==================== design 1
Fig. 1: design 1, routed metal, one colour a layer
Two of the layers only.
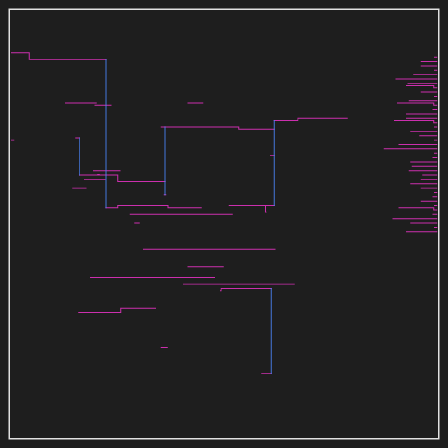

$ cat src/rtl/expr_postfix_sched.sv
// Shunting-yard scheduler: converts an infix token stream into postfix order.
// Operators wait on an internal stack and are released by precedence, by a
// closing paren, or at EOF. Results leave through a single registered output
// slot with a valid/ready handshake. An END marker closes each expression.
module expr_postfix_sched #(
  parameter int DATA_W = 32,
  parameter int DEPTH  = 16
) (
  input  logic              clk,
  input  logic              rst_n,
  input  logic              tok_valid,
  output logic              tok_ready,
  input  logic [2:0]        tok_kind,
  input  logic [3:0]        tok_op,
  input  logic [DATA_W-1:0] tok_val,
  output logic              out_valid,
  input  logic              out_ready,
  output logic              out_is_op,
  output logic [3:0]        out_op,
  output logic [DATA_W-1:0] out_val,
  output logic              out_last,
  output logic              busy,
  output logic              err,
  output logic [2:0]        err_code
);

  localparam int SP_W  = $clog2(DEPTH + 1);
  localparam int IDX_W = (DEPTH > 1) ? $clog2(DEPTH) : 1;
  localparam logic [SP_W-1:0] SP_FULL = SP_W'(DEPTH);
  localparam logic [SP_W-1:0] SP_ONE  = SP_W'(1);

  localparam logic [2:0] K_NUM    = 3'd0;
  localparam logic [2:0] K_OP     = 3'd1;
  localparam logic [2:0] K_LPAREN = 3'd2;
  localparam logic [2:0] K_RPAREN = 3'd3;
  localparam logic [2:0] K_EOF    = 3'd4;

  localparam logic [3:0] OP_ASSIGN = 4'd0;
  localparam logic [3:0] OP_MAX    = 4'd10;
  localparam logic [3:0] OP_END    = 4'hF;

  localparam logic [2:0] E_OVERFLOW  = 3'd1;
  localparam logic [2:0] E_UNMATCH_R = 3'd2;
  localparam logic [2:0] E_UNMATCH_L = 3'd3;
  localparam logic [2:0] E_ILLEGAL   = 3'd4;

  typedef enum logic [2:0] {
    S_ACCEPT,
    S_POP_PREC,
    S_POP_PAREN,
    S_FLUSH,
    S_ERROR
  } state_e;

  typedef struct packed {
    logic       is_lparen;
    logic [3:0] op;
  } stk_ent_t;

  // Binding strength of each operator; higher binds tighter.
  function automatic logic [2:0] prec(input logic [3:0] op);
    logic [2:0] p;
    case (op)
      4'd0:                    p = 3'd0;
      4'd1, 4'd2:              p = 3'd1;
      4'd3, 4'd4, 4'd5, 4'd6:  p = 3'd2;
      4'd7, 4'd8:              p = 3'd3;
      default:                 p = 3'd4;
    endcase
    return p;
  endfunction

  state_e            state_q, state_d;
  logic [SP_W-1:0]   sp_q, sp_d;
  logic [3:0]        pend_q, pend_d;
  logic              out_valid_q, out_valid_d;
  logic              out_is_op_q, out_is_op_d;
  logic [3:0]        out_op_q, out_op_d;
  logic [DATA_W-1:0] out_val_q, out_val_d;
  logic              out_last_q, out_last_d;
  logic              err_q, err_d;
  logic [2:0]        err_code_q, err_code_d;
  logic              run_q;

  stk_ent_t          stack_mem [DEPTH];
  logic              push_en;
  stk_ent_t          push_ent;
  logic [IDX_W-1:0]  push_idx;
  logic [IDX_W-1:0]  top_idx;
  stk_ent_t          top_ent;

  logic slot_free, stk_empty, stk_full, prec_pop;
  logic ld_num, ld_pop, ld_end, do_pop, raise_err;
  logic [2:0] err_sel;

  assign slot_free = !out_valid_q || out_ready;
  assign stk_empty = (sp_q == '0);
  assign stk_full  = (sp_q == SP_FULL);
  assign push_idx  = IDX_W'(sp_q);
  assign top_idx   = IDX_W'(sp_q - SP_ONE);
  assign top_ent   = stack_mem[top_idx];

  // Top of stack leaves before the pending op if it binds at least as tightly
  // (strictly tighter when the pending op is the right-associative ASSIGN).
  assign prec_pop = !stk_empty && !top_ent.is_lparen &&
                    ((prec(top_ent.op) > prec(pend_q)) ||
                     ((prec(top_ent.op) == prec(pend_q)) && (pend_q != OP_ASSIGN)));

  // Next-state, stack control and output-slot update.
  always_comb begin
    // NOTE: every signal written here gets a default first so no latch is inferred.
    state_d    = state_q;
    sp_d       = sp_q;
    pend_d     = pend_q;
    err_d      = err_q;
    err_code_d = err_code_q;
    push_en    = 1'b0;
    push_ent   = '0;
    tok_ready  = 1'b0;
    ld_num     = 1'b0;
    ld_pop     = 1'b0;
    ld_end     = 1'b0;
    do_pop     = 1'b0;
    raise_err  = 1'b0;
    err_sel    = '0;

    // A drained slot clears; a load below overrides it in the same cycle.
    out_valid_d = out_valid_q;
    out_is_op_d = out_is_op_q;
    out_op_d    = out_op_q;
    out_val_d   = out_val_q;
    out_last_d  = out_last_q;
    if (out_valid_q && out_ready) begin
      out_valid_d = 1'b0;
      out_is_op_d = 1'b0;
      out_op_d    = '0;
      out_val_d   = '0;
      out_last_d  = 1'b0;
    end

    case (state_q)
      S_ACCEPT: begin
        tok_ready = run_q && slot_free;
        if (tok_valid && tok_ready) begin
          case (tok_kind)
            K_NUM: ld_num = 1'b1;
            K_OP: begin
              if (tok_op > OP_MAX) begin
                raise_err = 1'b1;
                err_sel   = E_ILLEGAL;
              end else begin
                pend_d  = tok_op;
                state_d = S_POP_PREC;
              end
            end
            K_LPAREN: begin
              if (stk_full) begin
                raise_err = 1'b1;
                err_sel   = E_OVERFLOW;
              end else begin
                push_en            = 1'b1;
                push_ent.is_lparen = 1'b1;
              end
            end
            K_RPAREN: state_d = S_POP_PAREN;
            K_EOF:    state_d = S_FLUSH;
            default: begin
              raise_err = 1'b1;
              err_sel   = E_ILLEGAL;
            end
          endcase
        end
      end
      S_POP_PREC: begin
        if (prec_pop) begin
          if (slot_free) begin
            ld_pop = 1'b1;
            do_pop = 1'b1;
          end
        end else if (stk_full) begin
          raise_err = 1'b1;
          err_sel   = E_OVERFLOW;
        end else begin
          push_en     = 1'b1;
          push_ent.op = pend_q;
          state_d     = S_ACCEPT;
        end
      end
      S_POP_PAREN: begin
        if (stk_empty) begin
          raise_err = 1'b1;
          err_sel   = E_UNMATCH_R;
        end else if (top_ent.is_lparen) begin
          do_pop  = 1'b1;
          state_d = S_ACCEPT;
        end else if (slot_free) begin
          ld_pop = 1'b1;
          do_pop = 1'b1;
        end
      end
      S_FLUSH: begin
        if (stk_empty) begin
          if (slot_free) begin
            ld_end  = 1'b1;
            state_d = S_ACCEPT;
          end
        end else if (top_ent.is_lparen) begin
          raise_err = 1'b1;
          err_sel   = E_UNMATCH_L;
        end else if (slot_free) begin
          ld_pop = 1'b1;
          do_pop = 1'b1;
        end
      end
      S_ERROR: ;
      default: state_d = S_ERROR;
    endcase

    if (ld_num) begin
      out_valid_d = 1'b1;
      out_is_op_d = 1'b0;
      out_op_d    = '0;
      out_val_d   = tok_val;
      out_last_d  = 1'b0;
    end
    if (ld_pop) begin
      out_valid_d = 1'b1;
      out_is_op_d = 1'b1;
      out_op_d    = top_ent.op;
      out_val_d   = '0;
      out_last_d  = 1'b0;
    end
    if (ld_end) begin
      out_valid_d = 1'b1;
      out_is_op_d = 1'b1;
      out_op_d    = OP_END;
      out_val_d   = '0;
      out_last_d  = 1'b1;
    end
    if (do_pop)  sp_d = sp_q - SP_ONE;
    if (push_en) sp_d = sp_q + SP_ONE;

    // Entering or sitting in ERROR drops whatever is in the slot.
    if (raise_err || state_q == S_ERROR) begin
      out_valid_d = 1'b0;
      out_is_op_d = 1'b0;
      out_op_d    = '0;
      out_val_d   = '0;
      out_last_d  = 1'b0;
    end
    if (raise_err) begin
      state_d    = S_ERROR;
      err_d      = 1'b1;
      err_code_d = err_sel;
    end
  end

  // Control and output registers; reset empties the stack and the slot.
  always_ff @(posedge clk or negedge rst_n) begin
    if (!rst_n) begin
      state_q     <= S_ACCEPT;
      sp_q        <= '0;
      pend_q      <= '0;
      out_valid_q <= 1'b0;
      out_is_op_q <= 1'b0;
      out_op_q    <= '0;
      out_val_q   <= '0;
      out_last_q  <= 1'b0;
      err_q       <= 1'b0;
      err_code_q  <= '0;
      run_q       <= 1'b0;
    end else begin
      // NOTE: non-blocking so every flop samples the pre-edge values.
      state_q     <= state_d;
      sp_q        <= sp_d;
      pend_q      <= pend_d;
      out_valid_q <= out_valid_d;
      out_is_op_q <= out_is_op_d;
      out_op_q    <= out_op_d;
      out_val_q   <= out_val_d;
      out_last_q  <= out_last_d;
      err_q       <= err_d;
      err_code_q  <= err_code_d;
      run_q       <= 1'b1;
    end
  end

  // Operator stack storage.
  // NOTE: the array has no reset; sp_q alone marks live entries, so clearing it empties the stack.
  always_ff @(posedge clk) begin
    if (push_en) stack_mem[push_idx] <= push_ent;
  end

  assign out_valid = out_valid_q;
  assign out_is_op = out_is_op_q;
  assign out_op    = out_op_q;
  assign out_val   = out_val_q;
  assign out_last  = out_last_q;
  assign err       = err_q;
  assign err_code  = err_code_q;
  assign busy      = (state_q != S_ACCEPT) || out_valid_q;

endmodule

$ cat config.mk
export PLATFORM = sky130hd
export DESIGN_NAME = expr_postfix_sched
export DESIGN_NICKNAME = d
export VERILOG_FILES = /design/src/rtl/expr_postfix_sched.sv
export SDC_FILE = /design/constraint.sdc
export NUM_CORES = 1
export LEC_CHECK = 0
export CAP_MARGIN = 15
export CORE_MARGIN = 5
export CORE_UTILIZATION = 40
export CTS_CLUSTER_DIAMETER = 80
export DETAILED_ROUTE_END_ITERATION = 6
export SLEW_MARGIN = 10
export SYNTH_ARGS = -nofsm -noshare
export SYNTH_HDL_FRONTEND = slang
export SYNTH_SLANG_ARGS = --single-unit
$ cat constraint.sdc
create_clock -name clk -period 12.5 [get_ports clk]
set_input_delay 2.5 -clock clk [delete_from_list [all_inputs] [get_ports clk]]
set_output_delay 2.5 -clock clk [all_outputs]
set_load 0.01 [all_outputs]
==================== design 2
<file path="src/rtl/combat_controller.sv">
// combat_controller: hit points, damage, shot cooldown and death flags.
// Define COMBAT_INVULN_EN for tick-based invulnerability windows instead of edge-only hits.
module combat_controller #(
    parameter int HP_W          = 7,
    parameter int MAX_HP        = 100,
    parameter int HIT_DAMAGE    = 10,
    parameter int SHOT_COOLDOWN = 30,
    parameter int INVULN_FRAMES = 20
) (
    input  logic            Clk,
    input  logic            Reset,
    input  logic            frame_clk,
    input  logic            game_active,
    input  logic            Shoot_req,
    input  logic            Proj_hit_npc,
    input  logic            Npc_hit_player,
    output logic            Shoot_fire,
    output logic            shot_ready,
    output logic [HP_W-1:0] Player_HP,
    output logic [HP_W-1:0] NPC_HP,
    output logic            Player_Dead,
    output logic            NPC_Dead
);

    localparam logic [HP_W-1:0] HP_MAX = HP_W'(MAX_HP);
    localparam logic [HP_W-1:0] DMG    = HP_W'(HIT_DAMAGE);
    localparam logic [7:0]      COOL   = 8'(SHOT_COOLDOWN);

    if (MAX_HP >= (1 << HP_W) || MAX_HP < 1 ||
        SHOT_COOLDOWN < 1 || SHOT_COOLDOWN > 255 ||
        INVULN_FRAMES < 1 || INVULN_FRAMES > 255) begin : g_bad_param
        $error("combat_controller: parameter out of range");
    end

    typedef enum logic [1:0] {IDLE, ARMED, COOLDOWN, OVER} state_t;

    state_t          state_q, state_d;
    logic            fs_meta_q, fs_meta_d;
    logic            fs_sync_q, fs_sync_d;
    logic            fs_prev_q, fs_prev_d;
    logic            shoot_prev_q, shoot_prev_d;
    logic            fire_q, fire_d;
    logic [7:0]      cool_q, cool_d;
    logic [HP_W-1:0] php_q, php_d;
    logic [HP_W-1:0] nhp_q, nhp_d;
    logic            pdead_q, pdead_d;
    logic            ndead_q, ndead_d;

    logic tick;
    logic shoot_edge;
    logic in_play;
    logic p_acc;
    logic n_acc;

    function automatic logic [HP_W-1:0] apply_dmg(input logic [HP_W-1:0] hp);
        return (hp > DMG) ? hp - DMG : '0;
    endfunction

    assign tick       = fs_sync_q & ~fs_prev_q;
    assign shoot_edge = Shoot_req & ~shoot_prev_q;
    // Damage stops the moment either side is out, so a kill freezes both counters.
    assign in_play    = game_active && (state_q == ARMED || state_q == COOLDOWN) &&
                        (php_q != '0) && (nhp_q != '0);

`ifdef COMBAT_INVULN_EN
    localparam logic [7:0] INV = 8'(INVULN_FRAMES);

    logic [7:0] pinv_q, pinv_d;
    logic [7:0] ninv_q, ninv_d;

    assign p_acc = in_play && Npc_hit_player && (pinv_q == '0);
    assign n_acc = in_play && Proj_hit_npc && (ninv_q == '0);

    always_comb begin
        pinv_d = pinv_q;
        ninv_d = ninv_q;
        if (state_q == IDLE) begin
            pinv_d = '0;
            ninv_d = '0;
        end else begin
            if (p_acc)
                pinv_d = INV;
            else if (tick && pinv_q != '0)
                pinv_d = pinv_q - 8'd1;
            if (n_acc)
                ninv_d = INV;
            else if (tick && ninv_q != '0)
                ninv_d = ninv_q - 8'd1;
        end
    end

    always_ff @(posedge Clk) begin
        if (Reset) begin
            pinv_q <= '0;
            ninv_q <= '0;
        end else begin
            pinv_q <= pinv_d;
            ninv_q <= ninv_d;
        end
    end
`else
    logic phit_prev_q, phit_prev_d;
    logic nhit_prev_q, nhit_prev_d;

    assign phit_prev_d = Npc_hit_player;
    assign nhit_prev_d = Proj_hit_npc;
    assign p_acc = in_play && Npc_hit_player && !phit_prev_q;
    assign n_acc = in_play && Proj_hit_npc && !nhit_prev_q;

    always_ff @(posedge Clk) begin
        if (Reset) begin
            phit_prev_q <= 1'b0;
            nhit_prev_q <= 1'b0;
        end else begin
            phit_prev_q <= phit_prev_d;
            nhit_prev_q <= nhit_prev_d;
        end
    end
`endif

    always_comb begin
        fs_meta_d    = frame_clk;
        fs_sync_d    = fs_meta_q;
        fs_prev_d    = fs_sync_q;
        shoot_prev_d = Shoot_req;
        state_d      = state_q;
        fire_d       = 1'b0;
        cool_d       = cool_q;
        php_d        = php_q;
        nhp_d        = nhp_q;
        pdead_d      = game_active && (php_q == '0);
        ndead_d      = game_active && (nhp_q == '0);

        if (p_acc)
            php_d = apply_dmg(php_q);
        if (n_acc)
            nhp_d = apply_dmg(nhp_q);
        if (state_q == IDLE) begin
            php_d = HP_MAX;
            nhp_d = HP_MAX;
        end

        if (!game_active) begin
            state_d = IDLE;
            cool_d  = '0;
        end else begin
            unique case (state_q)
                IDLE: state_d = ARMED;
                ARMED: begin
                    if (php_q == '0 || nhp_q == '0) begin
                        state_d = OVER;
                    end else if (shoot_edge) begin
                        fire_d  = 1'b1;
                        cool_d  = COOL;
                        state_d = COOLDOWN;
                    end
                end
                COOLDOWN: begin
                    if (php_q == '0 || nhp_q == '0) begin
                        state_d = OVER;
                    end else if (tick) begin
                        cool_d = cool_q - 8'd1;
                        if (cool_q <= 8'd1) begin
                            cool_d  = '0;
                            state_d = ARMED;
                        end
                    end
                end
                OVER: state_d = OVER;
                default: state_d = IDLE;
            endcase
        end
    end

    always_ff @(posedge Clk) begin
        if (Reset) begin
            state_q      <= IDLE;
            fs_meta_q    <= 1'b0;
            fs_sync_q    <= 1'b0;
            fs_prev_q    <= 1'b0;
            shoot_prev_q <= 1'b0;
            fire_q       <= 1'b0;
            cool_q       <= '0;
            php_q        <= HP_MAX;
            nhp_q        <= HP_MAX;
            pdead_q      <= 1'b0;
            ndead_q      <= 1'b0;
        end else begin
            state_q      <= state_d;
            fs_meta_q    <= fs_meta_d;
            fs_sync_q    <= fs_sync_d;
            fs_prev_q    <= fs_prev_d;
            shoot_prev_q <= shoot_prev_d;
            fire_q       <= fire_d;
            cool_q       <= cool_d;
            php_q        <= php_d;
            nhp_q        <= nhp_d;
            pdead_q      <= pdead_d;
            ndead_q      <= ndead_d;
        end
    end

    assign Shoot_fire  = fire_q;
    assign shot_ready  = (state_q == ARMED) && game_active;
    assign Player_HP   = php_q;
    assign NPC_HP      = nhp_q;
    assign Player_Dead = pdead_q;
    assign NPC_Dead    = ndead_q;

endmodule

</file>
<file path="config.mk">
export PLATFORM = sky130hd
export DESIGN_NAME = combat_controller
export DESIGN_NICKNAME = d
export VERILOG_FILES = /design/src/rtl/combat_controller.sv
export SDC_FILE = /design/constraint.sdc
export NUM_CORES = 1
export LEC_CHECK = 0
export ABC_CLOCK_PERIOD_IN_PS = 2100
export CAP_MARGIN = 10
export CORE_MARGIN = 4
export CORE_UTILIZATION = 30
export CTS_BUF_LIST = sky130_fd_sc_hd__clkbuf_4
export CTS_CLUSTER_DIAMETER = 80
export DETAILED_ROUTE_END_ITERATION = 12
export GPL_TIMING_DRIVEN = 0
export SLEW_MARGIN = 20
export SYNTH_ARGS = -nofsm -noshare
export SYNTH_HDL_FRONTEND = slang
export SYNTH_SLANG_ARGS = --single-unit
</file>
<file path="constraint.sdc">
create_clock -name Clk -period 2.1 [get_ports Clk]
set_input_delay 0.315 -clock Clk [delete_from_list [all_inputs] [get_ports Clk]]
set_output_delay 0.315 -clock Clk [all_outputs]
set_load 0.005 [all_outputs]
</file>
Fig. 2: design 2, routed metal, one colour a layer
Two of the layers only.
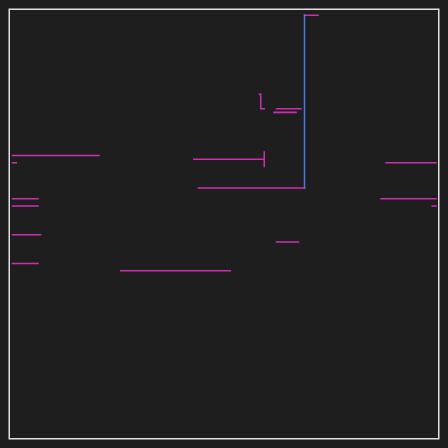
blue -> metal 4  # wire length 32.6 µm
magenta -> metal 3  # wire length 133 µm

Fig. 3: design 2, signal wires on met2
Cells faint in the background.
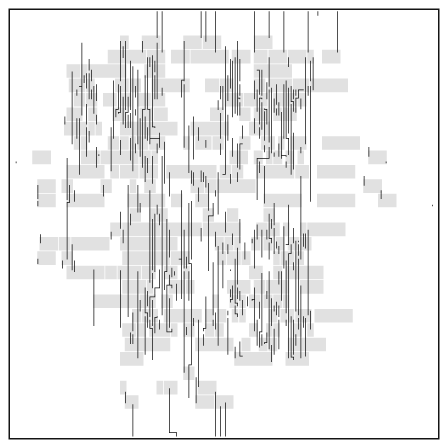
share of all routed wire = 49%
nets with wire on the layer = 191
longest straight run = 29.9 µm

==> flow_metrics.rpt, design 2 <==
IMPLEMENTATION SUMMARY REPORT
----------------------------------------------------
[Critical path]
  Number of cells on the critical path ........................ 4
  Biggest fanout along the worst timing path ........................ 6
  Register-to-Register Path Depth ........................ 7
  Crit path capture ........................ shot_ready

[STA]
  Total setup violations reported at the end of the flow ........................ 0
  Clock period minus final worst setup slack ........................ 2.04 ns
  Final WS setup ........................ 0.0649 ns
  Setup Total Neg Slack ........................ 0 ns

[Synthesis]
  Number of synthesized register bits ........................ 31
  Biggest area consumer among synthesized cells ........................ sky130_fd_sc_hd__dfxtp_1
  Yosys cell count ........................ 186
  Number of library cell types mapped by synthesis ........................ about 40
  Post-synth area hogs ........................ sky130_fd_sc_hd__dfxtp_1 (39%), sky130_fd_sc_hd__ha_1 (6.3%), sky130_fd_sc_hd__nor2b_1 (4.3%)
  Synthesized instance count ........................ 186
  Fraction of synthesis flops using an asynchronous set or reset pin ........................ 0%
  Syn Std Cell Area ........................ 1590 µm²
  Synth Area per Inst ........................ 8.57 µm²

[Placement]
  Worst slack at placement ........................ -0.0921 ns
  RD Place Congestion ........................ 0.825

[Run]
  Maximum Capacitance Violations ........................ 0

[Final layout]
  Fin util ........................ approximately two fifths
  Post-layout instance area ........................ 2080 µm²
  Total inserted antenna cells ........................ 0

[Power]
  Switching part of the total power ........................ 25.7%
  Worst-case vdd ir drop ........................ around 340 µV
  Leak Pwr ........................ 0.760 nW

[Worst hold path]
  Hold_sp ........................ fs_meta_q
  Hold Path Sink ........................ fs_prev_d

[Detailed routing]
  Count of antenna-violating nets left after detailed routing ........................ 0
  DRC viols ........................ 0

[Clock network]
  Count of clock tree sinks ........................ 31
  Clock network latency to the later pin of the worst-skew pair ........................ around 0.34 ns
  CTS max path bufs ........................ 2
  CTS tree ........................ yes

[Floorplanning]
  Top Ports ........................ 25

[Status]
  Status ........................ finished clean

----------------------------------------------------
==> design 2: routing by layer <==
metal	up-vias	routed length (µm)	track usage, %
met5	-	0	0
met4	0	32	5.07
met3	2	133	3.55
met2	26	1690	18.6
met1	669	1620	13.7
li1	757	-	-
==> design 2: cells by family after synthesis <==
| logic type | count (synthesis) | share of synthesized area [%] |
|---|---|---|
| compound gates | 50 | 23.2 |
| fa+ha+maj | 8 | 6.28 |
| simple gates | 81 | 27.4 |
| buf+inv | 15 | 4.00 |
| flops | 31 | 38.9 |
| other cells | 1 | 0.235 |
==> design 2: layout make-up <==
type	instances	area, µm²
repair buffers	27	258
flip-flops and latches	31	628
well taps	70	87.6
plain buffers	4	22.5
clock buffers	5	37.5
multi-input cells	141	963
fillers	553	3060
inverters	11	41.3
clock inverters	3	38.8
==> design 2: state kept, by name, summed over array words and instances (netlist names) <==
signal        count
fs_meta_q         1
fs_prev_q         1
shoot_prev_q      1
nhit_prev_q       1
Shoot_fire        1
NPC_Dead          1
Player_HP         6
cool_q            8
phit_prev_q       1
state_q           2
Player_Dead       1
NPC_HP            6
fs_prev_d         1
Fig. 4: design 1, signal wires on met2
Cells faint in the background.
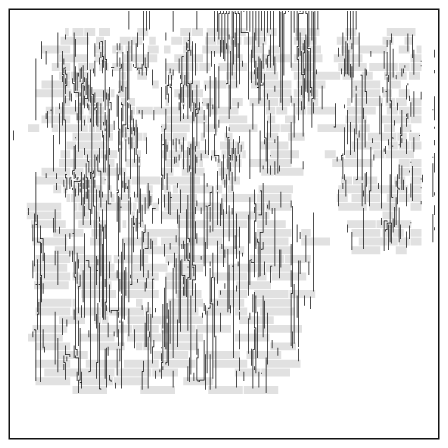
share of all routed wire = 47%
main direction = vertical
wire length on this layer = 6290 µm
nets with wire on the layer = 484
grt met2 use: 23.7%
final WL: 13300 µm

Fig. 5: design 1, the metal 4 layer
Bar = 50 µm. Cells faint in the background.
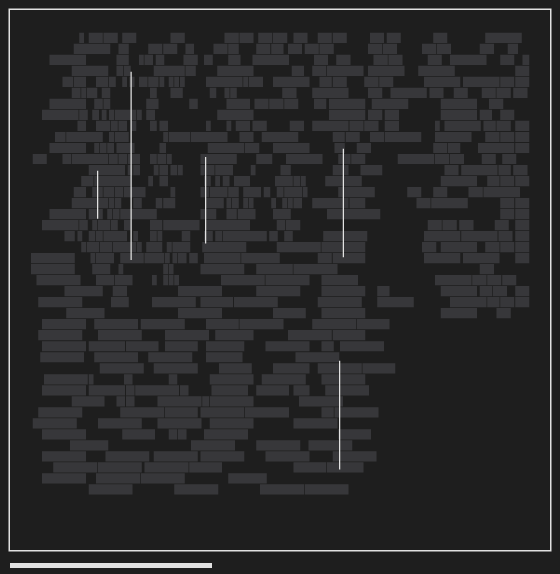
nets with wire on the layer = 2
share of all routed wire = 0.99%
longest straight run = 46.2 µm

Notes on Fig. 1 above:
blue -> metal 4  # wire length 132 µm
magenta -> metal 3  # wire length 667 µm

==> flow_metrics.rpt, design 1 <==
IMPLEMENTATION SUMMARY REPORT
----------------------------------------------------
[Clock network]
  CTS max path bufs ........................ 2
  Cell at the root of the clock tree ........................ sky130_fd_sc_hd__clkbuf_16
  Clock transition at the registers of the reported paths ........................ 0.06 ns

[Floorplanning]
  Height of the die ........................ around 130 µm

[Detailed routing]
  Violation count after the first detailed-routing iteration ........................ approximately 280
  Highest routing layer actually used ........................ met4

[Placement]
  Placed Cells incl. Taps ........................ about 660
  RD Place Congestion ........................ 0.861
  Total cell area at the placement stage ........................ 7110 µm²

[STA]
  Clock period minus final worst setup slack ........................ around 6.5 ns

[Synthesis]
  Dominant synthesized flop cell ........................ sky130_fd_sc_hd__edfxtp_1
  Aoi share ........................ 10.3%
  Yosys cell count ........................ 399
  Dominant comb cell ........................ multiplexers

[GRT]
  Initial antenna violation count ........................ 0
  Global-route total usage across every layer ........................ 15.4%

[Critical path]
  Arrival time reported for the critical path endpoint ........................ 4.00 ns

[Power]
  Cell internal power dissipation ........................ between 0.7 and 0.8 mW

[Worst hold path]
  Path type of the worst min-delay path ........................ reg -> reg

[Status]
  Status ........................ finished clean

----------------------------------------------------
==> design 1: cells by family after synthesis <==
family / Yosys count
muxes: 35
adders and majority gates: 13
and+or+nand+nor: 101
xor gates and xnor gates: 7
DFF: 136
AOI/OAI and AO/OA: 77
other: 1
buffers and inverters: 29
==> design 1: registers in the layout, summed over array words and instances, names as in the netlist <==
name	count
out_val	32
out_last	1
err_code	3
sp_q	5
pend_q	4
err	1
out_op	4
out_is_op	1
state_q	3
out_valid	1
run_q	1
stack_mem	80
==> design 1: power by group through the flow <==
stage | Sequential [mW] | Clock (mW) | Combinational, mW
2_1_floorplan | 0.481 | 0 | 0.00253
3_3_place_gp | 0.481 | 0 | 0.0205
3_5_place_dp | 0.481 | 0 | 0.0207
4_1_cts | 0.472 | 0.505 | 0.0209
5_1_grt | 0.472 | 0.531 | 0.0225
6_report | 0.472 | 0.497 | 0.0204
==> design 1: layout make-up <==
type	instances	area, µm²	area share (%)
Sequential cell	136	3800	49.2
Multi-Input combinational cell	234	2140	27.7
Timing Repair Buffer	92	908	11.8
Clock buffer	18	429	5.56
Tap cell	188	235	3.05
Clock inverter	14	160	2.07
Inverter	13	48.8	0.632

==> gallery <==
Clock nets.
picture 1
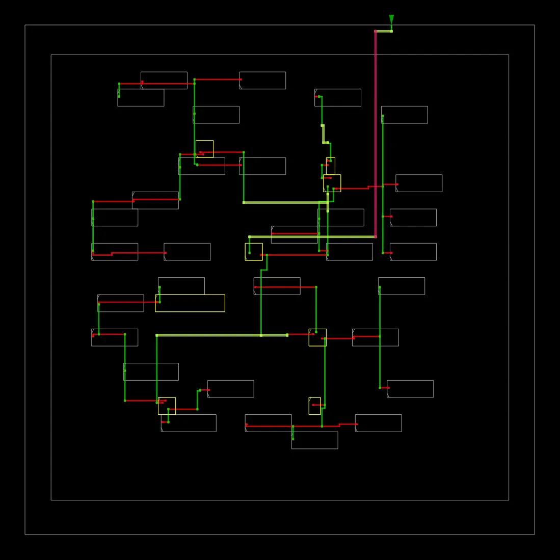
picture 2
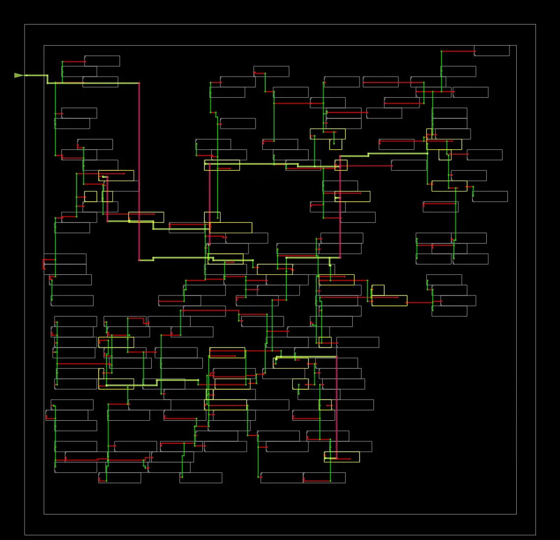
design 2 -> picture 1
design 1 -> picture 2
The one with the most sequential cells is picture 2.


==================== design 3
[src/rtl/fetch_pkg.sv]
// Shared definitions for the instruction-fetch stage: FSM encoding and
// default constants.
package fetch_pkg;

    typedef enum logic [1:0] {
        ST_IDLE  = 2'd0,
        ST_REQ   = 2'd1,
        ST_HOLD  = 2'd2,
        ST_DRAIN = 2'd3
    } fetch_state_e;

    localparam logic [31:0] NOP_INSTR_DEF = 32'h0000_0000;  // sll $0,$0,0
    localparam int unsigned PC_INC_DEF    = 4;

endpackage

[src/rtl/fetch_stage_pipe_skid_buf.sv]
// One-entry skid buffer holding {instr, pc, pc4} while the IF/ID register
// is stalled. Priority: clear over load over unload.
module fetch_skid_buf
    import fetch_pkg::*;
#(
    parameter int XLEN = 32
) (
    input  logic            clk,
    input  logic            rst,
    input  logic            load_i,
    input  logic            unload_i,
    input  logic            clear_i,
    input  logic [31:0]     instr_i,
    input  logic [XLEN-1:0] pc_i,
    input  logic [XLEN-1:0] pc4_i,
    output logic            valid_o,
    output logic [31:0]     instr_o,
    output logic [XLEN-1:0] pc_o,
    output logic [XLEN-1:0] pc4_o
);

    logic            valid_q, valid_d;
    logic [31:0]     instr_q, instr_d;
    logic [XLEN-1:0] pc_q, pc_d;
    logic [XLEN-1:0] pc4_q, pc4_d;

    // Next-state selection for the buffered entry
    always_comb begin
        valid_d = valid_q;
        instr_d = instr_q;
        pc_d    = pc_q;
        pc4_d   = pc4_q;
        if (clear_i) begin
            valid_d = 1'b0;
        end else if (load_i) begin
            valid_d = 1'b1;
            instr_d = instr_i;
            pc_d    = pc_i;
            pc4_d   = pc4_i;
        end else if (unload_i) begin
            valid_d = 1'b0;
        end else begin
            valid_d = valid_q;
        end
    end

    // Buffer storage
    always_ff @(posedge clk or posedge rst) begin
        if (rst) begin
            valid_q <= 1'b0;
            instr_q <= 32'h0000_0000;
            pc_q    <= {XLEN{1'b0}};
            pc4_q   <= {XLEN{1'b0}};
        end else begin
            valid_q <= valid_d;
            instr_q <= instr_d;
            pc_q    <= pc_d;
            pc4_q   <= pc4_d;
        end
    end

    assign valid_o = valid_q;
    assign instr_o = instr_q;
    assign pc_o    = pc_q;
    assign pc4_o   = pc4_q;

endmodule

[src/rtl/fetch_stage_pipe.sv]
// IF stage: owns the PC, runs the imem request/ready handshake and loads IF/ID.
// Optional build macro FETCH_PERF_CNT_EN adds saturating fetch/bubble counters.
module fetch_stage_pipe
    import fetch_pkg::*;
#(
    parameter int               XLEN      = 32,
    parameter logic [XLEN-1:0]  RESET_PC  = {XLEN{1'b0}},
    parameter int unsigned      PC_INC    = PC_INC_DEF,
    parameter logic [31:0]      NOP_INSTR = NOP_INSTR_DEF
) (
    input  logic            clk,
    input  logic            rst,
    input  logic            redirect_valid,
    input  logic [XLEN-1:0] redirect_pc,
    input  logic            stall,
    output logic            imem_req,
    output logic [XLEN-1:0] imem_addr,
    input  logic            imem_ready,
    input  logic [31:0]     imem_rdata,
    output logic            if_id_valid,
    output logic [31:0]     if_id_instr,
    output logic [XLEN-1:0] if_id_pc,
    output logic [XLEN-1:0] if_id_pc4
`ifdef FETCH_PERF_CNT_EN
    ,
    output logic [31:0]     perf_fetched,
    output logic [31:0]     perf_bubbles
`endif
);

    localparam logic [XLEN-1:0] PC_INC_W = XLEN'(PC_INC);

    fetch_state_e    state_q, state_d;
    logic [XLEN-1:0] pc_q, pc_d;
    logic [XLEN-1:0] req_pc_q, req_pc_d;
    logic            ifid_valid_q, ifid_valid_d;
    logic [31:0]     ifid_instr_q, ifid_instr_d;
    logic [XLEN-1:0] ifid_pc_q, ifid_pc_d;
    logic [XLEN-1:0] ifid_pc4_q, ifid_pc4_d;

    logic            skid_load_s, skid_unload_s, skid_clear_s;
    logic            skid_valid_s;
    logic [31:0]     skid_instr_s;
    logic [XLEN-1:0] skid_pc_s, skid_pc4_s;
    logic            fetch_load_s;
    logic            accept_s;
    logic [XLEN-1:0] req_pc_inc_s;

    assign accept_s     = !ifid_valid_q || !stall;
    assign req_pc_inc_s = req_pc_q + PC_INC_W;

    fetch_skid_buf #(.XLEN(XLEN)) u_skid (
        .clk      (clk),
        .rst      (rst),
        .load_i   (skid_load_s),
        .unload_i (skid_unload_s),
        .clear_i  (skid_clear_s),
        .instr_i  (imem_rdata),
        .pc_i     (req_pc_q),
        .pc4_i    (req_pc_inc_s),
        .valid_o  (skid_valid_s),
        .instr_o  (skid_instr_s),
        .pc_o     (skid_pc_s),
        .pc4_o    (skid_pc4_s)
    );

    // FSM next state, PC update and IF/ID load decisions
    always_comb begin
        state_d       = state_q;
        pc_d          = pc_q;
        req_pc_d      = req_pc_q;
        ifid_valid_d  = ifid_valid_q;
        ifid_instr_d  = ifid_instr_q;
        ifid_pc_d     = ifid_pc_q;
        ifid_pc4_d    = ifid_pc4_q;
        skid_load_s   = 1'b0;
        skid_unload_s = 1'b0;
        skid_clear_s  = 1'b0;
        fetch_load_s  = 1'b0;

        case (state_q)
            ST_IDLE: begin
                state_d = ST_REQ;
                if (redirect_valid) begin
                    req_pc_d = redirect_pc;
                end else begin
                    req_pc_d = req_pc_q;
                end
            end
            ST_REQ: begin
                if (redirect_valid) begin
                    // An outstanding request cannot be aborted; drain it first.
                    if (imem_ready) begin
                        req_pc_d = redirect_pc;
                        state_d  = ST_REQ;
                    end else begin
                        state_d  = ST_DRAIN;
                    end
                end else if (imem_ready) begin
                    pc_d     = req_pc_inc_s;
                    req_pc_d = req_pc_inc_s;
                    if (accept_s) begin
                        ifid_valid_d = 1'b1;
                        ifid_instr_d = imem_rdata;
                        ifid_pc_d    = req_pc_q;
                        ifid_pc4_d   = req_pc_inc_s;
                        fetch_load_s = 1'b1;
                    end else begin
                        skid_load_s  = 1'b1;
                        state_d      = ST_HOLD;
                    end
                end else begin
                    if (!stall) begin
                        ifid_valid_d = 1'b0;
                    end else begin
                        ifid_valid_d = ifid_valid_q;
                    end
                end
            end
            ST_HOLD: begin
                if (redirect_valid) begin
                    req_pc_d = redirect_pc;
                    state_d  = ST_REQ;
                end else if (!stall) begin
                    ifid_valid_d  = skid_valid_s;
                    ifid_instr_d  = skid_instr_s;
                    ifid_pc_d     = skid_pc_s;
                    ifid_pc4_d    = skid_pc4_s;
                    skid_unload_s = 1'b1;
                    fetch_load_s  = skid_valid_s;
                    state_d       = ST_REQ;
                end else begin
                    state_d = ST_HOLD;
                end
            end
            ST_DRAIN: begin
                if (imem_ready) begin
                    req_pc_d = redirect_valid ? redirect_pc : pc_q;
                    state_d  = ST_REQ;
                end else begin
                    state_d  = ST_DRAIN;
                end
            end
            default: begin
                state_d = ST_IDLE;
            end
        endcase

        // A redirect flushes IF/ID and the skid in every state.
        if (redirect_valid) begin
            pc_d         = redirect_pc;
            ifid_valid_d = 1'b0;
            ifid_instr_d = NOP_INSTR;
            skid_clear_s = 1'b1;
        end else begin
            skid_clear_s = 1'b0;
        end
    end

    // State, PC and IF/ID registers
    always_ff @(posedge clk or posedge rst) begin
        if (rst) begin
            state_q      <= ST_IDLE;
            pc_q         <= RESET_PC;
            req_pc_q     <= RESET_PC;
            ifid_valid_q <= 1'b0;
            ifid_instr_q <= NOP_INSTR;
            ifid_pc_q    <= {XLEN{1'b0}};
            ifid_pc4_q   <= {XLEN{1'b0}};
        end else begin
            state_q      <= state_d;
            pc_q         <= pc_d;
            req_pc_q     <= req_pc_d;
            ifid_valid_q <= ifid_valid_d;
            ifid_instr_q <= ifid_instr_d;
            ifid_pc_q    <= ifid_pc_d;
            ifid_pc4_q   <= ifid_pc4_d;
        end
    end

    assign imem_req    = (state_q == ST_REQ) || (state_q == ST_DRAIN);
    assign imem_addr   = req_pc_q;
    assign if_id_valid = ifid_valid_q;
    assign if_id_instr = ifid_instr_q;
    assign if_id_pc    = ifid_pc_q;
    assign if_id_pc4   = ifid_pc4_q;

`ifdef FETCH_PERF_CNT_EN
    logic [31:0] perf_fetched_q;
    logic [31:0] perf_bubbles_q;

    // Saturating fetch and bubble counters
    always_ff @(posedge clk or posedge rst) begin
        if (rst) begin
            perf_fetched_q <= 32'h0000_0000;
            perf_bubbles_q <= 32'h0000_0000;
        end else begin
            if (fetch_load_s && (perf_fetched_q != 32'hFFFF_FFFF)) begin
                perf_fetched_q <= perf_fetched_q + 32'd1;
            end else begin
                perf_fetched_q <= perf_fetched_q;
            end
            if ((state_q != ST_IDLE) && !ifid_valid_q && (perf_bubbles_q != 32'hFFFF_FFFF)) begin
                perf_bubbles_q <= perf_bubbles_q + 32'd1;
            end else begin
                perf_bubbles_q <= perf_bubbles_q;
            end
        end
    end

    assign perf_fetched = perf_fetched_q;
    assign perf_bubbles = perf_bubbles_q;
`endif

endmodule

[config.mk]
export PLATFORM = sky130hd
export DESIGN_NAME = fetch_stage_pipe
export DESIGN_NICKNAME = d
export VERILOG_FILES = /design/src/rtl/fetch_pkg.sv /design/src/rtl/fetch_stage_pipe_skid_buf.sv /design/src/rtl/fetch_stage_pipe.sv
export SDC_FILE = /design/constraint.sdc
export NUM_CORES = 1
export LEC_CHECK = 0
export CAP_MARGIN = 10
export CORE_MARGIN = 2
export CORE_UTILIZATION = 49
export CTS_CLUSTER_DIAMETER = 50
export CTS_CLUSTER_SIZE = 24
export DETAILED_ROUTE_END_ITERATION = 10
export HOLD_SLACK_MARGIN = 0.03
export PLACE_DENSITY_LB_ADDON = 0.25
export SYNTH_ARGS = -nofsm -noshare
export SYNTH_HDL_FRONTEND = slang
export SYNTH_SLANG_ARGS = --single-unit
export TNS_END_PERCENT = 1
[constraint.sdc]
create_clock -name clk -period 8.8 [get_ports clk]
set_input_delay 1.76 -clock clk [delete_from_list [all_inputs] [get_ports clk]]
set_output_delay 1.76 -clock clk [all_outputs]
set_load 0.005 [all_outputs]
==================== design 4
$ cat src/rtl/interrupt_controller_pkg.sv
// mips_irq_pkg: shared state encoding, default vectors and counter width for the interrupt controller.
package mips_irq_pkg;
    typedef enum logic [1:0] {IDLE = 2'd0, IRQ_SVC = 2'd1, NMI_SVC = 2'd2} state_t;
    localparam int DEF_NMI_VECTOR = 20;
    localparam int DEF_IRQ_VECTOR = 0;
    localparam int CNT_W = 8;
endpackage

$ cat src/rtl/interrupt_controller_if.sv
// interrupt_controller_if: request pins, control-unit strobes and PC-redirect outputs of the interrupt controller.
interface interrupt_controller_if #(parameter int ADDR_W = 32);
    import mips_irq_pkg::*;
    logic nmi_in;
    logic irq_in;
    logic cpu_busy;
    logic ie_set;
    logic ie_clr;
    logic instr_boundary;
    logic eret;
    logic take;
    logic save_pc;
    logic [ADDR_W-1:0] vector;
    logic pc_restore;
    logic ina;
    logic in_nmi;
    logic ie;
    logic [1:0] state;
    logic [CNT_W-1:0] taken_count;
    modport slave (
        input nmi_in, irq_in, cpu_busy, ie_set, ie_clr, instr_boundary, eret,
        output take, save_pc, vector, pc_restore, ina, in_nmi, ie, state, taken_count
    );
    modport master (
        output nmi_in, irq_in, cpu_busy, ie_set, ie_clr, instr_boundary, eret,
        input take, save_pc, vector, pc_restore, ina, in_nmi, ie, state, taken_count
    );
endinterface

$ cat src/rtl/interrupt_controller_edge_detect.sv
// edge_detect: one-cycle rise flag for a synchronous input, compared against its registered copy.
module edge_detect (
    input  logic clock,
    input  logic reset,
    input  logic in,
    output logic rise
);
    logic r_prev;
    always_ff @(posedge clock) r_prev <= reset ? 1'b0 : in;
    assign rise = in & ~r_prev;
endmodule

$ cat src/rtl/interrupt_controller.sv
// interrupt_controller: decides at instruction boundaries whether to redirect the PC to an NMI/IRQ handler
// and when to restore the saved PC on return.
module interrupt_controller
    import mips_irq_pkg::*;
#(
    parameter int ADDR_W = 32,
    parameter logic [ADDR_W-1:0] NMI_VECTOR = ADDR_W'(DEF_NMI_VECTOR),
    parameter logic [ADDR_W-1:0] IRQ_VECTOR = ADDR_W'(DEF_IRQ_VECTOR)
) (
    input logic clock,
    input logic reset,
    interrupt_controller_if.slave bus
);
    state_t r_state;
    logic r_ie;
    logic r_ie_saved;
    logic r_nmi_pend;
    logic r_ina;
    logic r_in_nmi;
    logic [CNT_W-1:0] r_count;
    logic w_rise;
    logic w_idle;
    logic w_irq_ok;
    logic w_take;
    logic w_restore;
    state_t w_next;

    edge_detect u_nmi_edge (.clock(clock), .reset(reset), .in(bus.nmi_in), .rise(w_rise));

    assign w_idle    = r_state == IDLE;
    assign w_irq_ok  = bus.irq_in & r_ie & ~bus.cpu_busy;
    assign w_take    = ~reset & bus.instr_boundary & w_idle & (r_nmi_pend | w_irq_ok);
    assign w_restore = ~reset & bus.eret & ~w_idle;
    // The unused code 3 falls back to IDLE so a corrupted state cannot lock out interrupts.
    assign w_next = w_take ? (r_nmi_pend ? NMI_SVC : IRQ_SVC) :
                    (w_restore || r_state == state_t'(2'd3)) ? IDLE : r_state;

    always_ff @(posedge clock) begin
        if (reset) begin
            r_state    <= IDLE;
            r_ie       <= 1'b0;
            r_ie_saved <= 1'b0;
            r_nmi_pend <= 1'b0;
            r_ina      <= 1'b0;
            r_in_nmi   <= 1'b0;
            r_count    <= '0;
        end else begin
            r_state    <= w_next;
            r_nmi_pend <= w_rise | (r_nmi_pend & ~w_take);
            r_ie       <= w_take ? 1'b0 : w_restore ? r_ie_saved :
                          (w_idle & bus.ie_clr) ? 1'b0 : (w_idle & bus.ie_set) ? 1'b1 : r_ie;
            if (w_take) r_ie_saved <= r_ie;
            r_ina      <= w_next != IDLE;
            r_in_nmi   <= w_next == NMI_SVC;
            if (w_take && !(&r_count)) r_count <= r_count + 1'b1;
        end
    end

    assign bus.take        = w_take;
    assign bus.save_pc     = w_take;
    assign bus.vector      = w_take ? (r_nmi_pend ? NMI_VECTOR : IRQ_VECTOR) : '0;
    assign bus.pc_restore  = w_restore;
    assign bus.ina         = r_ina;
    assign bus.in_nmi      = r_in_nmi;
    assign bus.ie          = r_ie;
    assign bus.state       = r_state;
    assign bus.taken_count = r_count;
endmodule

$ cat src/flat_wrapper.sv
// flat-port wrapper written by rule: the top's interface ports become plain ports
module interrupt_controller_flat import mips_irq_pkg::*;
#(
    parameter int ADDR_W = 32,
    parameter logic [ADDR_W-1:0] NMI_VECTOR = ADDR_W'(DEF_NMI_VECTOR),
    parameter logic [ADDR_W-1:0] IRQ_VECTOR = ADDR_W'(DEF_IRQ_VECTOR)
)
  (clock, reset, bus_nmi_in, bus_irq_in, bus_cpu_busy, bus_ie_set, bus_ie_clr, bus_instr_boundary, bus_eret, bus_take, bus_save_pc, bus_vector, bus_pc_restore, bus_ina, bus_in_nmi, bus_ie, bus_state, bus_taken_count);
  interrupt_controller_if #(.ADDR_W(ADDR_W)) bus_i ();
  input logic clock;
  input logic reset;
  input wire logic [$bits(bus_i.nmi_in)-1:0] bus_nmi_in;
  input wire logic [$bits(bus_i.irq_in)-1:0] bus_irq_in;
  input wire logic [$bits(bus_i.cpu_busy)-1:0] bus_cpu_busy;
  input wire logic [$bits(bus_i.ie_set)-1:0] bus_ie_set;
  input wire logic [$bits(bus_i.ie_clr)-1:0] bus_ie_clr;
  input wire logic [$bits(bus_i.instr_boundary)-1:0] bus_instr_boundary;
  input wire logic [$bits(bus_i.eret)-1:0] bus_eret;
  output wire logic [$bits(bus_i.take)-1:0] bus_take;
  output wire logic [$bits(bus_i.save_pc)-1:0] bus_save_pc;
  output wire logic [$bits(bus_i.vector)-1:0] bus_vector;
  output wire logic [$bits(bus_i.pc_restore)-1:0] bus_pc_restore;
  output wire logic [$bits(bus_i.ina)-1:0] bus_ina;
  output wire logic [$bits(bus_i.in_nmi)-1:0] bus_in_nmi;
  output wire logic [$bits(bus_i.ie)-1:0] bus_ie;
  output wire logic [$bits(bus_i.state)-1:0] bus_state;
  output wire logic [$bits(bus_i.taken_count)-1:0] bus_taken_count;
  assign bus_i.nmi_in = bus_nmi_in;
  assign bus_i.irq_in = bus_irq_in;
  assign bus_i.cpu_busy = bus_cpu_busy;
  assign bus_i.ie_set = bus_ie_set;
  assign bus_i.ie_clr = bus_ie_clr;
  assign bus_i.instr_boundary = bus_instr_boundary;
  assign bus_i.eret = bus_eret;
  assign bus_take = bus_i.take;
  assign bus_save_pc = bus_i.save_pc;
  assign bus_vector = bus_i.vector;
  assign bus_pc_restore = bus_i.pc_restore;
  assign bus_ina = bus_i.ina;
  assign bus_in_nmi = bus_i.in_nmi;
  assign bus_ie = bus_i.ie;
  assign bus_state = bus_i.state;
  assign bus_taken_count = bus_i.taken_count;
  interrupt_controller #(.ADDR_W(ADDR_W), .NMI_VECTOR(NMI_VECTOR), .IRQ_VECTOR(IRQ_VECTOR)) u_core (.clock(clock), .reset(reset), .bus(bus_i));
endmodule
$ cat config.mk
export PLATFORM = sky130hd
export DESIGN_NAME = interrupt_controller_flat
export DESIGN_NICKNAME = d
export VERILOG_FILES = /design/src/rtl/interrupt_controller_pkg.sv /design/src/rtl/interrupt_controller_if.sv /design/src/rtl/interrupt_controller_edge_detect.sv /design/src/rtl/interrupt_controller.sv /design/src/flat_wrapper.sv
export SDC_FILE = /design/constraint.sdc
export NUM_CORES = 1
export LEC_CHECK = 0
export CAP_MARGIN = 0
export CORE_MARGIN = 5
export CORE_UTILIZATION = 42
export CTS_BUF_LIST = sky130_fd_sc_hd__clkbuf_2
export DETAILED_ROUTE_END_ITERATION = 6
export PLACE_DENSITY = 0.95
export REMOVE_ABC_BUFFERS = 1
export SKIP_CTS_REPAIR_TIMING = 1
export SLEW_MARGIN = 20
export SYNTH_ARGS = -nofsm -noshare
export SYNTH_HDL_FRONTEND = slang
export SYNTH_SLANG_ARGS = --single-unit
$ cat constraint.sdc
create_clock -name clock -period 2.5 [get_ports clock]
set_clock_uncertainty 0.1 [all_clocks]
set_input_delay 0.25 -clock clock [delete_from_list [all_inputs] [get_ports clock]]
set_output_delay 0.25 -clock clock [all_outputs]
set_load 0.1 [all_outputs]
==================== design 5
==> config.mk <==
export PLATFORM = sky130hd
export DESIGN_NAME = instruction_fetch
export DESIGN_NICKNAME = d
export VERILOG_FILES = /design/src/rtl/instruction_fetch_pkg.sv /design/src/rtl/instruction_fetch_pc_next.sv /design/src/rtl/instruction_fetch.sv
export SDC_FILE = /design/constraint.sdc
export NUM_CORES = 1
export LEC_CHECK = 0
export CORE_ASPECT_RATIO = 0.5
export CORE_MARGIN = 2
export CORE_UTILIZATION = 63
export DETAILED_ROUTE_END_ITERATION = 16
export DONT_BUFFER_PORTS = 1
export PLACE_DENSITY = 0.86
export SYNTH_ARGS = -nofsm -noshare
export SYNTH_HDL_FRONTEND = slang
export SYNTH_SLANG_ARGS = --single-unit
==> constraint.sdc <==
create_clock -name clk -period 2.8 [get_ports clk]
set_clock_uncertainty 0.05 [all_clocks]
set_input_delay 0.28 -clock clk [delete_from_list [all_inputs] [get_ports clk]]
set_output_delay 0.28 -clock clk [all_outputs]
set_load 0.1 [all_outputs]
==> src/rtl/instruction_fetch_pkg.sv <==
// Shared types and constants for the instruction fetch unit.
// Imported by the fetch top and its next-PC helper.
package instruction_fetch_pkg;

  typedef enum logic [2:0] {
    FETCH_STATE_IDLE    = 3'd0,
    FETCH_STATE_REQUEST = 3'd1,
    FETCH_STATE_WAIT    = 3'd2,
    FETCH_STATE_HOLD    = 3'd3,
    FETCH_STATE_DISCARD = 3'd4,
    FETCH_STATE_FAULT   = 3'd5
  } fetch_state_e;

  localparam logic [1:0] FETCH_CAUSE_NONE       = 2'b00;
  localparam logic [1:0] FETCH_CAUSE_ACCESS     = 2'b01;
  localparam logic [1:0] FETCH_CAUSE_MISALIGNED = 2'b10;

  localparam int unsigned INSTRUCTION_BYTES = 4;

  localparam logic [31:0] RESET_VECTOR_DEFAULT = 32'h0000_0000;

  function automatic logic is_misaligned(input logic [31:0] a);
    return a[1:0] != 2'b00;
  endfunction

endpackage

==> src/rtl/instruction_fetch_pc_next.sv <==
// Next-PC select: redirect, sequential advance or hold.
// Also flags a redirect target that is not word aligned.
module instruction_fetch_pc_next
  import instruction_fetch_pkg::*;
(
  input  logic [31:0] i_pc,
  input  logic        i_redirect_valid,
  input  logic [31:0] i_redirect_pc,
  input  logic        i_advance,
  output logic [31:0] o_next_pc,
  output logic        o_misaligned
);

  logic w_bad;

  assign w_bad = is_misaligned(i_redirect_pc);

  // Redirect beats advance; a bad target leaves the PC alone
  always_comb begin
    o_misaligned = i_redirect_valid && w_bad;
    o_next_pc    = i_pc;
    unique case (1'b1)
      (i_redirect_valid && !w_bad):
        o_next_pc = i_redirect_pc;
      (!i_redirect_valid && i_advance):
        o_next_pc = i_pc + 32'(INSTRUCTION_BYTES);
      default:
        o_next_pc = i_pc;
    endcase
  end

endmodule

==> src/rtl/instruction_fetch.sv <==
// Instruction fetch: owns the PC, one fetch in flight at a time,
// holds the word for decode, handles redirects and faults.
module instruction_fetch
  import instruction_fetch_pkg::*;
#(
  parameter logic [31:0] RESET_VECTOR = RESET_VECTOR_DEFAULT
) (
  input  logic        clk,
  input  logic        reset_n,
  output logic        mem_req_valid,
  input  logic        mem_req_ready,
  output logic [31:0] mem_req_addr,
  input  logic        mem_resp_valid,
  input  logic [31:0] mem_resp_data,
  input  logic        mem_resp_error,
  input  logic        redirect_valid,
  input  logic [31:0] redirect_pc,
  output logic        instruction_valid,
  input  logic        instruction_ready,
  output logic [31:0] instruction,
  output logic [31:0] instruction_pc,
  output logic        fetch_error,
  output logic [1:0]  fetch_error_cause,
  output logic [31:0] fetch_error_pc
);

  fetch_state_e r_state;
  fetch_state_e w_state_next;

  logic [31:0] r_pc;
  logic [31:0] r_instr;
  logic [31:0] r_instr_pc;
  logic [1:0]  r_cause;
  logic [31:0] r_err_pc;

  logic [31:0] w_next_pc;
  logic        w_misaligned;
  logic        w_redir_ok;
  logic        w_advance;
  logic        w_resp_take;
  logic        w_resp_fault;

  assign w_redir_ok = redirect_valid && !w_misaligned;
  assign w_advance  = (r_state == FETCH_STATE_HOLD)
                   && instruction_ready;

  assign w_resp_take  = (r_state == FETCH_STATE_WAIT)
                     && mem_resp_valid && !redirect_valid
                     && !mem_resp_error;
  assign w_resp_fault = (r_state == FETCH_STATE_WAIT)
                     && mem_resp_valid && !redirect_valid
                     && mem_resp_error;

  instruction_fetch_pc_next u_pc_next (
    .i_pc             (r_pc),
    .i_redirect_valid (redirect_valid),
    .i_redirect_pc    (redirect_pc),
    .i_advance        (w_advance),
    .o_next_pc        (w_next_pc),
    .o_misaligned     (w_misaligned)
  );

  // State register
  always_ff @(posedge clk or negedge reset_n) begin
    if (!reset_n) r_state <= FETCH_STATE_IDLE;
    else          r_state <= w_state_next;
  end

  // Next state; redirects override every other event
  always_comb begin
    w_state_next = r_state;
    unique case (r_state)
      FETCH_STATE_IDLE:
        w_state_next = FETCH_STATE_REQUEST;
      FETCH_STATE_REQUEST:
        if (mem_req_ready) w_state_next = FETCH_STATE_WAIT;
      FETCH_STATE_WAIT:
        if (mem_resp_valid)
          w_state_next = mem_resp_error ? FETCH_STATE_FAULT
                                        : FETCH_STATE_HOLD;
      FETCH_STATE_HOLD:
        if (instruction_ready) w_state_next = FETCH_STATE_REQUEST;
      FETCH_STATE_DISCARD:
        if (mem_resp_valid) w_state_next = FETCH_STATE_REQUEST;
      FETCH_STATE_FAULT:
        w_state_next = FETCH_STATE_FAULT;
      default:
        w_state_next = FETCH_STATE_IDLE;
    endcase
    if (w_misaligned) begin
      w_state_next = FETCH_STATE_FAULT;
    end else if (w_redir_ok) begin
      unique case (r_state)
        FETCH_STATE_REQUEST:
          w_state_next = mem_req_ready ? FETCH_STATE_DISCARD
                                       : FETCH_STATE_REQUEST;
        FETCH_STATE_WAIT, FETCH_STATE_DISCARD:
          // a response arriving now is the stale one, so the
          // new fetch can start straight away
          w_state_next = mem_resp_valid ? FETCH_STATE_REQUEST
                                        : FETCH_STATE_DISCARD;
        default:
          w_state_next = FETCH_STATE_REQUEST;
      endcase
    end
  end

  // PC, held instruction and fault bookkeeping
  always_ff @(posedge clk or negedge reset_n) begin
    if (!reset_n) begin
      r_pc       <= RESET_VECTOR;
      r_instr    <= '0;
      r_instr_pc <= '0;
      r_cause    <= FETCH_CAUSE_NONE;
      r_err_pc   <= '0;
    end else begin
      r_pc <= w_next_pc;
      if (w_resp_take) begin
        r_instr    <= mem_resp_data;
        r_instr_pc <= r_pc;
      end
      if (w_misaligned) begin
        r_cause  <= FETCH_CAUSE_MISALIGNED;
        r_err_pc <= redirect_pc;
      end else if (w_redir_ok
                   && r_state == FETCH_STATE_FAULT) begin
        r_cause  <= FETCH_CAUSE_NONE;
        r_err_pc <= '0;
      end else if (w_resp_fault) begin
        r_cause  <= FETCH_CAUSE_ACCESS;
        r_err_pc <= r_pc;
      end
    end
  end

  // Moore outputs decoded from state and registers
  always_comb begin
    mem_req_valid     = (r_state == FETCH_STATE_REQUEST);
    mem_req_addr      = r_pc;
    instruction_valid = (r_state == FETCH_STATE_HOLD);
    instruction       = r_instr;
    instruction_pc    = r_instr_pc;
    fetch_error       = (r_state == FETCH_STATE_FAULT);
    fetch_error_cause = r_cause;
    fetch_error_pc    = r_err_pc;
  end

endmodule
==================== design 6
===== config.mk =====
export PLATFORM = sky130hd
export DESIGN_NAME = jcs_bus_sequencer
export DESIGN_NICKNAME = d
export VERILOG_FILES = /design/src/rtl/jcs_bus_sequencer.sv
export SDC_FILE = /design/constraint.sdc
export NUM_CORES = 1
export LEC_CHECK = 0
export ABC_AREA = 0
export CAP_MARGIN = 30
export CORE_MARGIN = 2
export CORE_UTILIZATION = 40
export DETAILED_ROUTE_END_ITERATION = 10
export GPL_TIMING_DRIVEN = 0
export PLACE_DENSITY_LB_ADDON = 0.05
export SYNTH_ARGS = -nofsm -noshare
export SYNTH_HDL_FRONTEND = slang
export SYNTH_SLANG_ARGS = --single-unit

===== constraint.sdc =====
create_clock -name CLK -period 4.1 [get_ports CLK]
set_input_delay 0.82 -clock CLK [delete_from_list [all_inputs] [get_ports CLK]]
set_output_delay 0.82 -clock CLK [all_outputs]
set_load 0.005 [all_outputs]

===== src/rtl/jcs_bus_sequencer.sv =====
// Bus sequencer: turns LOAD/MOVE/ALU commands into timed enable/set selector
// sequences (setup, set, hold per transfer) for the shared 8-bit datapath.
module jcs_bus_sequencer #(
    parameter int SET_CYCLES = 1
) (
    input  logic       CLK,
    input  logic       RST,
    input  logic       cmd_valid,
    output logic       cmd_ready,
    input  logic [1:0] cmd_op,
    input  logic [1:0] cmd_src,
    input  logic [1:0] cmd_dst,
    input  logic [2:0] cmd_alu,
    output logic [3:0] ena_sel,
    output logic [3:0] set_sel,
    output logic [2:0] alu_op,
    output logic       busy,
    output logic       done
);

    typedef enum logic [1:0] {IDLE, SETUP, SET, HOLD} state_t;

    localparam logic [1:0] OP_LOAD = 2'b00;
    localparam logic [1:0] OP_MOVE = 2'b01;
    localparam logic [1:0] OP_ALU  = 2'b10;
    localparam logic [3:0] SET_N   = 4'(SET_CYCLES);

    localparam logic [3:0] SEL_DATA = 4'd1;
    localparam logic [3:0] SEL_TMP  = 4'd6;
    localparam logic [3:0] SEL_ACC  = 4'd7;

    state_t     state;
    logic [1:0] step;
    logic [3:0] set_cnt;
    logic [1:0] op_q, src_q, dst_q;

    function automatic logic [3:0] reg_code(input logic [1:0] idx);
        return 4'd2 + {2'b00, idx};
    endfunction

    // Bus driver for a given transfer of a command
    function automatic logic [3:0] xfer_ena(input logic [1:0] op, input logic [1:0] src,
                                            input logic [1:0] dst, input logic [1:0] stp);
        logic [3:0] e;
        e = 4'd0;
        case (op)
            OP_LOAD: e = SEL_DATA;
            OP_MOVE: e = reg_code(src);
            OP_ALU: begin
                case (stp)
                    2'd0:    e = reg_code(src);
                    2'd1:    e = reg_code(dst);
                    default: e = SEL_ACC;
                endcase
            end
            default: e = 4'd0;
        endcase
        return e;
    endfunction

    function automatic logic [3:0] xfer_set(input logic [1:0] op, input logic [1:0] dst,
                                            input logic [1:0] stp);
        logic [3:0] s;
        s = 4'd0;
        case (op)
            OP_LOAD, OP_MOVE: s = reg_code(dst);
            OP_ALU: begin
                case (stp)
                    2'd0:    s = SEL_TMP;
                    2'd1:    s = SEL_ACC;
                    default: s = reg_code(dst);
                endcase
            end
            default: s = 4'd0;
        endcase
        return s;
    endfunction

    assign cmd_ready = (state == IDLE);
    assign busy      = !cmd_ready;

    always_ff @(posedge CLK) begin
        if (RST) begin
            state   <= IDLE;
            step    <= 2'd0;
            set_cnt <= 4'd0;
            op_q    <= 2'd0;
            src_q   <= 2'd0;
            dst_q   <= 2'd0;
            ena_sel <= 4'd0;
            set_sel <= 4'd0;
            alu_op  <= 3'd0;
            done    <= 1'b0;
        end else begin
            done <= 1'b0;
            case (state)
                IDLE: begin
                    ena_sel <= 4'd0;
                    set_sel <= 4'd0;
                    if (cmd_valid) begin
                        op_q  <= cmd_op;
                        src_q <= cmd_src;
                        dst_q <= cmd_dst;
                        step  <= 2'd0;
                        if (cmd_op == OP_ALU)
                            alu_op <= cmd_alu;
                        // Reserved opcode completes immediately without leaving IDLE
                        if (cmd_op == 2'b11) begin
                            done <= 1'b1;
                        end else begin
                            state   <= SETUP;
                            ena_sel <= xfer_ena(cmd_op, cmd_src, cmd_dst, 2'd0);
                        end
                    end
                end
                SETUP: begin
                    state   <= SET;
                    set_cnt <= 4'd1;
                    set_sel <= xfer_set(op_q, dst_q, step);
                end
                SET: begin
                    if (set_cnt >= SET_N) begin
                        state   <= HOLD;
                        set_sel <= 4'd0;
                    end else begin
                        set_cnt <= set_cnt + 4'd1;
                    end
                end
                HOLD: begin
                    if (op_q != OP_ALU || step == 2'd2) begin
                        state   <= IDLE;
                        ena_sel <= 4'd0;
                        done    <= 1'b1;
                    end else begin
                        state   <= SETUP;
                        step    <= step + 2'd1;
                        ena_sel <= xfer_ena(op_q, src_q, dst_q, step + 2'd1);
                    end
                end
                default: begin
                    state   <= IDLE;
                    ena_sel <= 4'd0;
                    set_sel <= 4'd0;
                end
            endcase
        end
    end

endmodule

Fig. 6: design 3, the metal 4 layer
Bar = 50 µm. Cells faint in the background.
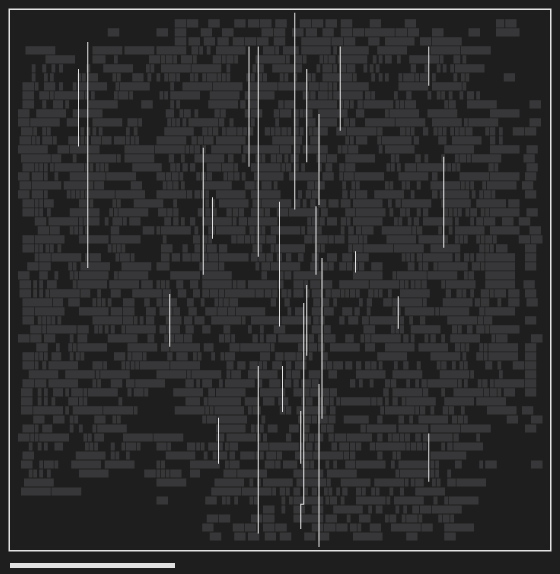
wire length on this layer = 803 µm
nets with wire on the layer = 17
main direction = vertical
share of all routed wire = 2.3%

Fig. 7: design 3, clock nets
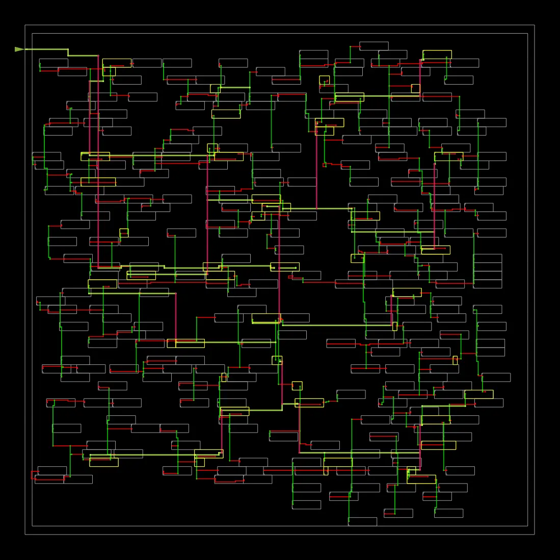
clock-net power: 1.16 mW
number of buffers added by the clock tree synthesis step: 27
Clock Buffer Count: 31
clock network latency to the later pin of the worst-skew pair: 0.55 ns
count of clock tree sinks: 256

==> flow_metrics.rpt, design 3 <==
IMPLEMENTATION SUMMARY REPORT
----------------------------------------------------
[Clock network]
  Hold-fix buffers at CTS ........................ 0
  CTS max path bufs ........................ 3
  Post-cts repair resize count ........................ 0

[Detailed routing]
  DRC viols ........................ 0
  First-pass iteration count of the detailed router ........................ 8
  Vias ........................ 11.1k
  Routed wire per std cell ........................ 18.2 µm

[Synthesis]
  Number of synthesized register bits ........................ roughly 260
  Number of library cell types mapped by synthesis ........................ 62
  Synth cell count leaders ........................ sky130_fd_sc_hd__nand2_1 (468), sky130_fd_sc_hd__dfrtp_1 (256), sky130_fd_sc_hd__o21ai_0 (131)

[Floorplanning]
  Chip footprint ........................ around 27000 µm²
  Die W ........................ 163 µm
  Tap Count ........................ 330

[GRT]
  Global-route congestion overflow total ........................ 0

[STA]
  Clock period minus final worst setup slack ........................ roughly 4.6 ns
  Final period util ........................ 52.0%

[Run]
  Count of tool warnings ........................ 29

[Power]
  Worst-case vdd ir drop ........................ 169 µV

[Critical path]
  Beginning of the critical path ........................ imem_ready

[Final layout]
  Fin util ........................ between 60% and 70%
  Most instantiated logic cell after routing ........................ sky130_fd_sc_hd__nand2_1

[Placement]
  Total cell area at the placement stage ........................ 14500 µm²

[Status]
  Status ........................ finished clean

----------------------------------------------------
design 3: metrics by stage:
step	setup slack [ns]	hold WS, ns
floorplan	3.67	0.440
global placement	3.79	0.452
detailed placement	3.68	0.457
CTS	4.23	0.473
global route	3.95	0.486
finish	4.23	0.473
design 3: worst max-delay path, stage by stage:
cell	delay (ns)
sky130_fd_sc_hd__clkdlybuf4s50_1	0.59
sky130_fd_sc_hd__nand3b_1	0.10
sky130_fd_sc_hd__buf_4	0.25
sky130_fd_sc_hd__a22oi_2	0.17
sky130_fd_sc_hd__buf_4	0.55
sky130_fd_sc_hd__and2_2	0.48
sky130_fd_sc_hd__buf_4	0.55
sky130_fd_sc_hd__nand2_1	0.26
sky130_fd_sc_hd__o211ai_1	0.26
design 3: registers in the layout, summed over array words and instances (netlist names):
signal          flops
if_id_valid         1
if_id_instr        32
if_id_pc4          30
imem_addr          32
u_skid.valid_o      1
if_id_pc           32
u_skid.pc_o        30
state_q             2
pc_q               32
u_skid.pc4_o       32
u_skid.instr_o     32
design 3: metal layers:
metal / track usage [%] / routed length [µm]
met5: 0 / 0
met4: 7.48 / 802
met3: 5.38 / 2980
met2: 42.0 / 16000
met1: 38.0 / 15500
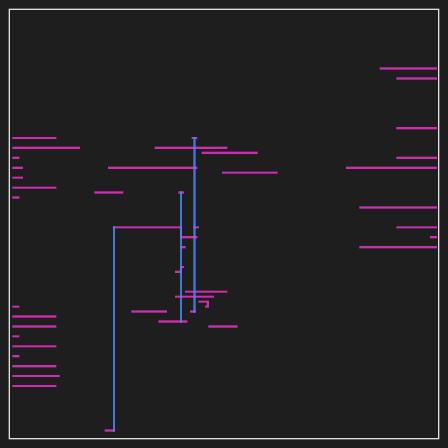
Fig. 8. Routed metal, one colour a layer (design 4).
Two of the layers only.
blue -> metal 4  # wire length 69.4 µm
magenta -> metal 3  # wire length 205 µm
Routed wire per std cell: 12.8 µm
vias: 862
final WL: 2230 µm
global-route total usage across every layer: 12.4%

Fig. 9: design 4, cells by drive strength
Bar = 20 µm.
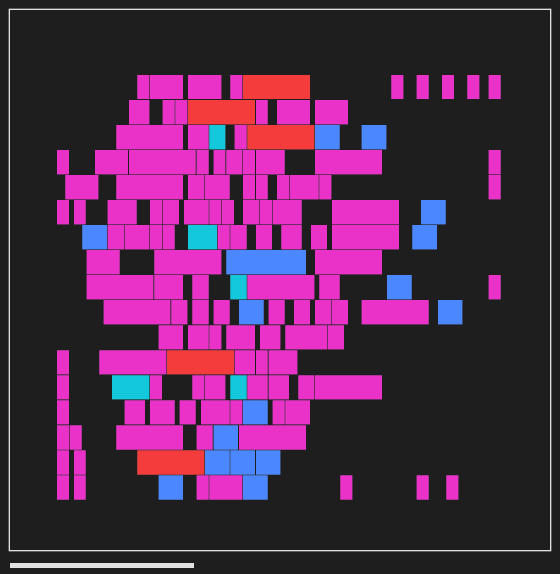
blue -> _3 and _4 cells  # cells 16, share 11%
magenta -> _0 and _1 cells  # cells 120, share 82%
cyan -> _2 cells  # cells 5, share 3.4%
red -> _6 and larger  # cells 5, share 3.4%
Synth-to-Final Area Change: 19.6%
count of buffers not belonging to the clock network in the layout: 28
post-layout instance area: 1190 µm²

==> flow_metrics.rpt, design 4 <==
IMPLEMENTATION SUMMARY REPORT
----------------------------------------------------
[Status]
  Status ........................ finished clean

[Synthesis]
  Basic Gates by Area ........................ between 20% and 30%
  Dominant comb cell ........................ buffers and inverters
  Aoi share ........................ a little over an eighth
  Biggest area consumer among synthesized cells ........................ sky130_fd_sc_hd__dfxtp_1
  Synth Area per Inst ........................ 8.30 µm²
  Number of library cell types mapped by synthesis ........................ 34
  Number of synthesized register bits ........................ 16

[Final layout]
  Total inserted antenna cells ........................ 0
  Flop count ........................ 16
  Most instantiated logic cell after routing ........................ sky130_fd_sc_hd__conb_1
  Nets ........................ 157
  Register share of the cell area ........................ between 20% and 30%
  Clock Buffer Count ........................ 3

[Power]
  Power consumption ........................ ~0.70 mW

[Placement]
  Placed Cells incl. Taps ........................ 170

[Floorplanning]
  Die W ........................ between 50 and 60 µm
  Chip footprint ........................ around 3400 µm²
  Area inside the core boundary ........................ 2230 µm²

[STA]
  Final tally of max-slew violations ........................ 0

[Critical path]
  Biggest fanout along the worst timing path ........................ 10
  Class of the most critical setup path ........................ in -> out

[Detailed routing]
  Count of antenna-violating nets left after detailed routing ........................ 0
  Metal1 wirelength ........................ 813 µm

[Clock network]
  Count of clock tree sinks ........................ 16

----------------------------------------------------
design 4: report_power, final:
part | internal [mW] | leakage [nW] | total, mW | switching (mW)
combinational | 0.0383 | 0.391 | 0.312 | 0.274
sequential | 0.262 | 0.130 | 0.268 | 0.00630
clock | 0.0348 | 0.0140 | 0.123 | 0.0880
total | 0.335 | 0.535 | 0.703 | 0.368
design 4: sequential cells by signal, indices dropped and copies added, names as in the netlist:
| register | flops |
|---|---|
| u_core.bus.taken_count | 8 |
| u_core.bus.state | 2 |
| u_core.bus.ie | 1 |
| u_core.bus.in_nmi | 1 |
| u_core.bus.ina | 1 |
| u_core.r_ie_saved | 1 |
| u_core.r_nmi_pend | 1 |
| u_core.u_nmi_edge.r_prev | 1 |
design 4: worst reg2reg max path, cell delays in order, from the launching register on:
cell and delay [ns]:
sky130_fd_sc_hd__dfxtp_1 0.36, sky130_fd_sc_hd__and3b_1 0.19, sky130_fd_sc_hd__o21ai_2 0.31, sky130_fd_sc_hd__clkinv_1 0.45, sky130_fd_sc_hd__a31oi_1 0.28, sky130_fd_sc_hd__nor3_1 0.06
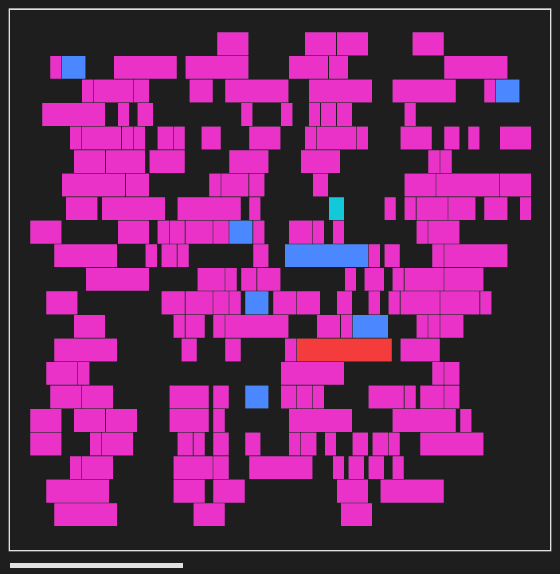
Fig. 10. Cells by drive strength (design 6).
Bar = 20 µm.
cyan -> _2 cells  # cells 1, share 0.52%
red -> _6 and larger  # cells 1, share 0.52%
blue -> _3 and _4 cells  # cells 7, share 3.7%
magenta -> _0 and _1 cells  # cells 182, share 95%

==> flow_metrics.rpt, design 6 <==
IMPLEMENTATION SUMMARY REPORT
----------------------------------------------------
[Status]
  Status ........................ finished clean

[Detailed routing]
  Number of vias per cell ........................ 4.81
  Wire length on met2 ........................ 1280 µm
  Vias ........................ 1141
  Highest routing layer actually used ........................ met4

[Run]
  Count of tool warnings ........................ 37

[STA]
  Max transition margin ........................ 64.3%
  Final period util ........................ 61.4%
  Total setup violations reported at the end of the flow ........................ 0
  Maximum frequency from static timing analysis ........................ 397 MHz
  Actual slew at the worst max-slew pin ........................ 0.536 ns
  Setup skew after layout ........................ 0.0129 ns

[Floorplanning]
  Height of the die ........................ 62.4 µm
  Top Ports ........................ 26

[GRT]
  Global-route total usage across every layer ........................ 16.2%
  Global-route congestion overflow total ........................ 0

[Power]
  Clock network fraction of design power ........................ 20.1%
  Clock-net power ........................ between 0.15 and 0.2 mW
  Switching part of the total power ........................ 36.2%

[Final layout]
  Total inserted antenna cells ........................ 0
  Most frequent cells in the layout ........................ sky130_fd_sc_hd__dfxtp_1 (24), sky130_fd_sc_hd__clkdlybuf4s50_1 (22), sky130_fd_sc_hd__nand2_1 (19)
  Most instantiated logic cell after routing ........................ sky130_fd_sc_hd__dfxtp_1

[Placement]
  PortBufs ........................ 22

[Clock network]
  Max H-tree Level ........................ 1
  Clock network latency to the later pin of the worst-skew pair ........................ around 0.33 ns

[Synthesis]
  Most common cell in the synthesized netlist ........................ sky130_fd_sc_hd__dfxtp_1
  Fraction of synthesis flops using an asynchronous set or reset pin ........................ 0%
  Yosys cell count ........................ 164
  Synth Area per Inst ........................ ~8.3 µm²

[Worst hold path]
  Hold Path Sink ........................ src_q[0]

[Critical path]
  Biggest fanout along the worst timing path ........................ 5
  Register-to-Register Path Depth ........................ 6

----------------------------------------------------
## design 6: cell type report
class                           instances  area, µm²
Buffer                                  9       42.5
Clock buffer                            3       22.5
Clock inverter                          1       30.0
Fill cell                             339       1610
Inverter                               15       56.3
Multi-Input combinational cell        117        788
Sequential cell                        24        480
Tap cell                               46       57.6
Timing Repair Buffer                   22        220
## design 6: logic make-up after synthesis
logic type	synth area share, %
AND-OR/OR-AND	16.8
adder cells (fa/ha/maj)	13.8
buffers and inverters	7.25
flip-flops	35.2
multiplexers	5.96
other	0.275
AND/OR/NAND/NOR	20.7
## design 6: registers in the layout (all words and copies together), names as in the netlist
signal,flops
dst_q,2
set_sel,3
done,1
ena_sel,3
op_q,2
state,2
alu_op,3
src_q,2
step,2
set_cnt,4
## design 6: metrics by stage
| step | worst slack (ns) | total power, mW | instances | area, µm² |
|---|---|---|---|---|
| global placement | 1.47 | 0.687 | 233 | 1650 |
| global route | 1.46 | 0.936 | 237 | 1700 |
| CTS | 1.56 | 0.876 | 237 | 1700 |
| detailed placement | 1.44 | 0.699 | 233 | 1650 |
| finish | 1.58 | 0.866 | 237 | 1700 |
| floorplan | 2.15 | 0.564 | 165 | 1370 |
Fig. 11: design 5, cells by drive strength
Bar = 50 µm.
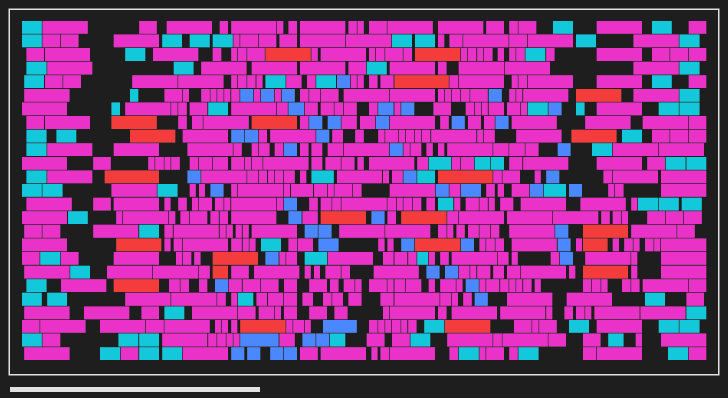
red -> _6 and larger  # cells 22, share 3.3%
blue -> _3 and _4 cells  # cells 53, share 8.0%
cyan -> _2 cells  # cells 80, share 12%
magenta -> _0 and _1 cells  # cells 508, share 77%

==> flow_metrics.rpt, design 5 <==
IMPLEMENTATION SUMMARY REPORT
----------------------------------------------------
[Power]
  Clock network fraction of design power ........................ 28.0%
  Leak Pwr ........................ 3.41 nW
  PwrDens ........................ 1070 nW/µm²
  Relative contribution of combinational cells to total power ........................ 20.6%

[Placement]
  PortBufs ........................ 0

[Status]
  Violations in the final reports ........................ hold timing
  Status ........................ finished with violations

[Synthesis]
  Biggest area consumer among synthesized cells ........................ sky130_fd_sc_hd__dfrtp_1
  Post-synth EDFFs ........................ 0

[Clock network]
  Clock network latency to the later pin of the worst-skew pair ........................ 0.42 ns

[GRT]
  Grt met2 use ........................ a little over half
  Pin count of the biggest net entering global routing ........................ around 130

[STA]
  Count of endpoints failing hold in the final timing report ........................ approximately 130
  Worst hold-check slack ........................ -0.494 ns

[Critical path]
  Arrival time reported for the critical path endpoint ........................ 2.69 ns
  Cells along the critical path ........................ nor2_1, nand4_2, nor4_2, a211oi_1, a311oi_1

[Final layout]
  Nets ........................ 722

[Detailed routing]
  Highest routing layer actually used ........................ met4

[Floorplanning]
  Die W ........................ 142 µm

----------------------------------------------------
[design 5: worst paths after layout]
path | end | cells past startpoint | from | slack [ns]
setup / recovery | mem_req_addr[20] | 5 | r_state[2] | 0.38
hold / removal | instruction[22] | 0 | reset_n | -0.49
setup reg to reg | mem_req_addr[20] | 5 | r_state[2] | 0.38
hold reg to reg | mem_req_addr[4] | 1 | mem_req_addr[4] | 0.59
max in group asynchronous | instruction[5] | 0 | reset_n | 2.97
min in group clk | mem_req_addr[15] | 2 | redirect_pc[15] | 0.01
[design 5: power by group through the flow]
stage	Combinational, mW	Sequential [mW]	Clock [mW]
after global placement	1.52	4.20	0
after floorplan	0.650	4.74	0
final	1.67	4.19	2.28
after global routing	1.75	4.23	2.38
after CTS	1.64	4.18	2.28
after detailed placement	1.55	4.21	0
[design 5: cell type report]
type	instances	area, µm²
Clock buffer	20	447
Clock inverter	12	154
Fill cell	519	1740
Inverter	6	22.5
Multi-Input combinational cell	383	2490
Sequential cell	133	3330
Tap cell	121	151
Timing Repair Buffer	109	981


==> gallery <==
Signal wires on met1.
panel A
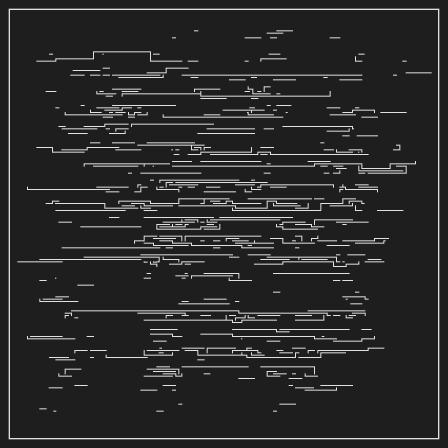
panel B
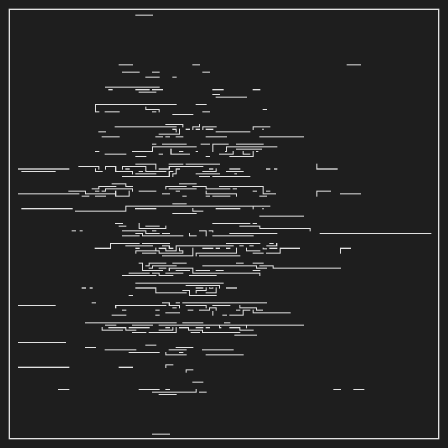
panel C
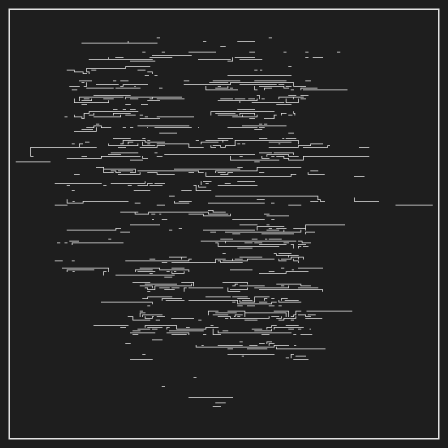
Design 6 is panel A.
Design 4 is panel B.
Design 2 is panel C.


## Gallery

Cells by drive strength.
Plate I
Bar = 50 µm.
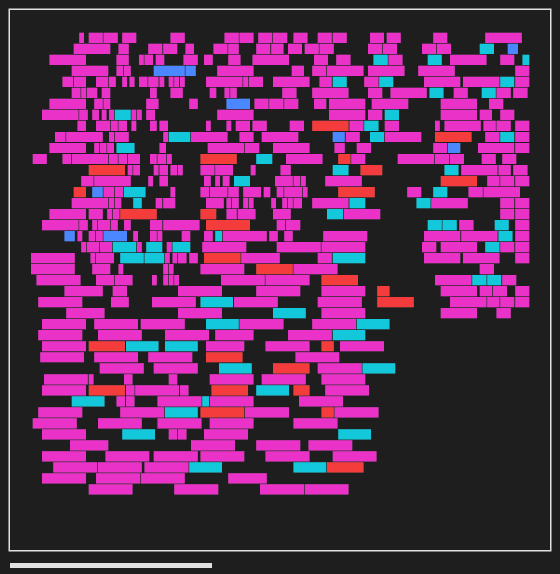
Plate II
Bar = 50 µm.
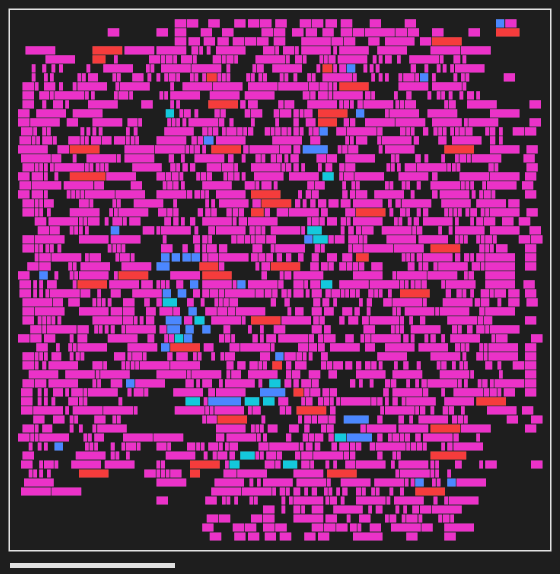
Plate III
Bar = 20 µm.
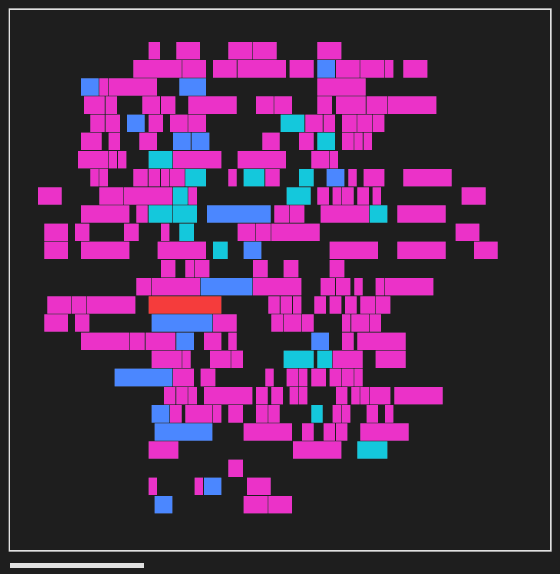
Plate I is design 1.
Plate II is design 3.
Plate III is design 2.

Power is estimated from default activity; no workload was simulated.
